######## design 1 ########
### Cells colored by class, design 1

The bar under the picture is 50 um long.
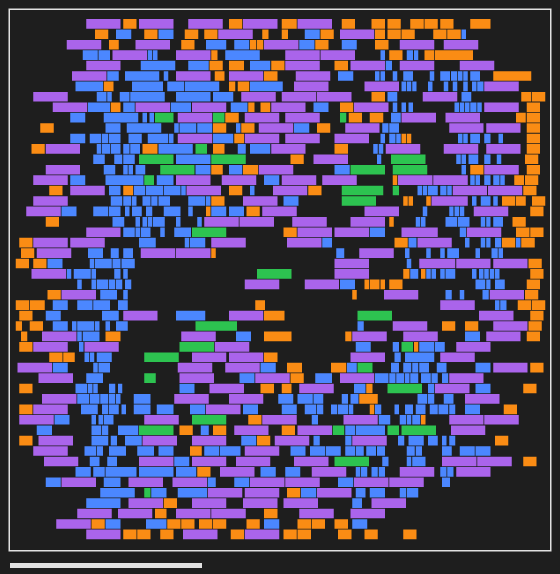
### Clock network drawn from the DEF, design 1

The bar under the picture is 50 um long.
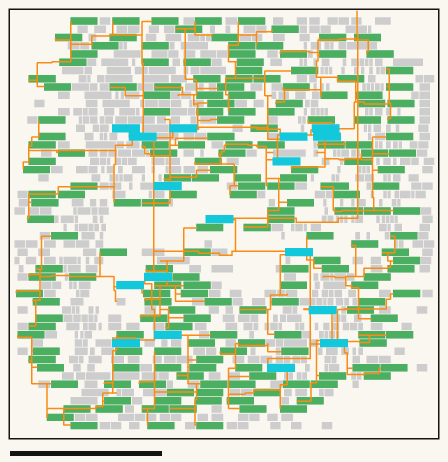
<file path="config.mk">
export PLATFORM = sky130hd
export DESIGN_NAME = map_pixel_fetch
export DESIGN_NICKNAME = d
export VERILOG_FILES = /design/src/rtl/game_pkg.sv /design/src/rtl/sram_pkg.sv /design/src/rtl/map_coord_xlate.sv /design/src/rtl/map_pixel_fetch.sv
export SDC_FILE = /design/constraint.sdc
export NUM_CORES = 1
export LEC_CHECK = 0
export CAP_MARGIN = 10
export CORE_UTILIZATION = 43
export DETAILED_ROUTE_END_ITERATION = 16
export GPL_TIMING_DRIVEN = 0
export PLACE_DENSITY = 0.76
export SLEW_MARGIN = 20
export SYNTH_ARGS = -nofsm -noshare
export SYNTH_HDL_FRONTEND = slang
export SYNTH_HIERARCHICAL = 1
export SYNTH_SLANG_ARGS = --single-unit
</file>
<file path="constraint.sdc">
create_clock -name i_clk -period 3.5 [get_ports i_clk]
set_input_delay 0.7 -clock i_clk [delete_from_list [all_inputs] [get_ports i_clk]]
set_output_delay 0.7 -clock i_clk [all_outputs]
set_load 0.01 [all_outputs]
</file>
<file path="src/rtl/game_pkg.sv">
`default_nettype none
// ============================================================================
// Module   : game_pkg
// Brief    : Game-wide constants shared with the rendering path.
// Revision : 1.0
// ============================================================================
package game_pkg;

  // Signed width of the player's world x/y position
  localparam int POS_WIDTH = 11;

endpackage
`default_nettype wire

</file>
<file path="src/rtl/sram_pkg.sv">
`default_nettype none
// ============================================================================
// Module   : sram_pkg
// Brief    : World-map SRAM geometry, border colour, fetch classification
//            and the RGB565 -> RGB888 expansion used by the colour path.
// Revision : 1.0
// ============================================================================
package sram_pkg;

  localparam int          MAP_LOG2_W   = 10;
  localparam int          MAP_LOG2_H   = 10;
  localparam int          ADDR_WIDTH   = 20;
  localparam int          DATA_WIDTH   = 16;
  localparam logic [23:0] BORDER_COLOR = 24'h202020;

  // How a pixel slot was resolved at read-issue time
  typedef enum logic [1:0] {
    FETCH_READ = 2'd0,
    FETCH_OOB  = 2'd1,
    FETCH_MISS = 2'd2
  } fetch_kind_t;

  // Replicate the top bits of each channel into the new low bits so that
  // full-scale 5/6-bit values map to full-scale 8-bit values.
  function automatic logic [23:0] rgb565_to_rgb888(input logic [15:0] px);
    return {px[15:11], px[15:13], px[10:5], px[10:9], px[4:0], px[4:2]};
  endfunction

endpackage
`default_nettype wire

</file>
<file path="src/rtl/map_coord_xlate.sv">
`default_nettype none
// ============================================================================
// Module   : map_coord_xlate
// Brief    : Combinational screen -> world translation centred on the camera,
//            with out-of-map detection. Only the in-map index bits leave.
// Revision : 1.0
// ============================================================================
module map_coord_xlate #(
  parameter int SCREEN_W   = 640,
  parameter int SCREEN_H   = 480,
  parameter int H_WIDTH    = 10,
  parameter int V_WIDTH    = 10,
  parameter int POS_WIDTH  = 11,
  parameter int MAP_LOG2_W = 10,
  parameter int MAP_LOG2_H = 10
) (
  input  logic signed [POS_WIDTH-1:0]  cam_x_i,
  input  logic signed [POS_WIDTH-1:0]  cam_y_i,
  input  logic        [H_WIDTH-1:0]    h_i,
  input  logic        [V_WIDTH-1:0]    v_i,
  output logic        [MAP_LOG2_W-1:0] map_x_o,
  output logic        [MAP_LOG2_H-1:0] map_y_o,
  output logic                         oob_o
);

  // Two guard bits cover camera range plus screen offset without overflow
  localparam int WW = POS_WIDTH + 2;

  localparam logic signed [WW-1:0] HALF_W = WW'(SCREEN_W / 2);
  localparam logic signed [WW-1:0] HALF_H = WW'(SCREEN_H / 2);
  localparam logic signed [WW-1:0] MAP_W  = WW'(1 << MAP_LOG2_W);
  localparam logic signed [WW-1:0] MAP_H  = WW'(1 << MAP_LOG2_H);

  logic signed [WW-1:0] wx;
  logic signed [WW-1:0] wy;

  // World coordinate = camera centre - half screen + screen coordinate
  always_comb begin
    wx      = {{(WW-POS_WIDTH){cam_x_i[POS_WIDTH-1]}}, cam_x_i} - HALF_W + WW'(h_i);
    wy      = {{(WW-POS_WIDTH){cam_y_i[POS_WIDTH-1]}}, cam_y_i} - HALF_H + WW'(v_i);
    oob_o   = wx[WW-1] || (wx >= MAP_W) || wy[WW-1] || (wy >= MAP_H);
    map_x_o = wx[MAP_LOG2_W-1:0];
    map_y_o = wy[MAP_LOG2_H-1:0];
  end

endmodule
`default_nettype wire

</file>
<file path="src/rtl/map_pixel_fetch.sv">
`default_nettype none
// ============================================================================
// Module   : map_pixel_fetch
// Brief    : Three-stage pixel fetch: camera-relative translate, SRAM read
//            issue, colour expansion with border / last-good substitution and
//            a per-frame count of reads lost to the frame encoder.
// Revision : 1.0
// ============================================================================
module map_pixel_fetch
  import sram_pkg::fetch_kind_t;
  import sram_pkg::FETCH_READ;
  import sram_pkg::FETCH_OOB;
  import sram_pkg::FETCH_MISS;
  import sram_pkg::rgb565_to_rgb888;
#(
  parameter int          SCREEN_W     = 640,
  parameter int          SCREEN_H     = 480,
  parameter int          H_WIDTH      = 10,
  parameter int          V_WIDTH      = 10,
  parameter int          MAP_LOG2_W   = sram_pkg::MAP_LOG2_W,
  parameter int          MAP_LOG2_H   = sram_pkg::MAP_LOG2_H,
  parameter int          POS_WIDTH    = game_pkg::POS_WIDTH,
  parameter int          ADDR_WIDTH   = sram_pkg::ADDR_WIDTH,
  parameter int          DATA_WIDTH   = sram_pkg::DATA_WIDTH,
  parameter logic [23:0] BORDER_COLOR = sram_pkg::BORDER_COLOR,
  parameter int          MISS_WIDTH   = 16
) (
  input  logic                        i_clk,
  input  logic                        i_rst_n,
  input  logic        [H_WIDTH-1:0]   i_VGA_H,
  input  logic        [V_WIDTH-1:0]   i_VGA_V,
  input  logic                        i_req_valid,
  input  logic signed [POS_WIDTH-1:0] i_player_x,
  input  logic signed [POS_WIDTH-1:0] i_player_y,
  input  logic                        i_sram_busy,
  output logic        [ADDR_WIDTH-1:0] o_sram_addr,
  output logic                        o_sram_rd,
  input  logic        [DATA_WIDTH-1:0] i_sram_data,
  output logic                        o_pixel_valid,
  output logic        [23:0]          o_pixel_color,
  output logic        [H_WIDTH-1:0]   o_pixel_H,
  output logic        [V_WIDTH-1:0]   o_pixel_V,
  output logic        [MISS_WIDTH-1:0] o_frame_miss_cnt
);

  // ---------------- camera ----------------
  logic                        frame_start;
  logic signed [POS_WIDTH-1:0] cam_x_q, cam_x_d;
  logic signed [POS_WIDTH-1:0] cam_y_q, cam_y_d;

  // ---------------- stage 1 (translated slot) ----------------
  logic                  s1_valid_q, s1_oob_q, s1_busy_q;
  logic [MAP_LOG2_W-1:0] s1_mx_q, s1_mx_d;
  logic [MAP_LOG2_H-1:0] s1_my_q, s1_my_d;
  logic                  s1_oob_d;
  logic [H_WIDTH-1:0]    s1_h_q;
  logic [V_WIDTH-1:0]    s1_v_q;

  // ---------------- stage 2 (read issued) ----------------
  logic                  s2_valid_q;
  fetch_kind_t           s2_kind_q, s2_kind_d;
  logic [H_WIDTH-1:0]    s2_h_q;
  logic [V_WIDTH-1:0]    s2_v_q;
  logic                  rd_q, rd_d;
  logic [ADDR_WIDTH-1:0] addr_q, addr_d;

  // ---------------- stage 3 (pixel out) ----------------
  logic                  pix_valid_q;
  logic [23:0]           pix_color_q, pix_color_d;
  logic [H_WIDTH-1:0]    pix_h_q, pix_h_d;
  logic [V_WIDTH-1:0]    pix_v_q, pix_v_d;
  logic [23:0]           last_color_q, last_color_d;
  logic [MISS_WIDTH-1:0] miss_acc_q, miss_acc_d;
  logic [MISS_WIDTH-1:0] frame_miss_q, frame_miss_d;
  logic                  miss_now;
  logic [23:0]           sram_rgb;

  assign frame_start = i_req_valid && (i_VGA_H == '0) && (i_VGA_V == '0);

  // Pixel (0,0) sees the freshly sampled player position, hence the bypass
  always_comb begin
    cam_x_d = cam_x_q;
    cam_y_d = cam_y_q;
    if (frame_start) begin
      cam_x_d = i_player_x;
      cam_y_d = i_player_y;
    end
  end

  // Camera register, frozen between frame starts
  always_ff @(posedge i_clk or negedge i_rst_n) begin
    if (!i_rst_n) begin
      cam_x_q <= '0;
      cam_y_q <= '0;
    end else begin
      cam_x_q <= cam_x_d;
      cam_y_q <= cam_y_d;
    end
  end

  map_coord_xlate #(
    .SCREEN_W   (SCREEN_W),
    .SCREEN_H   (SCREEN_H),
    .H_WIDTH    (H_WIDTH),
    .V_WIDTH    (V_WIDTH),
    .POS_WIDTH  (POS_WIDTH),
    .MAP_LOG2_W (MAP_LOG2_W),
    .MAP_LOG2_H (MAP_LOG2_H)
  ) u_xlate (
    .cam_x_i (cam_x_d),
    .cam_y_i (cam_y_d),
    .h_i     (i_VGA_H),
    .v_i     (i_VGA_V),
    .map_x_o (s1_mx_d),
    .map_y_o (s1_my_d),
    .oob_o   (s1_oob_d)
  );

  // Stage 1 register: translated coordinates and the busy flag of this slot
  always_ff @(posedge i_clk or negedge i_rst_n) begin
    if (!i_rst_n) begin
      s1_valid_q <= 1'b0;
      s1_oob_q   <= 1'b0;
      s1_busy_q  <= 1'b0;
      s1_mx_q    <= '0;
      s1_my_q    <= '0;
      s1_h_q     <= '0;
      s1_v_q     <= '0;
    end else begin
      s1_valid_q <= i_req_valid;
      s1_oob_q   <= s1_oob_d;
      s1_busy_q  <= i_sram_busy;
      s1_mx_q    <= s1_mx_d;
      s1_my_q    <= s1_my_d;
      s1_h_q     <= i_VGA_H;
      s1_v_q     <= i_VGA_V;
    end
  end

  // Out-of-map wins over busy so off-map pixels never count as misses
  always_comb begin
    s2_kind_d = FETCH_READ;
    if (s1_oob_q) begin
      s2_kind_d = FETCH_OOB;
    end else if (s1_busy_q) begin
      s2_kind_d = FETCH_MISS;
    end
    rd_d   = s1_valid_q && (s2_kind_d == FETCH_READ);
    addr_d = rd_d ? ADDR_WIDTH'({s1_my_q, s1_mx_q}) : addr_q;
  end

  // Stage 2 register: SRAM request and slot classification
  always_ff @(posedge i_clk or negedge i_rst_n) begin
    if (!i_rst_n) begin
      s2_valid_q <= 1'b0;
      s2_kind_q  <= FETCH_READ;
      s2_h_q     <= '0;
      s2_v_q     <= '0;
      rd_q       <= 1'b0;
      addr_q     <= '0;
    end else begin
      s2_valid_q <= s1_valid_q;
      s2_kind_q  <= s2_kind_d;
      s2_h_q     <= s1_h_q;
      s2_v_q     <= s1_v_q;
      rd_q       <= rd_d;
      addr_q     <= addr_d;
    end
  end

  assign sram_rgb = rgb565_to_rgb888(i_sram_data[15:0]);

  // Colour selection, last-good tracking and per-frame miss accounting
  always_comb begin
    pix_color_d  = pix_color_q;
    pix_h_d      = pix_h_q;
    pix_v_d      = pix_v_q;
    last_color_d = last_color_q;
    miss_now     = 1'b0;
    if (s2_valid_q) begin
      pix_h_d = s2_h_q;
      pix_v_d = s2_v_q;
      case (s2_kind_q)
        FETCH_READ: begin
          pix_color_d  = sram_rgb;
          last_color_d = sram_rgb;
        end
        FETCH_OOB: begin
          pix_color_d = BORDER_COLOR;
        end
        default: begin
          pix_color_d = last_color_q;
          miss_now    = 1'b1;
        end
      endcase
    end
    // A miss landing on the frame-start cycle belongs to the new frame
    frame_miss_d = frame_miss_q;
    if (frame_start) begin
      frame_miss_d = miss_acc_q;
      miss_acc_d   = miss_now ? MISS_WIDTH'(1) : '0;
    end else if (miss_now && (miss_acc_q != '1)) begin
      miss_acc_d   = miss_acc_q + MISS_WIDTH'(1);
    end else begin
      miss_acc_d   = miss_acc_q;
    end
  end

  // Stage 3 register: visible pixel and frame statistics
  always_ff @(posedge i_clk or negedge i_rst_n) begin
    if (!i_rst_n) begin
      pix_valid_q  <= 1'b0;
      pix_color_q  <= '0;
      pix_h_q      <= '0;
      pix_v_q      <= '0;
      last_color_q <= BORDER_COLOR;
      miss_acc_q   <= '0;
      frame_miss_q <= '0;
    end else begin
      pix_valid_q  <= s2_valid_q;
      pix_color_q  <= pix_color_d;
      pix_h_q      <= pix_h_d;
      pix_v_q      <= pix_v_d;
      last_color_q <= last_color_d;
      miss_acc_q   <= miss_acc_d;
      frame_miss_q <= frame_miss_d;
    end
  end

  assign o_sram_rd        = rd_q;
  assign o_sram_addr      = addr_q;
  assign o_pixel_valid    = pix_valid_q;
  assign o_pixel_color    = pix_color_q;
  assign o_pixel_H        = pix_h_q;
  assign o_pixel_V        = pix_v_q;
  assign o_frame_miss_cnt = frame_miss_q;

endmodule
`default_nettype wire

</file>
==> impl_metrics.toml <==
# flow metrics
[run_status]
outcome = "finished with violations"
violations = "negative setup slack"

[job]
warning_count = 29

[power_and_ir_drop]
irDropWorstVdd_uv = 338
powerClk_mw = 1.94
p_per_area_nw_per_um2 = 466
p_total_mw = 5.18

[clock_network]
cts_hold_buf = 0
post_cts_resized = 64

[critical_path]
cp.arrival_ps = 4070
r2r_slack_ps = 770
slowest_delay_ps = 400
r2r_cells = 11
start_kind = "input pin"
cp_slowest_cell = "or4_1"

[placement]
dpl.cell_count = 1067
post-place-ws_ps = -1540

[drt]
firstDrtPassIters = 4
num_vias = 5606

[timing]
setup_ws_ps = -277
slew_violations = 0
setup_viol = 1
fmax_mhz = 265

[yosys]
area_leaders = "dfrtp_1 (59%), mux2_2 (11%), ha_1 (6.2%), nand2_1 (2.9%), a21oi_1 (2.5%)"
ys_async_sr_fraction = 1.00
synth.avg_cell_area_um2 = 12.5
synthCells = 662
yosysCellCount = 662
synth-seq-cells = 198

[final_layout]
dominant_cells = "registers"
finalNonFillerCells = 1110
seq_share = 0.446
inverters = 36

[die]
taps = 260
## Picture notes: 'Cells colored by class' of design 1
color	class	cells
orange	remaining buffers and delay cells	188
purple	sequential cells	198
blue	remaining logic cells	433
green	clock drivers and dummy loads	31
Core ar.: 18800 um^2
cell area after layout: 11100 um^2

## Picture notes: 'Clock network drawn from the DEF' of design 1
[green] flip-flops | count: 198
[cyan] clock-net drivers | count: 17
[orange] clock wires | length: 2160 um
routed clock nets	18
clock group share of total power: 0.374
Post-Route Skew: 8.45 ps

[per-layer routing]
metal  share of wire  wire [um]  vias to the layer above  GRT usage
met5               0          0                        -          0
met4           0.017        303                        0     0.0566
met3           0.034        598                       20     0.0357
met2            0.51       8990                      125      0.312
met1            0.44       7900                     2790      0.252
li1                -          -                     2671          -
[cells by family (layout without fill, tap and decap cells)]
family                     Yosys count  after routing  synth area share
AOI/OAI and AO/OA                  113            113            0.0890
xor gates and xnor gates            13             13            0.0137
adders and majority gates           43             43            0.0666
buffers and inverters               67            255            0.0365
DFF                                198            198             0.597
muxes                               79             79             0.107
and+or+nand+nor                    149            149            0.0902

######## design 2 ########
### Floorplan with the power grid, design 2

The bar under the picture is 20 um long. Pins as bars on the die edge.
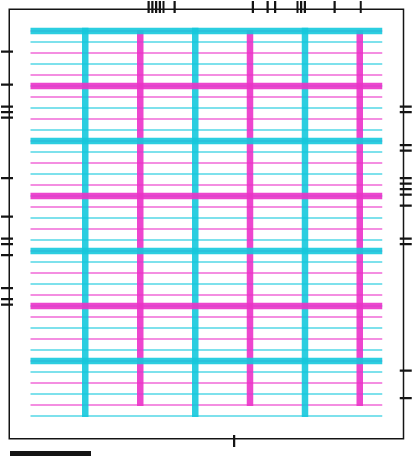
### Clock network drawn from the DEF, design 2

The bar under the picture is 20 um long.
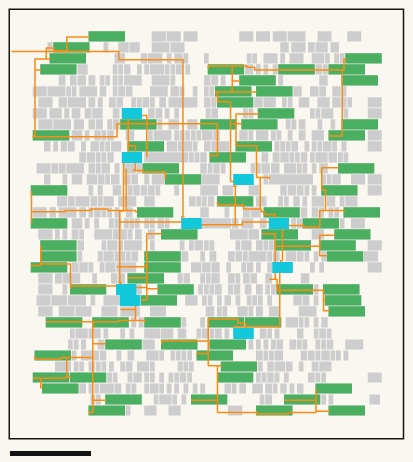
===== src/rtl/gtx_frame_rx.sv =====
// Frame receiver for a 16-bit GTX user interface: header/payload/checksum framing,
// sequence tracking, and lock acquisition/loss with error accounting.
module gtx_frame_rx #(
  parameter int DATA_WIDTH = 2,
  parameter int LOCK_COUNT = 4,
  parameter int ERR_LIMIT  = 4
) (
  input  logic                  clk_i,
  input  logic                  rst_n_i,
  input  logic [1:0]            ctrl_i,
  input  logic [15:0]           data_i,
  output logic [DATA_WIDTH-1:0] data_o,
  output logic                  valid_o,
  output logic                  locked_o,
  output logic                  err_o,
  output logic [15:0]           err_cnt_o
);

  localparam int W     = (DATA_WIDTH + 15) / 16;
  localparam int PW    = W * 16;
  localparam int IDX_W = (W > 1) ? $clog2(W) : 1;
  localparam logic [IDX_W-1:0] LAST_IDX = IDX_W'(W - 1);
  localparam logic [7:0] LOCK_MAX = 8'(LOCK_COUNT);
  localparam logic [7:0] ERR_MAX  = 8'(ERR_LIMIT);

  typedef enum logic [1:0] {HUNT, PAYLOAD, CHECK} state_t;

  state_t                state_q, state_d;
  logic [IDX_W-1:0]      idx_q, idx_d;
  logic [15:0]           sum_q, sum_d;
  logic [7:0]            seq_q, seq_d;
  logic [7:0]            prev_seq_q, prev_seq_d;
  logic                  hist_q, hist_d;
  logic [7:0]            good_run_q, good_run_d;
  logic [7:0]            bad_run_q, bad_run_d;
  logic [PW-1:0]         payload_q, payload_d;
  logic [DATA_WIDTH-1:0] data_q, data_d;
  logic                  valid_q, valid_d;
  logic                  err_q, err_d;
  logic                  locked_q, locked_d;
  logic [15:0]           err_cnt_q, err_cnt_d;

  logic is_hdr, is_data, seq_ok, frame_good, frame_bad;

  assign is_hdr  = (ctrl_i == 2'b01) && (data_i[7:0] == 8'hBC);
  assign is_data = (ctrl_i == 2'b00);
  assign seq_ok  = !hist_q || (seq_q == prev_seq_q + 8'd1);

  always_comb begin
    state_d    = state_q;
    idx_d      = idx_q;
    sum_d      = sum_q;
    seq_d      = seq_q;
    payload_d  = payload_q;
    frame_good = 1'b0;
    frame_bad  = 1'b0;

    case (state_q)
      HUNT: begin
        if (is_hdr) begin
          seq_d   = data_i[15:8];
          idx_d   = '0;
          sum_d   = '0;
          state_d = PAYLOAD;
        end
      end
      PAYLOAD: begin
        if (is_data) begin
          payload_d[idx_q*16 +: 16] = data_i;
          sum_d = sum_q + data_i;
          idx_d = idx_q + 1'b1;
          if (idx_q == LAST_IDX) state_d = CHECK;
        end else begin
          frame_bad = 1'b1;
        end
      end
      CHECK: begin
        if (is_data) begin
          if ((data_i == sum_q) && seq_ok) frame_good = 1'b1;
          else                            frame_bad  = 1'b1;
          state_d = HUNT;
        end else begin
          frame_bad = 1'b1;
        end
      end
      default: state_d = HUNT;
    endcase

    // An aborting header immediately opens a fresh frame with its own seq.
    if ((state_q != HUNT) && !is_data) begin
      if (is_hdr) begin
        seq_d   = data_i[15:8];
        idx_d   = '0;
        sum_d   = '0;
        state_d = PAYLOAD;
      end else begin
        state_d = HUNT;
      end
    end
  end

  always_comb begin
    prev_seq_d = prev_seq_q;
    hist_d     = hist_q;
    good_run_d = good_run_q;
    bad_run_d  = bad_run_q;
    data_d     = data_q;
    valid_d    = 1'b0;
    err_d      = 1'b0;
    locked_d   = locked_q;
    err_cnt_d  = err_cnt_q;

    if (frame_good) begin
      bad_run_d  = '0;
      hist_d     = 1'b1;
      prev_seq_d = seq_q;
      if (good_run_q != LOCK_MAX) good_run_d = good_run_q + 8'd1;
      if (good_run_d == LOCK_MAX) locked_d = 1'b1;
      if (locked_d) begin
        valid_d = 1'b1;
        data_d  = payload_q[DATA_WIDTH-1:0];
      end
    end else if (frame_bad) begin
      err_d      = 1'b1;
      good_run_d = '0;
      if (err_cnt_q != 16'hFFFF) err_cnt_d = err_cnt_q + 16'd1;
      if (bad_run_q != ERR_MAX)  bad_run_d = bad_run_q + 8'd1;
      if (bad_run_d == ERR_MAX) begin
        locked_d = 1'b0;
        hist_d   = 1'b0;
      end
    end
  end

  always_ff @(posedge clk_i or negedge rst_n_i) begin
    if (!rst_n_i) begin
      state_q    <= HUNT;
      idx_q      <= '0;
      sum_q      <= '0;
      seq_q      <= '0;
      prev_seq_q <= '0;
      hist_q     <= 1'b0;
      good_run_q <= '0;
      bad_run_q  <= '0;
      payload_q  <= '0;
      data_q     <= '0;
      valid_q    <= 1'b0;
      err_q      <= 1'b0;
      locked_q   <= 1'b0;
      err_cnt_q  <= '0;
    end else begin
      state_q    <= state_d;
      idx_q      <= idx_d;
      sum_q      <= sum_d;
      seq_q      <= seq_d;
      prev_seq_q <= prev_seq_d;
      hist_q     <= hist_d;
      good_run_q <= good_run_d;
      bad_run_q  <= bad_run_d;
      payload_q  <= payload_d;
      data_q     <= data_d;
      valid_q    <= valid_d;
      err_q      <= err_d;
      locked_q   <= locked_d;
      err_cnt_q  <= err_cnt_d;
    end
  end

  assign data_o    = data_q;
  assign valid_o   = valid_q;
  assign err_o     = err_q;
  assign locked_o  = locked_q;
  assign err_cnt_o = err_cnt_q;

endmodule


===== config.mk =====
export PLATFORM = sky130hd
export DESIGN_NAME = gtx_frame_rx
export DESIGN_NICKNAME = d
export VERILOG_FILES = /design/src/rtl/gtx_frame_rx.sv
export SDC_FILE = /design/constraint.sdc
export NUM_CORES = 1
export LEC_CHECK = 0
export ABC_AREA = 1
export CAP_MARGIN = 15
export CORE_ASPECT_RATIO = 1.1
export CORE_MARGIN = 5
export CORE_UTILIZATION = 59
export DETAILED_ROUTE_END_ITERATION = 10
export PLACE_DENSITY_LB_ADDON = 0.08
export SLEW_MARGIN = 5
export SYNTH_ARGS = -nofsm -noshare
export SYNTH_HDL_FRONTEND = slang
export SYNTH_SLANG_ARGS = --single-unit

===== constraint.sdc =====
create_clock -name clk_i -period 2.9 [get_ports clk_i]
set_input_delay 0.29 -clock clk_i [delete_from_list [all_inputs] [get_ports clk_i]]
set_output_delay 0.29 -clock clk_i [all_outputs]
set_load 0.005 [all_outputs]

==> impl_metrics.toml <==
# flow metrics
[run_status]
outcome = "finished clean"

[final_layout]
finish.utilization = 0.684
areaGrowthSynthToFinish_pct = 14.9
logic_area_um2 = 2660
finalNonFillerCells = 816

[power_and_ir_drop]
comb_power_share = 0.412

[drt]
met1_length_um = 4810
topRoutingLayerUsed = "met4"
drt-vias-per-instance = 5.50

[critical_path]
path_cells = "ha_1 -> nand3_1 -> nor2_1 -> nand2_1 -> nor2_1 -> nand2_1 -> nand3_1 -> buf_4 -> nand2_1 -> nand2_1"
required_ps = 3180
cp_slowest_cell = "dfrtp_1"
slowest_delay_ps = 420

[placement]
io_buffers = 40

[clock_network]
cts.sinks = 75
path_clk_slew_ps = 80
cts_tree = "yes"

[yosys]
ff_type = "dfrtp_1"
synth-xor-area-share = 0.0480
synth-simple-area-share = 0.317
ys_warn_count = 0

[die]
ios = 41
Notes on 'Floorplan with the power grid' of design 2 above:
color	net
cyan	VSS
magenta	VDD
rows	35
met4 straps	6
Chip Height: 106 um
Core ar.: 8280 um^2

Notes on 'Clock network drawn from the DEF' of design 2 above:
[green] flip-flops | count: 75
[orange] clock wires | length: 959 um
[cyan] clock-net drivers | count: 9
routed clock nets	10
Post-Route Skew: 10.2 ps
Late-Pin Clk Latency: 340 ps
Power Clock: 0.910 mW
clock group share of total power: 0.238

how the worst min path moves through the flow:
stage,depth (start not counted),start,end,slack (ps)
2_1_floorplan,0,rst_n_i,bad_run_q[0],-6
3_3_place_gp,2,hist_q,hist_q,460
3_5_place_dp,2,data_o[1],data_o[1],480
4_1_cts,1,rst_n_i,err_o,120
5_1_grt,1,rst_n_i,good_run_q[3],160
6_report,1,rst_n_i,good_run_q[3],60

######## design 3 ########
**config.mk**
```make
export PLATFORM = sky130hd
export DESIGN_NAME = udp_frame_arbiter
export DESIGN_NICKNAME = d
export VERILOG_FILES = /design/src/rtl/udp_arb_pkg.sv /design/src/rtl/udp_frame_arbiter_rr_pick.sv /design/src/rtl/udp_frame_arbiter.sv
export SDC_FILE = /design/constraint.sdc
export NUM_CORES = 1
export LEC_CHECK = 0
export ABC_CLOCK_PERIOD_IN_PS = 2200
export CORE_MARGIN = 2
export CORE_UTILIZATION = 30
export DETAILED_ROUTE_END_ITERATION = 8
export PLACE_DENSITY = 0.85
export SLEW_MARGIN = 20
export SYNTH_ARGS = -nofsm -noshare
export SYNTH_HDL_FRONTEND = slang
export SYNTH_SLANG_ARGS = --single-unit
export TNS_END_PERCENT = 100
```
**constraint.sdc**
```tcl
create_clock -name aclk -period 2.2 [get_ports aclk]
set_input_delay 0.22 -clock aclk [delete_from_list [all_inputs] [get_ports aclk]]
set_output_delay 0.22 -clock aclk [all_outputs]
set_load 0.005 [all_outputs]
```
**src/rtl/udp_arb_pkg.sv**
```systemverilog
// Shared types and width helpers for the UDP payload frame arbiter.
package udp_arb_pkg;

  typedef enum logic {
    IDLE = 1'b0,
    BUSY = 1'b1
  } arb_state_t;

  function automatic int idx_w(input int n);
    return (n > 1) ? $clog2(n) : 1;
  endfunction

  // The counter only has to reach TIMEOUT-1, so $clog2(TIMEOUT) bits suffice.
  function automatic int wd_w(input int t);
    return (t > 2) ? $clog2(t) : 1;
  endfunction

endpackage

```
**src/rtl/udp_frame_arbiter_rr_pick.sv**
```systemverilog
// Combinational rotate-priority encoder: first set bit of req above last, wrapping.
module rr_pick
  import udp_arb_pkg::*;
#(
  parameter int NUM_SRC = 4,
  parameter int IDX_W   = idx_w(NUM_SRC)
) (
  input  logic [NUM_SRC-1:0] req,
  input  logic [IDX_W-1:0]   last,
  output logic               found,
  output logic [IDX_W-1:0]   idx
);

  // Lower group (<= last) is scanned first, so any hit above last overrides it.
  always_comb begin
    found = 1'b0;
    idx   = '0;
    for (int i = NUM_SRC - 1; i >= 0; i--) begin
      if (req[i] && (i <= int'(last))) begin
        found = 1'b1;
        idx   = IDX_W'(i);
      end
    end
    for (int i = NUM_SRC - 1; i >= 0; i--) begin
      if (req[i] && (i > int'(last))) begin
        found = 1'b1;
        idx   = IDX_W'(i);
      end
    end
  end

endmodule

```
**src/rtl/udp_frame_arbiter.sv**
```systemverilog
// Frame-level round-robin arbiter sharing one AXI-Stream payload channel,
// with a watchdog that releases a grant held by a stalled source.
module udp_frame_arbiter
  import udp_arb_pkg::*;
#(
  parameter int NUM_SRC = 4,
  parameter int DATA_W  = 32,
  parameter int TIMEOUT = 1024
) (
  input  logic                        aclk,
  input  logic                        aresetn,
  input  logic [NUM_SRC-1:0]          src_en,
  input  logic [NUM_SRC*DATA_W-1:0]   s_axis_tdata,
  input  logic [NUM_SRC-1:0]          s_axis_tvalid,
  input  logic [NUM_SRC-1:0]          s_axis_tlast,
  output logic [NUM_SRC-1:0]          s_axis_tready,
  output logic [DATA_W-1:0]           m_axis_tdata,
  output logic                        m_axis_tvalid,
  output logic                        m_axis_tlast,
  input  logic                        m_axis_tready,
  output logic                        grant_valid,
  output logic [idx_w(NUM_SRC)-1:0]   grant_idx,
  output logic                        frame_abort
);

  localparam int IDX_W = idx_w(NUM_SRC);
  localparam int WD_W  = wd_w(TIMEOUT);
  localparam logic [WD_W-1:0] WD_LAST = WD_W'(TIMEOUT - 1);

  arb_state_t         r_state;
  logic [IDX_W-1:0]   r_grant_idx;
  logic [IDX_W-1:0]   r_last_grant;
  logic [WD_W-1:0]    r_wd_cnt;

  logic [NUM_SRC-1:0] w_req;
  logic               w_found;
  logic [IDX_W-1:0]   w_pick;
  logic               w_busy;
  logic [DATA_W-1:0]  w_g_data;
  logic               w_g_valid;
  logic               w_g_last;
  logic               w_expire;

  assign w_busy = (r_state == BUSY);
  assign w_req  = s_axis_tvalid & src_en;

  rr_pick #(
    .NUM_SRC (NUM_SRC),
    .IDX_W   (IDX_W)
  ) u_rr_pick (
    .req   (w_req),
    .last  (r_last_grant),
    .found (w_found),
    .idx   (w_pick)
  );

  // Only the granted lane is routed; everything reads as zero in IDLE so
  // unselected or undriven sources can never leak onto the merged bus.
  always_comb begin
    w_g_data      = '0;
    w_g_valid     = 1'b0;
    w_g_last      = 1'b0;
    s_axis_tready = '0;
    for (int i = 0; i < NUM_SRC; i++) begin
      if (w_busy && (r_grant_idx == IDX_W'(i))) begin
        w_g_data         = s_axis_tdata[i*DATA_W +: DATA_W];
        w_g_valid        = s_axis_tvalid[i];
        w_g_last         = s_axis_tlast[i];
        s_axis_tready[i] = m_axis_tready;
      end
    end
  end

  assign w_expire      = w_busy & ~w_g_valid & (r_wd_cnt == WD_LAST);
  assign m_axis_tdata  = w_g_data;
  assign m_axis_tvalid = w_g_valid;
  assign m_axis_tlast  = w_g_last;
  assign grant_valid   = w_busy;
  assign grant_idx     = r_grant_idx;
  assign frame_abort   = w_expire;

  always_ff @(posedge aclk or negedge aresetn) begin
    if (!aresetn) begin
      r_state      <= IDLE;
      r_grant_idx  <= '0;
      r_last_grant <= IDX_W'(NUM_SRC - 1);
      r_wd_cnt     <= '0;
    end else begin
      case (r_state)
        IDLE: begin
          r_wd_cnt <= '0;
          if (w_found) begin
            r_grant_idx <= w_pick;
            r_state     <= BUSY;
          end
        end
        BUSY: begin
          // Any valid cycle, even one stalled by downstream, proves the source alive.
          if (w_g_valid) begin
            r_wd_cnt <= '0;
            if (m_axis_tready && w_g_last) begin
              r_last_grant <= r_grant_idx;
              r_state      <= IDLE;
            end
          end else if (w_expire) begin
            r_last_grant <= r_grant_idx;
            r_wd_cnt     <= '0;
            r_state      <= IDLE;
          end else begin
            r_wd_cnt <= r_wd_cnt + WD_W'(1);
          end
        end
        default: r_state <= IDLE;
      endcase
    end
  end

endmodule
```
### Routing congestion map, design 3

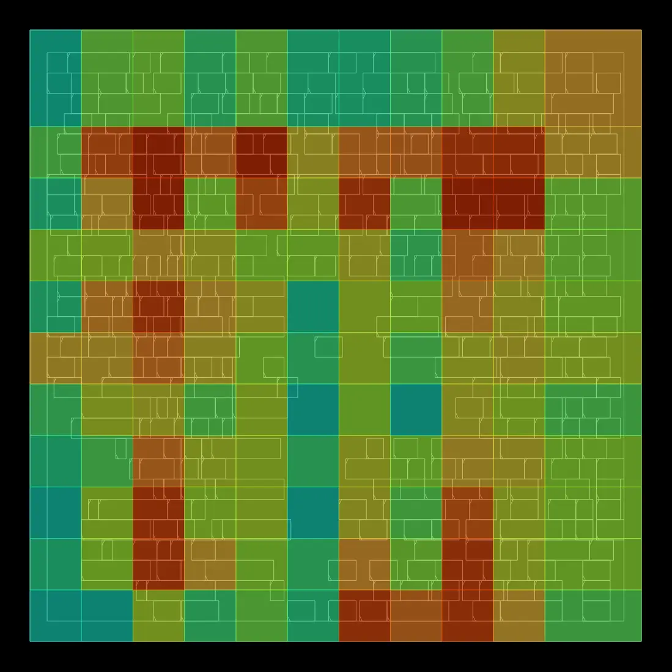
met3 Usage GRT: 0.0626
routing usage on met1: 0.243
Global Route Usage Sum: 0.227

==> impl_metrics.toml <==
# flow metrics
[grt]
grt_pass1_wl_um = 11500
grt_max_degree = 25
antenna_found_initial = 0

[yosys]
synthCells = 167
synth-simple-area-share = 0.228
mux_share = 0.433
ys_area_um2 = 1820

[timing]
slew_violations = 0
holdWs_ps = 374
finalSetupTns_ps = 0
period_used_share = 0.966
setup_viol = 0
skew_ps = 0.771

[drt]
route.met3.wl_um = 803
post-route-drc-count = 0

[placement]
gp_congestion = 0.891
io_buffers = 184
dpl.cell_count = 421
postPlaceCellArea_um2 = 3780

[clock_network]
path_clk_slew_ps = 60
clk_path_buf_depth = 2
cts_tree = "yes"

[die]
die-area_um2 = 6710
taps = 75

[final_layout]
dominant_cells = "buffers"
layout.nets = 501
clkCellAreaFrac = 0.0120
lay_top_count = "clkdlybuf4s50_1"
seq_share = 0.0981
buf_share = 0.505

[job]
drv_cap = 0

[power_and_ir_drop]
comb_power_share = 0.816
powerSeq_mw = 0.438

[worst_hold_path]
hp-class = "input pin to async pin"

[critical_path]
path_buffers = 5
critPathTopFamily = "buffers and inverters"
required_ps = 1980

[run_status]
outcome = "finished clean"
-- worst paths after layout --
kind | endpoint | slack, ps | start
hold / removal | r_wd_cnt[4] | 370 | aresetn
max in group asynchronous | grant_idx[0] | 1360 | aresetn
hold reg to reg | r_last_grant[0] | 520 | r_last_grant[0]
setup / recovery | s_axis_tready[2] | 70 | grant_idx[0]
setup reg to reg | r_last_grant[1] | 300 | grant_idx[0]
min in group aclk | r_last_grant[0] | 520 | r_last_grant[0]

######## design 4 ########
### Clock network drawn from the DEF, design 4

The bar under the picture is 20 um long.
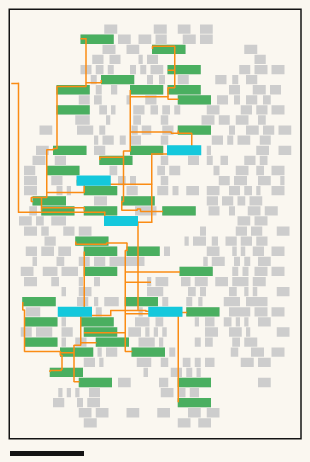
### Routing congestion map, design 4

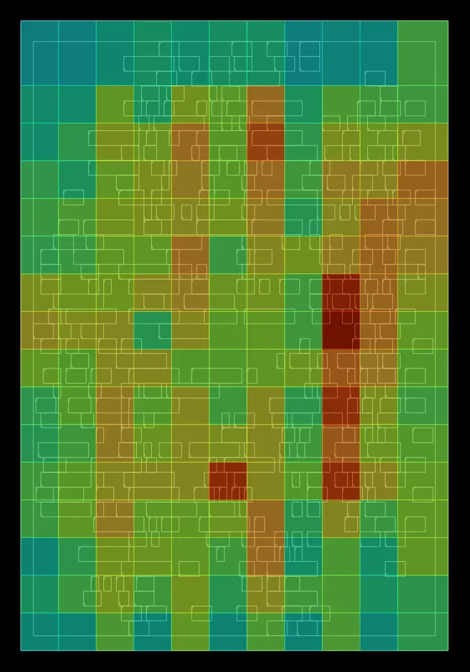
### Cells colored by class, design 4

The bar under the picture is 20 um long.
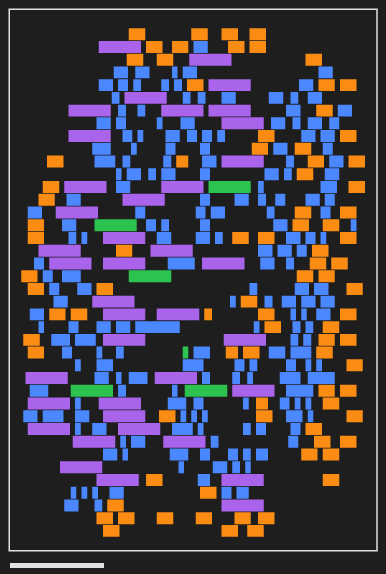
$ cat config.mk
export PLATFORM = sky130hd
export DESIGN_NAME = pipe_ctrl
export DESIGN_NICKNAME = d
export VERILOG_FILES = /design/src/rtl/pipe_pkg.sv /design/src/rtl/fwd_unit.sv /design/src/rtl/pipe_ctrl.sv
export SDC_FILE = /design/constraint.sdc
export NUM_CORES = 1
export LEC_CHECK = 0
export CAP_MARGIN = 25
export CELL_PAD_IN_SITES_DETAIL_PLACEMENT = 1
export CELL_PAD_IN_SITES_GLOBAL_PLACEMENT = 2
export CORE_ASPECT_RATIO = 1.5
export CORE_MARGIN = 2
export CORE_UTILIZATION = 29
export DETAILED_ROUTE_END_ITERATION = 10
export PLACE_DENSITY = 0.95
export SKIP_CTS_REPAIR_TIMING = 1
export SLEW_MARGIN = 40
export SYNTH_ARGS = -nofsm -noshare
export SYNTH_HDL_FRONTEND = slang
export SYNTH_HIERARCHICAL = 1
export SYNTH_SLANG_ARGS = --single-unit
$ cat constraint.sdc
create_clock -name clk -period 5.6 [get_ports clk]
set_input_delay 1.4 -clock clk [delete_from_list [all_inputs] [get_ports clk]]
set_output_delay 1.4 -clock clk [all_outputs]
set_load 0.01 [all_outputs]
$ cat src/rtl/pipe_pkg.sv
// Shared types and constants for the pipeline sequencing controller.
package pipe_pkg;

    typedef enum logic [1:0] {
        RUN      = 2'd0,
        MEM_WAIT = 2'd1,
        DRAIN    = 2'd2,
        HALTED   = 2'd3
    } state_e;

    localparam logic [1:0] FWD_REG   = 2'b00;
    localparam logic [1:0] FWD_EXMEM = 2'b01;
    localparam logic [1:0] FWD_MEMWB = 2'b10;

    localparam logic [4:0] REG_ZERO = 5'd0;

endpackage

$ cat src/rtl/fwd_unit.sv
// Operand forwarding select for one source register; EX/MEM beats MEM/WB, r0 never forwarded.
module fwd_unit
    import pipe_pkg::*;
(
    input  logic [4:0] src,
    input  logic [4:0] mem_rw,
    input  logic       mem_regwrite,
    input  logic [4:0] wb_rw,
    input  logic       wb_regwrite,
    output logic [1:0] sel
);

    always_comb begin
        sel = FWD_REG;
        if (mem_regwrite && (mem_rw != REG_ZERO) && (mem_rw == src)) begin
            sel = FWD_EXMEM;
        end else if (wb_regwrite && (wb_rw != REG_ZERO) && (wb_rw == src)) begin
            sel = FWD_MEMWB;
        end
    end

endmodule

$ cat src/rtl/pipe_ctrl.sv
// Five-stage pipeline sequencing: hazards, forwarding, memory freeze, halt drain/resume, counters.
module pipe_ctrl
    import pipe_pkg::*;
#(
    parameter int unsigned CNT_W        = 16,
    parameter int unsigned DRAIN_CYCLES = 2
) (
    input  logic             clk,
    input  logic             rst_n,
    input  logic [4:0]       id_rs,
    input  logic [4:0]       id_rt,
    input  logic             id_use_rs,
    input  logic             id_use_rt,
    input  logic [4:0]       ex_rw,
    input  logic [4:0]       mem_rw,
    input  logic [4:0]       wb_rw,
    input  logic             ex_regwrite,
    input  logic             mem_regwrite,
    input  logic             wb_regwrite,
    input  logic             ex_memtoreg,
    input  logic             ex_redirect,
    input  logic             mem_halt,
    input  logic             mem_req,
    input  logic             mem_ready,
    input  logic             go,
    output logic             pc_en,
    output logic             ifid_en,
    output logic             idex_en,
    output logic             exmem_en,
    output logic             memwb_en,
    output logic             ifid_flush,
    output logic             idex_flush,
    output logic             exmem_flush,
    output logic             memwb_flush,
    output logic [1:0]       fwd_a,
    output logic [1:0]       fwd_b,
    output logic             restart,
    output logic             halted,
    output logic [CNT_W-1:0] stall_cnt,
    output logic [CNT_W-1:0] flush_cnt
);

    localparam logic [2:0] DRAIN_LAST = 3'(DRAIN_CYCLES - 1);

    state_e           state_q, state_d;
    logic [2:0]       drain_q, drain_d;
    logic             halted_q, restart_q;
    logic [CNT_W-1:0] stall_cnt_q, flush_cnt_q;
    logic             load_use, wait_now, redirect_evt, stall_evt;
    logic [1:0]       fwd_a_raw, fwd_b_raw;

    fwd_unit u_fwd_a (
        .src          (id_rs),
        .mem_rw       (mem_rw),
        .mem_regwrite (mem_regwrite),
        .wb_rw        (wb_rw),
        .wb_regwrite  (wb_regwrite),
        .sel          (fwd_a_raw)
    );

    fwd_unit u_fwd_b (
        .src          (id_rt),
        .mem_rw       (mem_rw),
        .mem_regwrite (mem_regwrite),
        .wb_rw        (wb_rw),
        .wb_regwrite  (wb_regwrite),
        .sel          (fwd_b_raw)
    );

    assign fwd_a = rst_n ? fwd_a_raw : FWD_REG;
    assign fwd_b = rst_n ? fwd_b_raw : FWD_REG;

    assign load_use = ex_memtoreg && ex_regwrite && (ex_rw != REG_ZERO) &&
                      ((id_use_rs && (id_rs == ex_rw)) || (id_use_rt && (id_rt == ex_rw)));
    // Once frozen, only mem_ready releases the pipeline.
    assign wait_now = (state_q == MEM_WAIT) ? !mem_ready : (mem_req && !mem_ready);

    always_comb begin
        state_d      = state_q;
        drain_d      = drain_q;
        redirect_evt = 1'b0;
        pc_en        = 1'b0;
        ifid_en      = 1'b0;
        idex_en      = 1'b0;
        exmem_en     = 1'b0;
        memwb_en     = 1'b0;
        ifid_flush   = 1'b0;
        idex_flush   = 1'b0;
        exmem_flush  = 1'b0;
        memwb_flush  = 1'b0;
        if (rst_n) begin
            unique case (state_q)
                RUN, MEM_WAIT: begin
                    {pc_en, ifid_en, idex_en, exmem_en, memwb_en} = 5'b11111;
                    if (wait_now) begin
                        {pc_en, ifid_en, idex_en, exmem_en} = 4'b0000;
                        memwb_flush = 1'b1;
                        state_d     = MEM_WAIT;
                    end else if (mem_halt) begin
                        // Squash everything younger than the halt so only it retires.
                        pc_en       = 1'b0;
                        ifid_flush  = 1'b1;
                        idex_flush  = 1'b1;
                        exmem_flush = 1'b1;
                        state_d     = DRAIN;
                        drain_d     = 3'd0;
                    end else begin
                        state_d = RUN;
                        if (ex_redirect) begin
                            ifid_flush   = 1'b1;
                            idex_flush   = 1'b1;
                            redirect_evt = 1'b1;
                        end else if (load_use) begin
                            pc_en      = 1'b0;
                            ifid_en    = 1'b0;
                            idex_flush = 1'b1;
                        end
                        if (restart_q) ifid_flush = 1'b1;
                    end
                end
                DRAIN: begin
                    {ifid_en, idex_en, exmem_en, memwb_en} = 4'b1111;
                    ifid_flush  = 1'b1;
                    idex_flush  = 1'b1;
                    exmem_flush = 1'b1;
                    if (drain_q == DRAIN_LAST) begin
                        state_d = HALTED;
                    end else begin
                        drain_d = drain_q + 3'd1;
                    end
                end
                HALTED: begin
                    if (go) state_d = RUN;
                end
                default: state_d = RUN;
            endcase
        end
    end

    assign stall_evt = ((state_q == RUN) || (state_q == MEM_WAIT)) && !pc_en;

    always_ff @(posedge clk or negedge rst_n) begin
        if (!rst_n) begin
            state_q     <= RUN;
            drain_q     <= 3'd0;
            halted_q    <= 1'b0;
            restart_q   <= 1'b0;
            stall_cnt_q <= '0;
            flush_cnt_q <= '0;
        end else begin
            state_q   <= state_d;
            drain_q   <= drain_d;
            halted_q  <= (state_d == HALTED);
            restart_q <= (state_q == HALTED) && go;
            if (stall_evt && (stall_cnt_q != '1)) stall_cnt_q <= stall_cnt_q + 1'b1;
            if (redirect_evt && (flush_cnt_q != '1)) flush_cnt_q <= flush_cnt_q + 1'b1;
        end
    end

    assign halted    = halted_q;
    assign restart   = restart_q;
    assign stall_cnt = stall_cnt_q;
    assign flush_cnt = flush_cnt_q;

endmodule

==> impl_metrics.toml <==
# flow metrics
[final_layout]
layout-drive-gt1-share = 0.0821
clkbuf_count = 6
final_cell_mix = "clkdlybuf4s50_1 (83), xnor2_1 (43), dfrtp_1 (39)"
fillCellCount = 920
clkCellAreaFrac = 0.0370

[power_and_ir_drop]
powerSeq_mw = 0.403
switching_power_mw = 0.357

[yosys]
yosysTopAreaCell = "dfrtp_1"
synth_top_area_share = 0.407
synth-seq-cells = 39
synth_cell_types = 39
yosys-top-cells-count = "xnor2_1 (43), dfrtp_1 (39), nand3_1 (22)"

[clock_network]
cts-buffers-inserted = 5

[drt]
topRoutingLayerUsed = "met4"

[run_status]
outcome = "finished clean"

[worst_hold_path]
holdPathStages = 1

[timing]
fin_crit_ps = 4870

[job]
warning_count = 27
## Picture notes: 'Clock network drawn from the DEF' of design 4
[cyan] clock-net drivers | count: 5
[green] flip-flops | count: 39
[orange] clock wires | length: 571 um
routed clock nets	6
clock group share of total power: 0.247
Power Clock: 0.262 mW

## Picture notes: 'Routing congestion map' of design 4
routing usage on met1: 0.177
met3 Usage GRT: 0.0518
Global Route Usage Sum: 0.173

## Picture notes: 'Cells colored by class' of design 4
color	class	cells
blue	remaining logic cells	197
orange	remaining buffers and delay cells	87
purple	sequential cells	39
green	clock drivers and dummy loads	6
flop share of the area: 0.280
Site Rows: 40

==> per-layer routing <==
layer | vias to the layer above | global-route usage
li1 | 1022 | -
met3 | 11 | 0.0518
met4 | 0 | 0.0561
met2 | 70 | 0.334
met5 | - | 0
met1 | 1067 | 0.177
==> how the worst max path moves through the flow <==
stage / end / slack [ps]
floorplan: pc_en / 1580
finish: pc_en / 730
CTS: pc_en / 730
global route: idex_flush / 660
detailed placement: pc_en / 730
global placement: pc_en / 740
==> critical path, cell delays in order <==
cell             delay (ps)
clkdlybuf4s50_1         470
or3_1                   400
o311a_1                 340
a31o_2                  280
inv_1                    50
clkdlybuf4s50_1         520

######## design 5 ########
--- src/rtl/pwr_good_seq_if.sv ---
// Control/status bundle between board logic and the power-good sequencer.
// Master drives requests and the raw comparator; slave returns staged enables and status.
interface pwr_good_seq_if #(
    parameter int N_STAGES = 4,
    parameter int CNT_W    = 8
);
    logic                enable;
    logic                vout_ok;
    logic                clear_fault;
    logic [N_STAGES-1:0] load_en;
    logic                pwr_good;
    logic                fault;
    logic [CNT_W-1:0]    fault_cnt;

    modport master (
        output enable, vout_ok, clear_fault,
        input  load_en, pwr_good, fault, fault_cnt
    );

    modport slave (
        input  enable, vout_ok, clear_fault,
        output load_en, pwr_good, fault, fault_cnt
    );
endinterface

--- src/rtl/pwr_good_seq.sv ---
// Debounces the regulator OK comparator, ramps staged load enables, flags brown-out/timeout.
// Latency: VOUT_OK edge reaches filtered ok after 2+DEBOUNCE cycles; all outputs registered.
// Backpressure: none; level-sampled inputs, outputs follow the state on the transition edge.
module pwr_good_seq #(
    parameter int N_STAGES  = 4,
    parameter int DEBOUNCE  = 16,
    parameter int STAGE_DLY = 256,
    parameter int TIMEOUT   = 4096,
    parameter int CNT_W     = 8
) (
    input  logic            clk,
    input  logic            reset,
    pwr_good_seq_if.slave   bus
);
    localparam int TMAX = (TIMEOUT > STAGE_DLY) ? TIMEOUT : STAGE_DLY;
    localparam int TW   = $clog2(TMAX) + 1;
    localparam int DW   = $clog2(DEBOUNCE) + 1;

    typedef enum logic [2:0] {
        S_OFF,
        S_WAIT_OK,
        S_RAMP,
        S_ON,
        S_FAULT
    } state_t;

    state_t              state;
    logic [TW-1:0]       timer;
    logic [N_STAGES-1:0] load_en_q;
    logic                pwr_good_q;
    logic                fault_q;
    logic [CNT_W-1:0]    fault_cnt_q;

    logic                sync1;
    logic                ok_s;
    logic                ok_f;
    logic [DW-1:0]       dcnt;
    logic                deb_hit;
    logic                ok_f_nxt;
    logic                active;

    // The FSM reacts to the filtered level on the same edge it changes.
    always_comb begin
        deb_hit  = 1'b0;
        ok_f_nxt = ok_f;
        active   = 1'b0;
        deb_hit  = (ok_s != ok_f) && (dcnt == DW'(DEBOUNCE - 1));
        ok_f_nxt = deb_hit ? ok_s : ok_f;
        active   = (state == S_WAIT_OK) || (state == S_RAMP) || (state == S_ON);
    end

    always_ff @(posedge clk) begin
        if (reset) begin
            sync1 <= 1'b0;
            ok_s  <= 1'b0;
            ok_f  <= 1'b0;
            dcnt  <= '0;
        end else begin
            sync1 <= bus.vout_ok;
            ok_s  <= sync1;
            ok_f  <= ok_f_nxt;
            if ((ok_s == ok_f) || deb_hit)
                dcnt <= '0;
            else
                dcnt <= dcnt + 1'b1;
        end
    end

    always_ff @(posedge clk) begin
        if (reset) begin
            state       <= S_OFF;
            timer       <= '0;
            load_en_q   <= '0;
            pwr_good_q  <= 1'b0;
            fault_q     <= 1'b0;
            fault_cnt_q <= '0;
        end else if (active && !bus.enable) begin
            // Orderly shutdown outranks a coincident brown-out or timeout.
            state      <= S_OFF;
            load_en_q  <= '0;
            pwr_good_q <= 1'b0;
        end else if ((state == S_WAIT_OK && !ok_f_nxt && timer == TW'(TIMEOUT - 1)) ||
                     ((state == S_RAMP || state == S_ON) && !ok_f_nxt)) begin
            state      <= S_FAULT;
            load_en_q  <= '0;
            pwr_good_q <= 1'b0;
            fault_q    <= 1'b1;
            if (fault_cnt_q != {CNT_W{1'b1}})
                fault_cnt_q <= fault_cnt_q + 1'b1;
        end else begin
            case (state)
                S_OFF: begin
                    if (bus.enable) begin
                        state <= S_WAIT_OK;
                        timer <= '0;
                    end
                end
                S_WAIT_OK: begin
                    if (ok_f_nxt) begin
                        state     <= S_RAMP;
                        load_en_q <= N_STAGES'(1);
                        timer     <= '0;
                    end else begin
                        timer <= timer + 1'b1;
                    end
                end
                S_RAMP: begin
                    if (timer == TW'(STAGE_DLY - 1)) begin
                        timer <= '0;
                        if (&load_en_q) begin
                            state      <= S_ON;
                            pwr_good_q <= 1'b1;
                        end else begin
                            load_en_q <= (load_en_q << 1) | N_STAGES'(1);
                        end
                    end else begin
                        timer <= timer + 1'b1;
                    end
                end
                S_ON: begin
                    load_en_q  <= '1;
                    pwr_good_q <= 1'b1;
                end
                S_FAULT: begin
                    if (bus.clear_fault && !bus.enable) begin
                        state   <= S_OFF;
                        fault_q <= 1'b0;
                    end
                end
                default: state <= S_OFF;
            endcase
        end
    end

    assign bus.load_en   = load_en_q;
    assign bus.pwr_good  = pwr_good_q;
    assign bus.fault     = fault_q;
    assign bus.fault_cnt = fault_cnt_q;
endmodule

--- src/flat_wrapper.sv ---
// flat-port wrapper written by rule: the top's interface ports become plain ports
module pwr_good_seq_flat 
#(
    parameter int N_STAGES  = 4,
    parameter int DEBOUNCE  = 16,
    parameter int STAGE_DLY = 256,
    parameter int TIMEOUT   = 4096,
    parameter int CNT_W     = 8
)
  (clk, reset, bus_enable, bus_vout_ok, bus_clear_fault, bus_load_en, bus_pwr_good, bus_fault, bus_fault_cnt);
  pwr_good_seq_if #(.N_STAGES(N_STAGES), .CNT_W(CNT_W)) bus_i ();
  input  logic clk;
  input  logic reset;
  input wire logic [$bits(bus_i.enable)-1:0] bus_enable;
  input wire logic [$bits(bus_i.vout_ok)-1:0] bus_vout_ok;
  input wire logic [$bits(bus_i.clear_fault)-1:0] bus_clear_fault;
  output wire logic [$bits(bus_i.load_en)-1:0] bus_load_en;
  output wire logic [$bits(bus_i.pwr_good)-1:0] bus_pwr_good;
  output wire logic [$bits(bus_i.fault)-1:0] bus_fault;
  output wire logic [$bits(bus_i.fault_cnt)-1:0] bus_fault_cnt;
  assign bus_i.enable = bus_enable;
  assign bus_i.vout_ok = bus_vout_ok;
  assign bus_i.clear_fault = bus_clear_fault;
  assign bus_load_en = bus_i.load_en;
  assign bus_pwr_good = bus_i.pwr_good;
  assign bus_fault = bus_i.fault;
  assign bus_fault_cnt = bus_i.fault_cnt;
  pwr_good_seq #(.N_STAGES(N_STAGES), .DEBOUNCE(DEBOUNCE), .STAGE_DLY(STAGE_DLY), .TIMEOUT(TIMEOUT), .CNT_W(CNT_W)) u_core (.clk(clk), .reset(reset), .bus(bus_i));
endmodule
--- config.mk ---
export PLATFORM = sky130hd
export DESIGN_NAME = pwr_good_seq_flat
export DESIGN_NICKNAME = d
export VERILOG_FILES = /design/src/rtl/pwr_good_seq_if.sv /design/src/rtl/pwr_good_seq.sv /design/src/flat_wrapper.sv
export SDC_FILE = /design/constraint.sdc
export NUM_CORES = 1
export LEC_CHECK = 0
export ABC_AREA = 1
export CORE_MARGIN = 8
export CORE_UTILIZATION = 30
export CTS_BUF_LIST = sky130_fd_sc_hd__clkbuf_16
export DETAILED_ROUTE_END_ITERATION = 10
export GPL_ROUTABILITY_DRIVEN = 0
export PLACE_DENSITY = 0.44
export SLEW_MARGIN = 20
export SYNTH_ARGS = -nofsm -noshare
export SYNTH_HDL_FRONTEND = slang
export SYNTH_SLANG_ARGS = --single-unit
--- constraint.sdc ---
create_clock -name clk -period 4.8 [get_ports clk]
set_clock_uncertainty 0.2 [all_clocks]
set_input_delay 0.72 -clock clk [delete_from_list [all_inputs] [get_ports clk]]
set_output_delay 0.72 -clock clk [all_outputs]
set_load 0.005 [all_outputs]
### Floorplan with the power grid, design 5

The bar under the picture is 20 um long. Pins as bars on the die edge.
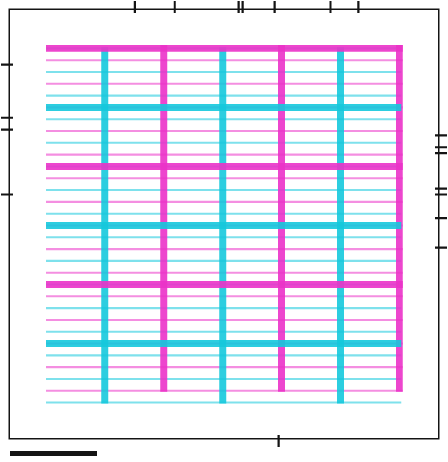
color	net
cyan	VSS
magenta	VDD
met4 straps	6
signal pins	19
met1 rails	31
rows	30
met5 straps	6
Core ar.: 6680 um^2
Peak VDD IR: 140 uV

==> worst max-delay path: cells and delay by family, from the launching register on <==
family | cells | cell delay [ps]
simple gates | 6 | 720
buf+inv | 3 | 500
fa+ha+maj | 2 | 400
flops | 1 | 330
compound gates | 2 | 270
==> kinds of logic after synthesis <==
logic type,share of synthesized area
adders and majority gates,0.0245
DFF,0.372
xor gates and xnor gates,0.0342
and+or+nand+nor,0.368
AOI/OAI and AO/OA,0.101
buffers and inverters,0.101
==> metal layers <==
metal  up-vias  wire length, um
met5         -                0
met4         0               60
met3         6              209
met2        21             1940
met1       832             2300
li1        999                -
==> impl_metrics.toml <==
# flow metrics
[run_status]
outcome = "finished clean"

[placement]
io_buffers = 18
post-place-ws_ps = 2170
postPlaceCellArea_um2 = 2290

[timing]
rsz0062_at_grt = "false"
worst_slew_pin_slew_ps = 391
fin_crit_ps = 2460
holdWs_ps = 201
slew_violations = 0

[final_layout]
areaGrowthSynthToFinish_pct = 20.4
nMultiInputCombCells = 215
stdcell_area_um2 = 2460
finish.utilization = 0.369
comb_area_share = 0.438
layout-drive-gt1-share = 0.105

[clock_network]
root_buffer = "clkbuf_16"
clock_latency_ps = 280

[drt]
post-route-drc-count = 0
firstDrtPassIters = 4

[yosys]
synth_cell_types = 28
yosysCellCount = 302
edf_count = 0
ys_seq_share = 0.372
syn_nets = 311
ys_area_um2 = 2050

[die]
rows = 30
initial_core_util = 0.306

[job]
drv_cap = 0

[critical_path]
critPathLaunch = "u_core.dcnt[0]"
r2r_start = "u_core.dcnt[0]"
path_max_fanout = 13

[power_and_ir_drop]
power_leader = "the clock network"
p_total_mw = 0.769
p_int_mw = 0.586
clkPwrFrac = 0.496

[grt]
busiest_layer = "met2"
grt_max_degree = 21
grt_use_met3 = 0.0317
grt_pass1_vias = 1806
met2_usage = 0.162

######## design 6 ########
### Floorplan with the power grid, design 6

The bar under the picture is 50 um long. Pins as bars on the die edge.
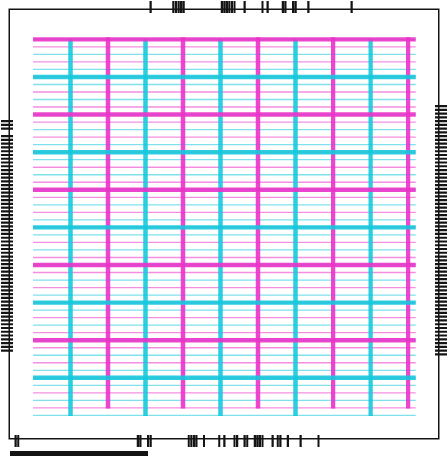
**src/rtl/store_buffer_pkg.sv**
```systemverilog
// Shared store/load encodings: BEOp codes, byte-enable patterns and the FIFO entry layout.
package store_buffer_pkg;

    localparam int unsigned ADDR_W = 32;
    localparam int unsigned DATA_W = 32;
    localparam int unsigned BE_W   = 4;

    localparam logic [1:0] BE_WORD = 2'b00;
    localparam logic [1:0] BE_HALF = 2'b01;
    localparam logic [1:0] BE_BYTE = 2'b10;
    localparam logic [1:0] BE_RSVD = 2'b11;

    localparam logic [BE_W-1:0] BEN_NONE    = 4'b0000;
    localparam logic [BE_W-1:0] BEN_WORD    = 4'b1111;
    localparam logic [BE_W-1:0] BEN_LO_HALF = 4'b0011;
    localparam logic [BE_W-1:0] BEN_HI_HALF = 4'b1100;
    localparam logic [BE_W-1:0] BEN_BYTE0   = 4'b0001;

    typedef struct packed {
        logic [ADDR_W-3:0] waddr;
        logic [BE_W-1:0]   be;
        logic [DATA_W-1:0] wdata;
    } sb_entry_t;

endpackage

```
**src/rtl/store_buffer_if.sv**
```systemverilog
// Store-path bus: M-stage store/load requests on one side, data-memory write port on the other.
interface store_buffer_if;
    import store_buffer_pkg::*;

    logic              st_valid;
    logic              st_ready;
    logic [1:0]        st_beop;
    logic [ADDR_W-1:0] st_addr;
    logic [DATA_W-1:0] st_data;
    logic              ades;
    logic              ld_valid;
    logic [ADDR_W-1:0] ld_addr;
    logic              ld_conflict;
    logic              mem_req;
    logic [ADDR_W-1:0] mem_addr;
    logic [BE_W-1:0]   mem_be;
    logic [DATA_W-1:0] mem_wdata;
    logic              mem_ack;
    logic              empty;

    modport master (
        output st_valid, st_beop, st_addr, st_data, ld_valid, ld_addr, mem_ack,
        input  st_ready, ades, ld_conflict, mem_req, mem_addr, mem_be, mem_wdata, empty
    );

    modport slave (
        input  st_valid, st_beop, st_addr, st_data, ld_valid, ld_addr, mem_ack,
        output st_ready, ades, ld_conflict, mem_req, mem_addr, mem_be, mem_wdata, empty
    );

endinterface

```
**src/rtl/store_buffer_align.sv**
```systemverilog
// Store aligner: BEOp + low address bits -> byte enables, lane-replicated data, misalignment.
module store_align
    import store_buffer_pkg::*;
(
    input  logic [1:0]        beop_i,
    input  logic [1:0]        addr_lo_i,
    input  logic [DATA_W-1:0] data_i,
    output logic [BE_W-1:0]   be_o,
    output logic [DATA_W-1:0] wdata_o,
    output logic              misaligned_o
);

    always_comb begin
        be_o         = BEN_NONE;
        wdata_o      = data_i;
        misaligned_o = 1'b0;
        case (beop_i)
            BE_WORD: begin
                be_o         = BEN_WORD;
                misaligned_o = (addr_lo_i != 2'b00);
            end
            BE_HALF: begin
                be_o         = addr_lo_i[1] ? BEN_HI_HALF : BEN_LO_HALF;
                wdata_o      = {2{data_i[15:0]}};
                misaligned_o = addr_lo_i[0];
            end
            BE_BYTE: begin
                be_o    = BEN_BYTE0 << addr_lo_i;
                wdata_o = {4{data_i[7:0]}};
            end
            default: ;
        endcase
    end

endmodule

```
**src/rtl/store_buffer.sv**
```systemverilog
// M-stage store buffer: aligns stores, queues them in a small FIFO and drains them to memory.
module store_buffer
    import store_buffer_pkg::*;
#(
    parameter int unsigned DEPTH = 2
) (
    input  logic          clk,
    input  logic          reset,
    store_buffer_if.slave bus
);

    localparam int unsigned PTR_W = (DEPTH > 1) ? $clog2(DEPTH) : 1;

    logic [PTR_W:0]    wr_ptr_q, wr_ptr_d, rd_ptr_q, rd_ptr_d, count;
    sb_entry_t         entry_q [DEPTH];
    sb_entry_t         head;
    logic [BE_W-1:0]   al_be;
    logic [DATA_W-1:0] al_wdata;
    logic              al_mis;
    logic              full, empty_w, push, pop, hit;
    logic [PTR_W-1:0]  slot_off;
    logic              unused_ld_lo;

    store_align u_align (
        .beop_i       (bus.st_beop),
        .addr_lo_i    (bus.st_addr[1:0]),
        .data_i       (bus.st_data),
        .be_o         (al_be),
        .wdata_o      (al_wdata),
        .misaligned_o (al_mis)
    );

    assign empty_w = (wr_ptr_q == rd_ptr_q);
    assign full    = (wr_ptr_q[PTR_W] != rd_ptr_q[PTR_W]) &&
                     (wr_ptr_q[PTR_W-1:0] == rd_ptr_q[PTR_W-1:0]);
    assign count   = wr_ptr_q - rd_ptr_q;
    assign push    = bus.st_valid & ~full & ~al_mis & (bus.st_beop != BE_RSVD);
    assign pop     = ~empty_w & bus.mem_ack;

    always_comb begin
        wr_ptr_d = wr_ptr_q + (PTR_W+1)'(push);
        rd_ptr_d = rd_ptr_q + (PTR_W+1)'(pop);
    end

    always_ff @(posedge clk or negedge reset) begin
        if (!reset) begin
            wr_ptr_q <= '0;
            rd_ptr_q <= '0;
        end else begin
            wr_ptr_q <= wr_ptr_d;
            rd_ptr_q <= rd_ptr_d;
        end
    end

    // Entry payload needs no reset: slots are only observed while inside [rd_ptr, wr_ptr).
    always_ff @(posedge clk) begin
        if (push) begin
            entry_q[wr_ptr_q[PTR_W-1:0]] <= '{waddr: bus.st_addr[ADDR_W-1:2],
                                              be:    al_be,
                                              wdata: al_wdata};
        end
    end

    // A slot is live when its distance from the read pointer is below the occupancy.
    always_comb begin
        hit      = 1'b0;
        slot_off = '0;
        for (int unsigned i = 0; i < DEPTH; i++) begin
            slot_off = PTR_W'(i) - rd_ptr_q[PTR_W-1:0];
            if (((PTR_W+1)'(slot_off) < count) &&
                (entry_q[PTR_W'(i)].waddr == bus.ld_addr[ADDR_W-1:2])) begin
                hit = 1'b1;
            end
        end
    end

    assign head            = entry_q[rd_ptr_q[PTR_W-1:0]];
    assign unused_ld_lo    = ^bus.ld_addr[1:0];

    assign bus.st_ready    = ~full;
    assign bus.ades        = bus.st_valid & al_mis;
    assign bus.ld_conflict = bus.ld_valid & hit;
    assign bus.mem_req     = ~empty_w;
    assign bus.mem_addr    = {head.waddr, 2'b00};
    assign bus.mem_be      = head.be;
    assign bus.mem_wdata   = head.wdata;
    assign bus.empty       = empty_w;

endmodule

```
**src/flat_wrapper.sv**
```systemverilog
// flat-port wrapper written by rule: the top's interface ports become plain ports
module store_buffer_flat import store_buffer_pkg::*;
#(
    parameter int unsigned DEPTH = 2
)
  (clk, reset, bus_st_valid, bus_st_beop, bus_st_addr, bus_st_data, bus_ld_valid, bus_ld_addr, bus_mem_ack, bus_st_ready, bus_ades, bus_ld_conflict, bus_mem_req, bus_mem_addr, bus_mem_be, bus_mem_wdata, bus_empty);
  store_buffer_if bus_i ();
  input  logic clk;
  input  logic reset;
  input wire logic [$bits(bus_i.st_valid)-1:0] bus_st_valid;
  input wire logic [$bits(bus_i.st_beop)-1:0] bus_st_beop;
  input wire logic [$bits(bus_i.st_addr)-1:0] bus_st_addr;
  input wire logic [$bits(bus_i.st_data)-1:0] bus_st_data;
  input wire logic [$bits(bus_i.ld_valid)-1:0] bus_ld_valid;
  input wire logic [$bits(bus_i.ld_addr)-1:0] bus_ld_addr;
  input wire logic [$bits(bus_i.mem_ack)-1:0] bus_mem_ack;
  output wire logic [$bits(bus_i.st_ready)-1:0] bus_st_ready;
  output wire logic [$bits(bus_i.ades)-1:0] bus_ades;
  output wire logic [$bits(bus_i.ld_conflict)-1:0] bus_ld_conflict;
  output wire logic [$bits(bus_i.mem_req)-1:0] bus_mem_req;
  output wire logic [$bits(bus_i.mem_addr)-1:0] bus_mem_addr;
  output wire logic [$bits(bus_i.mem_be)-1:0] bus_mem_be;
  output wire logic [$bits(bus_i.mem_wdata)-1:0] bus_mem_wdata;
  output wire logic [$bits(bus_i.empty)-1:0] bus_empty;
  assign bus_i.st_valid = bus_st_valid;
  assign bus_i.st_beop = bus_st_beop;
  assign bus_i.st_addr = bus_st_addr;
  assign bus_i.st_data = bus_st_data;
  assign bus_i.ld_valid = bus_ld_valid;
  assign bus_i.ld_addr = bus_ld_addr;
  assign bus_i.mem_ack = bus_mem_ack;
  assign bus_st_ready = bus_i.st_ready;
  assign bus_ades = bus_i.ades;
  assign bus_ld_conflict = bus_i.ld_conflict;
  assign bus_mem_req = bus_i.mem_req;
  assign bus_mem_addr = bus_i.mem_addr;
  assign bus_mem_be = bus_i.mem_be;
  assign bus_mem_wdata = bus_i.mem_wdata;
  assign bus_empty = bus_i.empty;
  store_buffer #(.DEPTH(DEPTH)) u_core (.clk(clk), .reset(reset), .bus(bus_i));
endmodule
```
**config.mk**
```make
export PLATFORM = sky130hd
export DESIGN_NAME = store_buffer_flat
export DESIGN_NICKNAME = d
export VERILOG_FILES = /design/src/rtl/store_buffer_pkg.sv /design/src/rtl/store_buffer_if.sv /design/src/rtl/store_buffer_align.sv /design/src/rtl/store_buffer.sv /design/src/flat_wrapper.sv
export SDC_FILE = /design/constraint.sdc
export NUM_CORES = 1
export LEC_CHECK = 0
export CAP_MARGIN = 20
export CORE_MARGIN = 8
export CORE_UTILIZATION = 32
export CTS_CLUSTER_SIZE = 14
export DETAILED_ROUTE_END_ITERATION = 8
export SETUP_SLACK_MARGIN = 0.5
export SYNTH_ARGS = -nofsm -noshare
export SYNTH_HDL_FRONTEND = slang
export SYNTH_SLANG_ARGS = --single-unit
```
**constraint.sdc**
```tcl
create_clock -name clk -period 7.7 [get_ports clk]
set_input_delay 0.77 -clock clk [delete_from_list [all_inputs] [get_ports clk]]
set_output_delay 0.77 -clock clk [all_outputs]
set_load 0.01 [all_outputs]
```
==> impl_metrics.toml <==
# flow metrics
[final_layout]
stdcell_area_um2 = 8780
seq_share = 0.463
finalNonFillerCells = 849
fillCellCount = 1671
final_cell_mix = "clkdlybuf4s50_1 (171), edfxtp_1 (132), mux2_2 (66)"
seq_cells = 136
clkCellAreaFrac = 0.0701
buf_share = 0.197

[clock_network]
postCtsSetupBuffers = 0
cts-buffers-inserted = 17
cts.sinks = 136
clock_latency_ps = 410
cts_hold_buf = 0

[grt]
grt_max_degree = 68

[drt]
drt-vias-per-instance = 4.63
totalWireLength_um = 16100
met1_length_um = 7210
wire_per_inst_um = 19.0
ant_nets = 0
post-route-drc-count = 0
num_vias = 3930

[job]
warning_count = 33
drv_cap = 0

[critical_path]
r2r_start = "u_core.rd_ptr_q[0]"
path_buffers = 2
critPathTopFamily = "simple AND/OR/NAND/NOR gates"
r2r_cells = 5
path_max_fanout = 31
path_cells = "ha_1 -> inv_1 -> ha_1 -> or4_1 -> nor4_2 -> nand4_1 -> a21boi_1 -> clkdlybuf4s50_1"

[yosys]
area_leaders = "edfxtp_1 (64%), mux2_2 (12%), xnor2_1 (5.1%), xor2_1 (3.8%), ha_1 (2.0%)"
ys_seq_share = 0.659
synth-seq-cells = 136
yosysMostFrequentCell = "edfxtp_1"
ff_type = "edfxtp_1"

[timing]
rsz0062_at_grt = "false"
finalSetupTns_ps = 0
fmax_mhz = 236

[die]
rows = 50

[worst_hold_path]
holdPathStages = 1
hp-class = "register to register"
holdCritStartpoint = "u_core.wr_ptr_q[1]"

[run_status]
outcome = "finished clean"

[power_and_ir_drop]
p_total_mw = 2.92
p_per_area_nw_per_um2 = 333

[placement]
post-place-ws_ps = 3640
Notes on 'Floorplan with the power grid' of design 6 above:
color	net
magenta	VDD
cyan	VSS
rows	50
signal pins	176
Chip Height: 155 um
die width: 155 um
Peak VDD IR: 171 uV
Core ar.: 18800 um^2

==> kinds of logic (layout without fill, tap and decap cells) <==
kind of cell / after synthesis / count (layout)
adder cells (fa/ha/maj): 10 / 10
AND-OR/OR-AND: 41 / 41
XOR/XNOR: 63 / 63
other: 1 / 2
multiplexers: 66 / 66
AND/OR/NAND/NOR: 49 / 49
flip-flops: 136 / 136
buffers and inverters: 34 / 222
==> power by group <==
group / total [mW] / switching, mW / internal [mW]
combinational: 0.998 / 0.448 / 0.550
clock: 0.846 / 0.329 / 0.516
sequential: 1.08 / 0.0867 / 0.991
total: 2.92 / 0.864 / 2.06


==> notes/layouts.md <==
Pictures saved along the way, in no particular order.

Signal wires by layer.
(a)
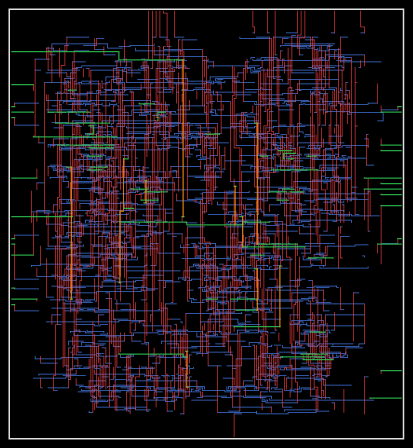
(b)
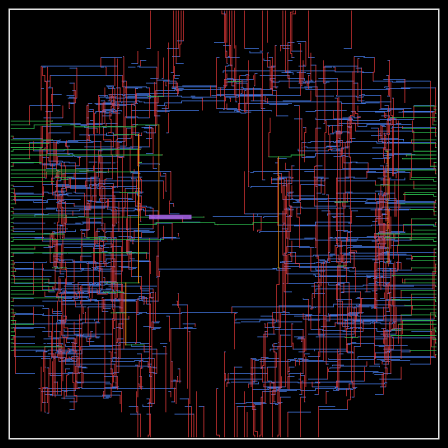
(c)
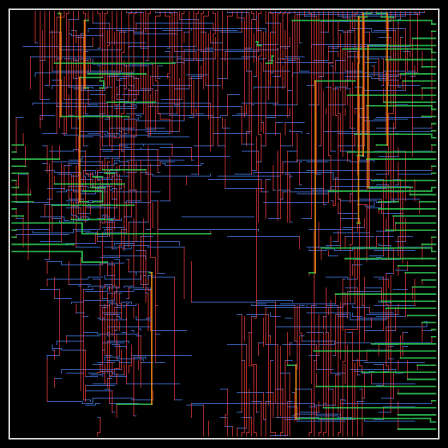
(d)
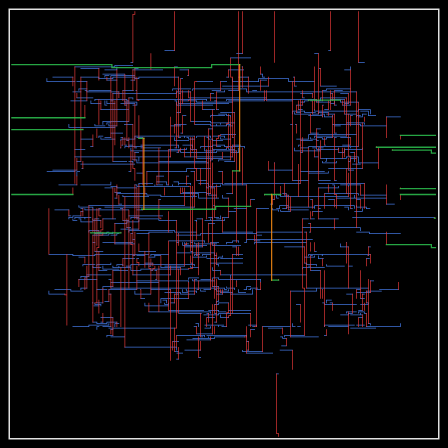
(e)
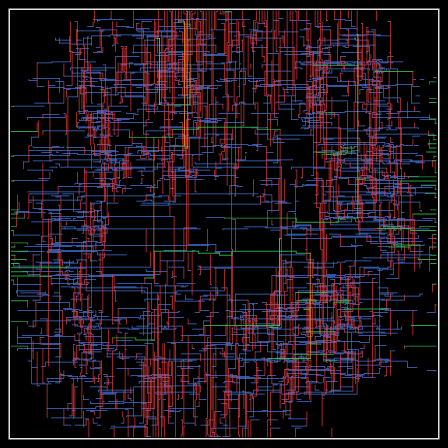
(f)
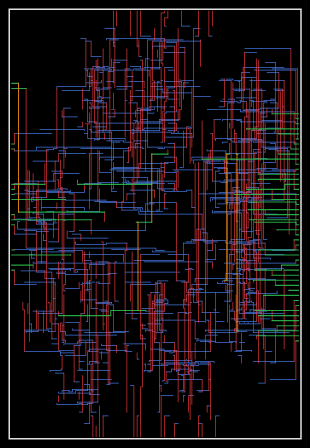
Of these, least wire: (d)
| picture | from |
|---|---|
| (d) | design 5 |
| (b) | design 6 |
| (f) | design 4 |
| (c) | design 3 |
| (e) | design 1 |
| (a) | design 2 |


==> layout pictures side by side <==
Clock network drawn from the DEF.
Plate I
The bar under the picture is 20 um long.
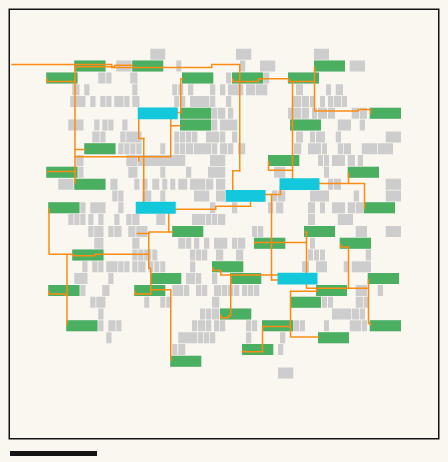
Plate II
The bar under the picture is 20 um long.
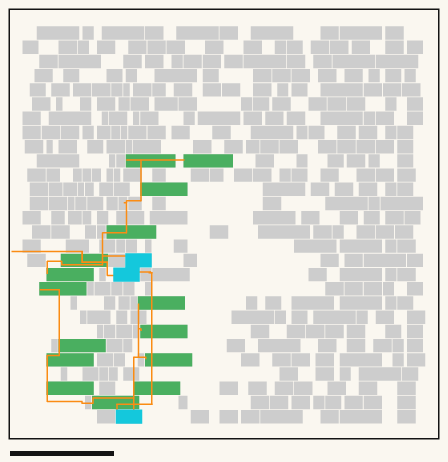
Plate III
The bar under the picture is 50 um long.
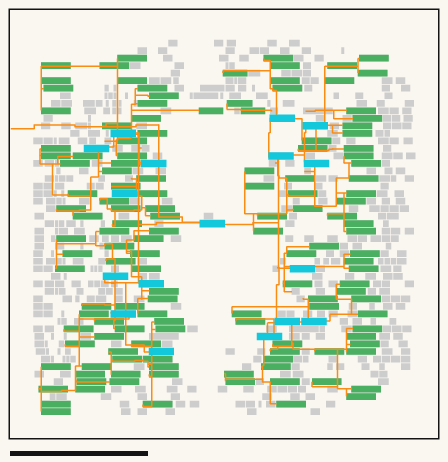
Of these, largest die: Plate III
- Plate I = design 5
- Plate III = design 6
- Plate II = design 3

Key to Plate III:
[orange] clock wires | length: 1730 um
[green] flip-flops | count: 136
[cyan] clock-net drivers | count: 17
routed clock nets	18

Power and IR drop assume default switching activity.
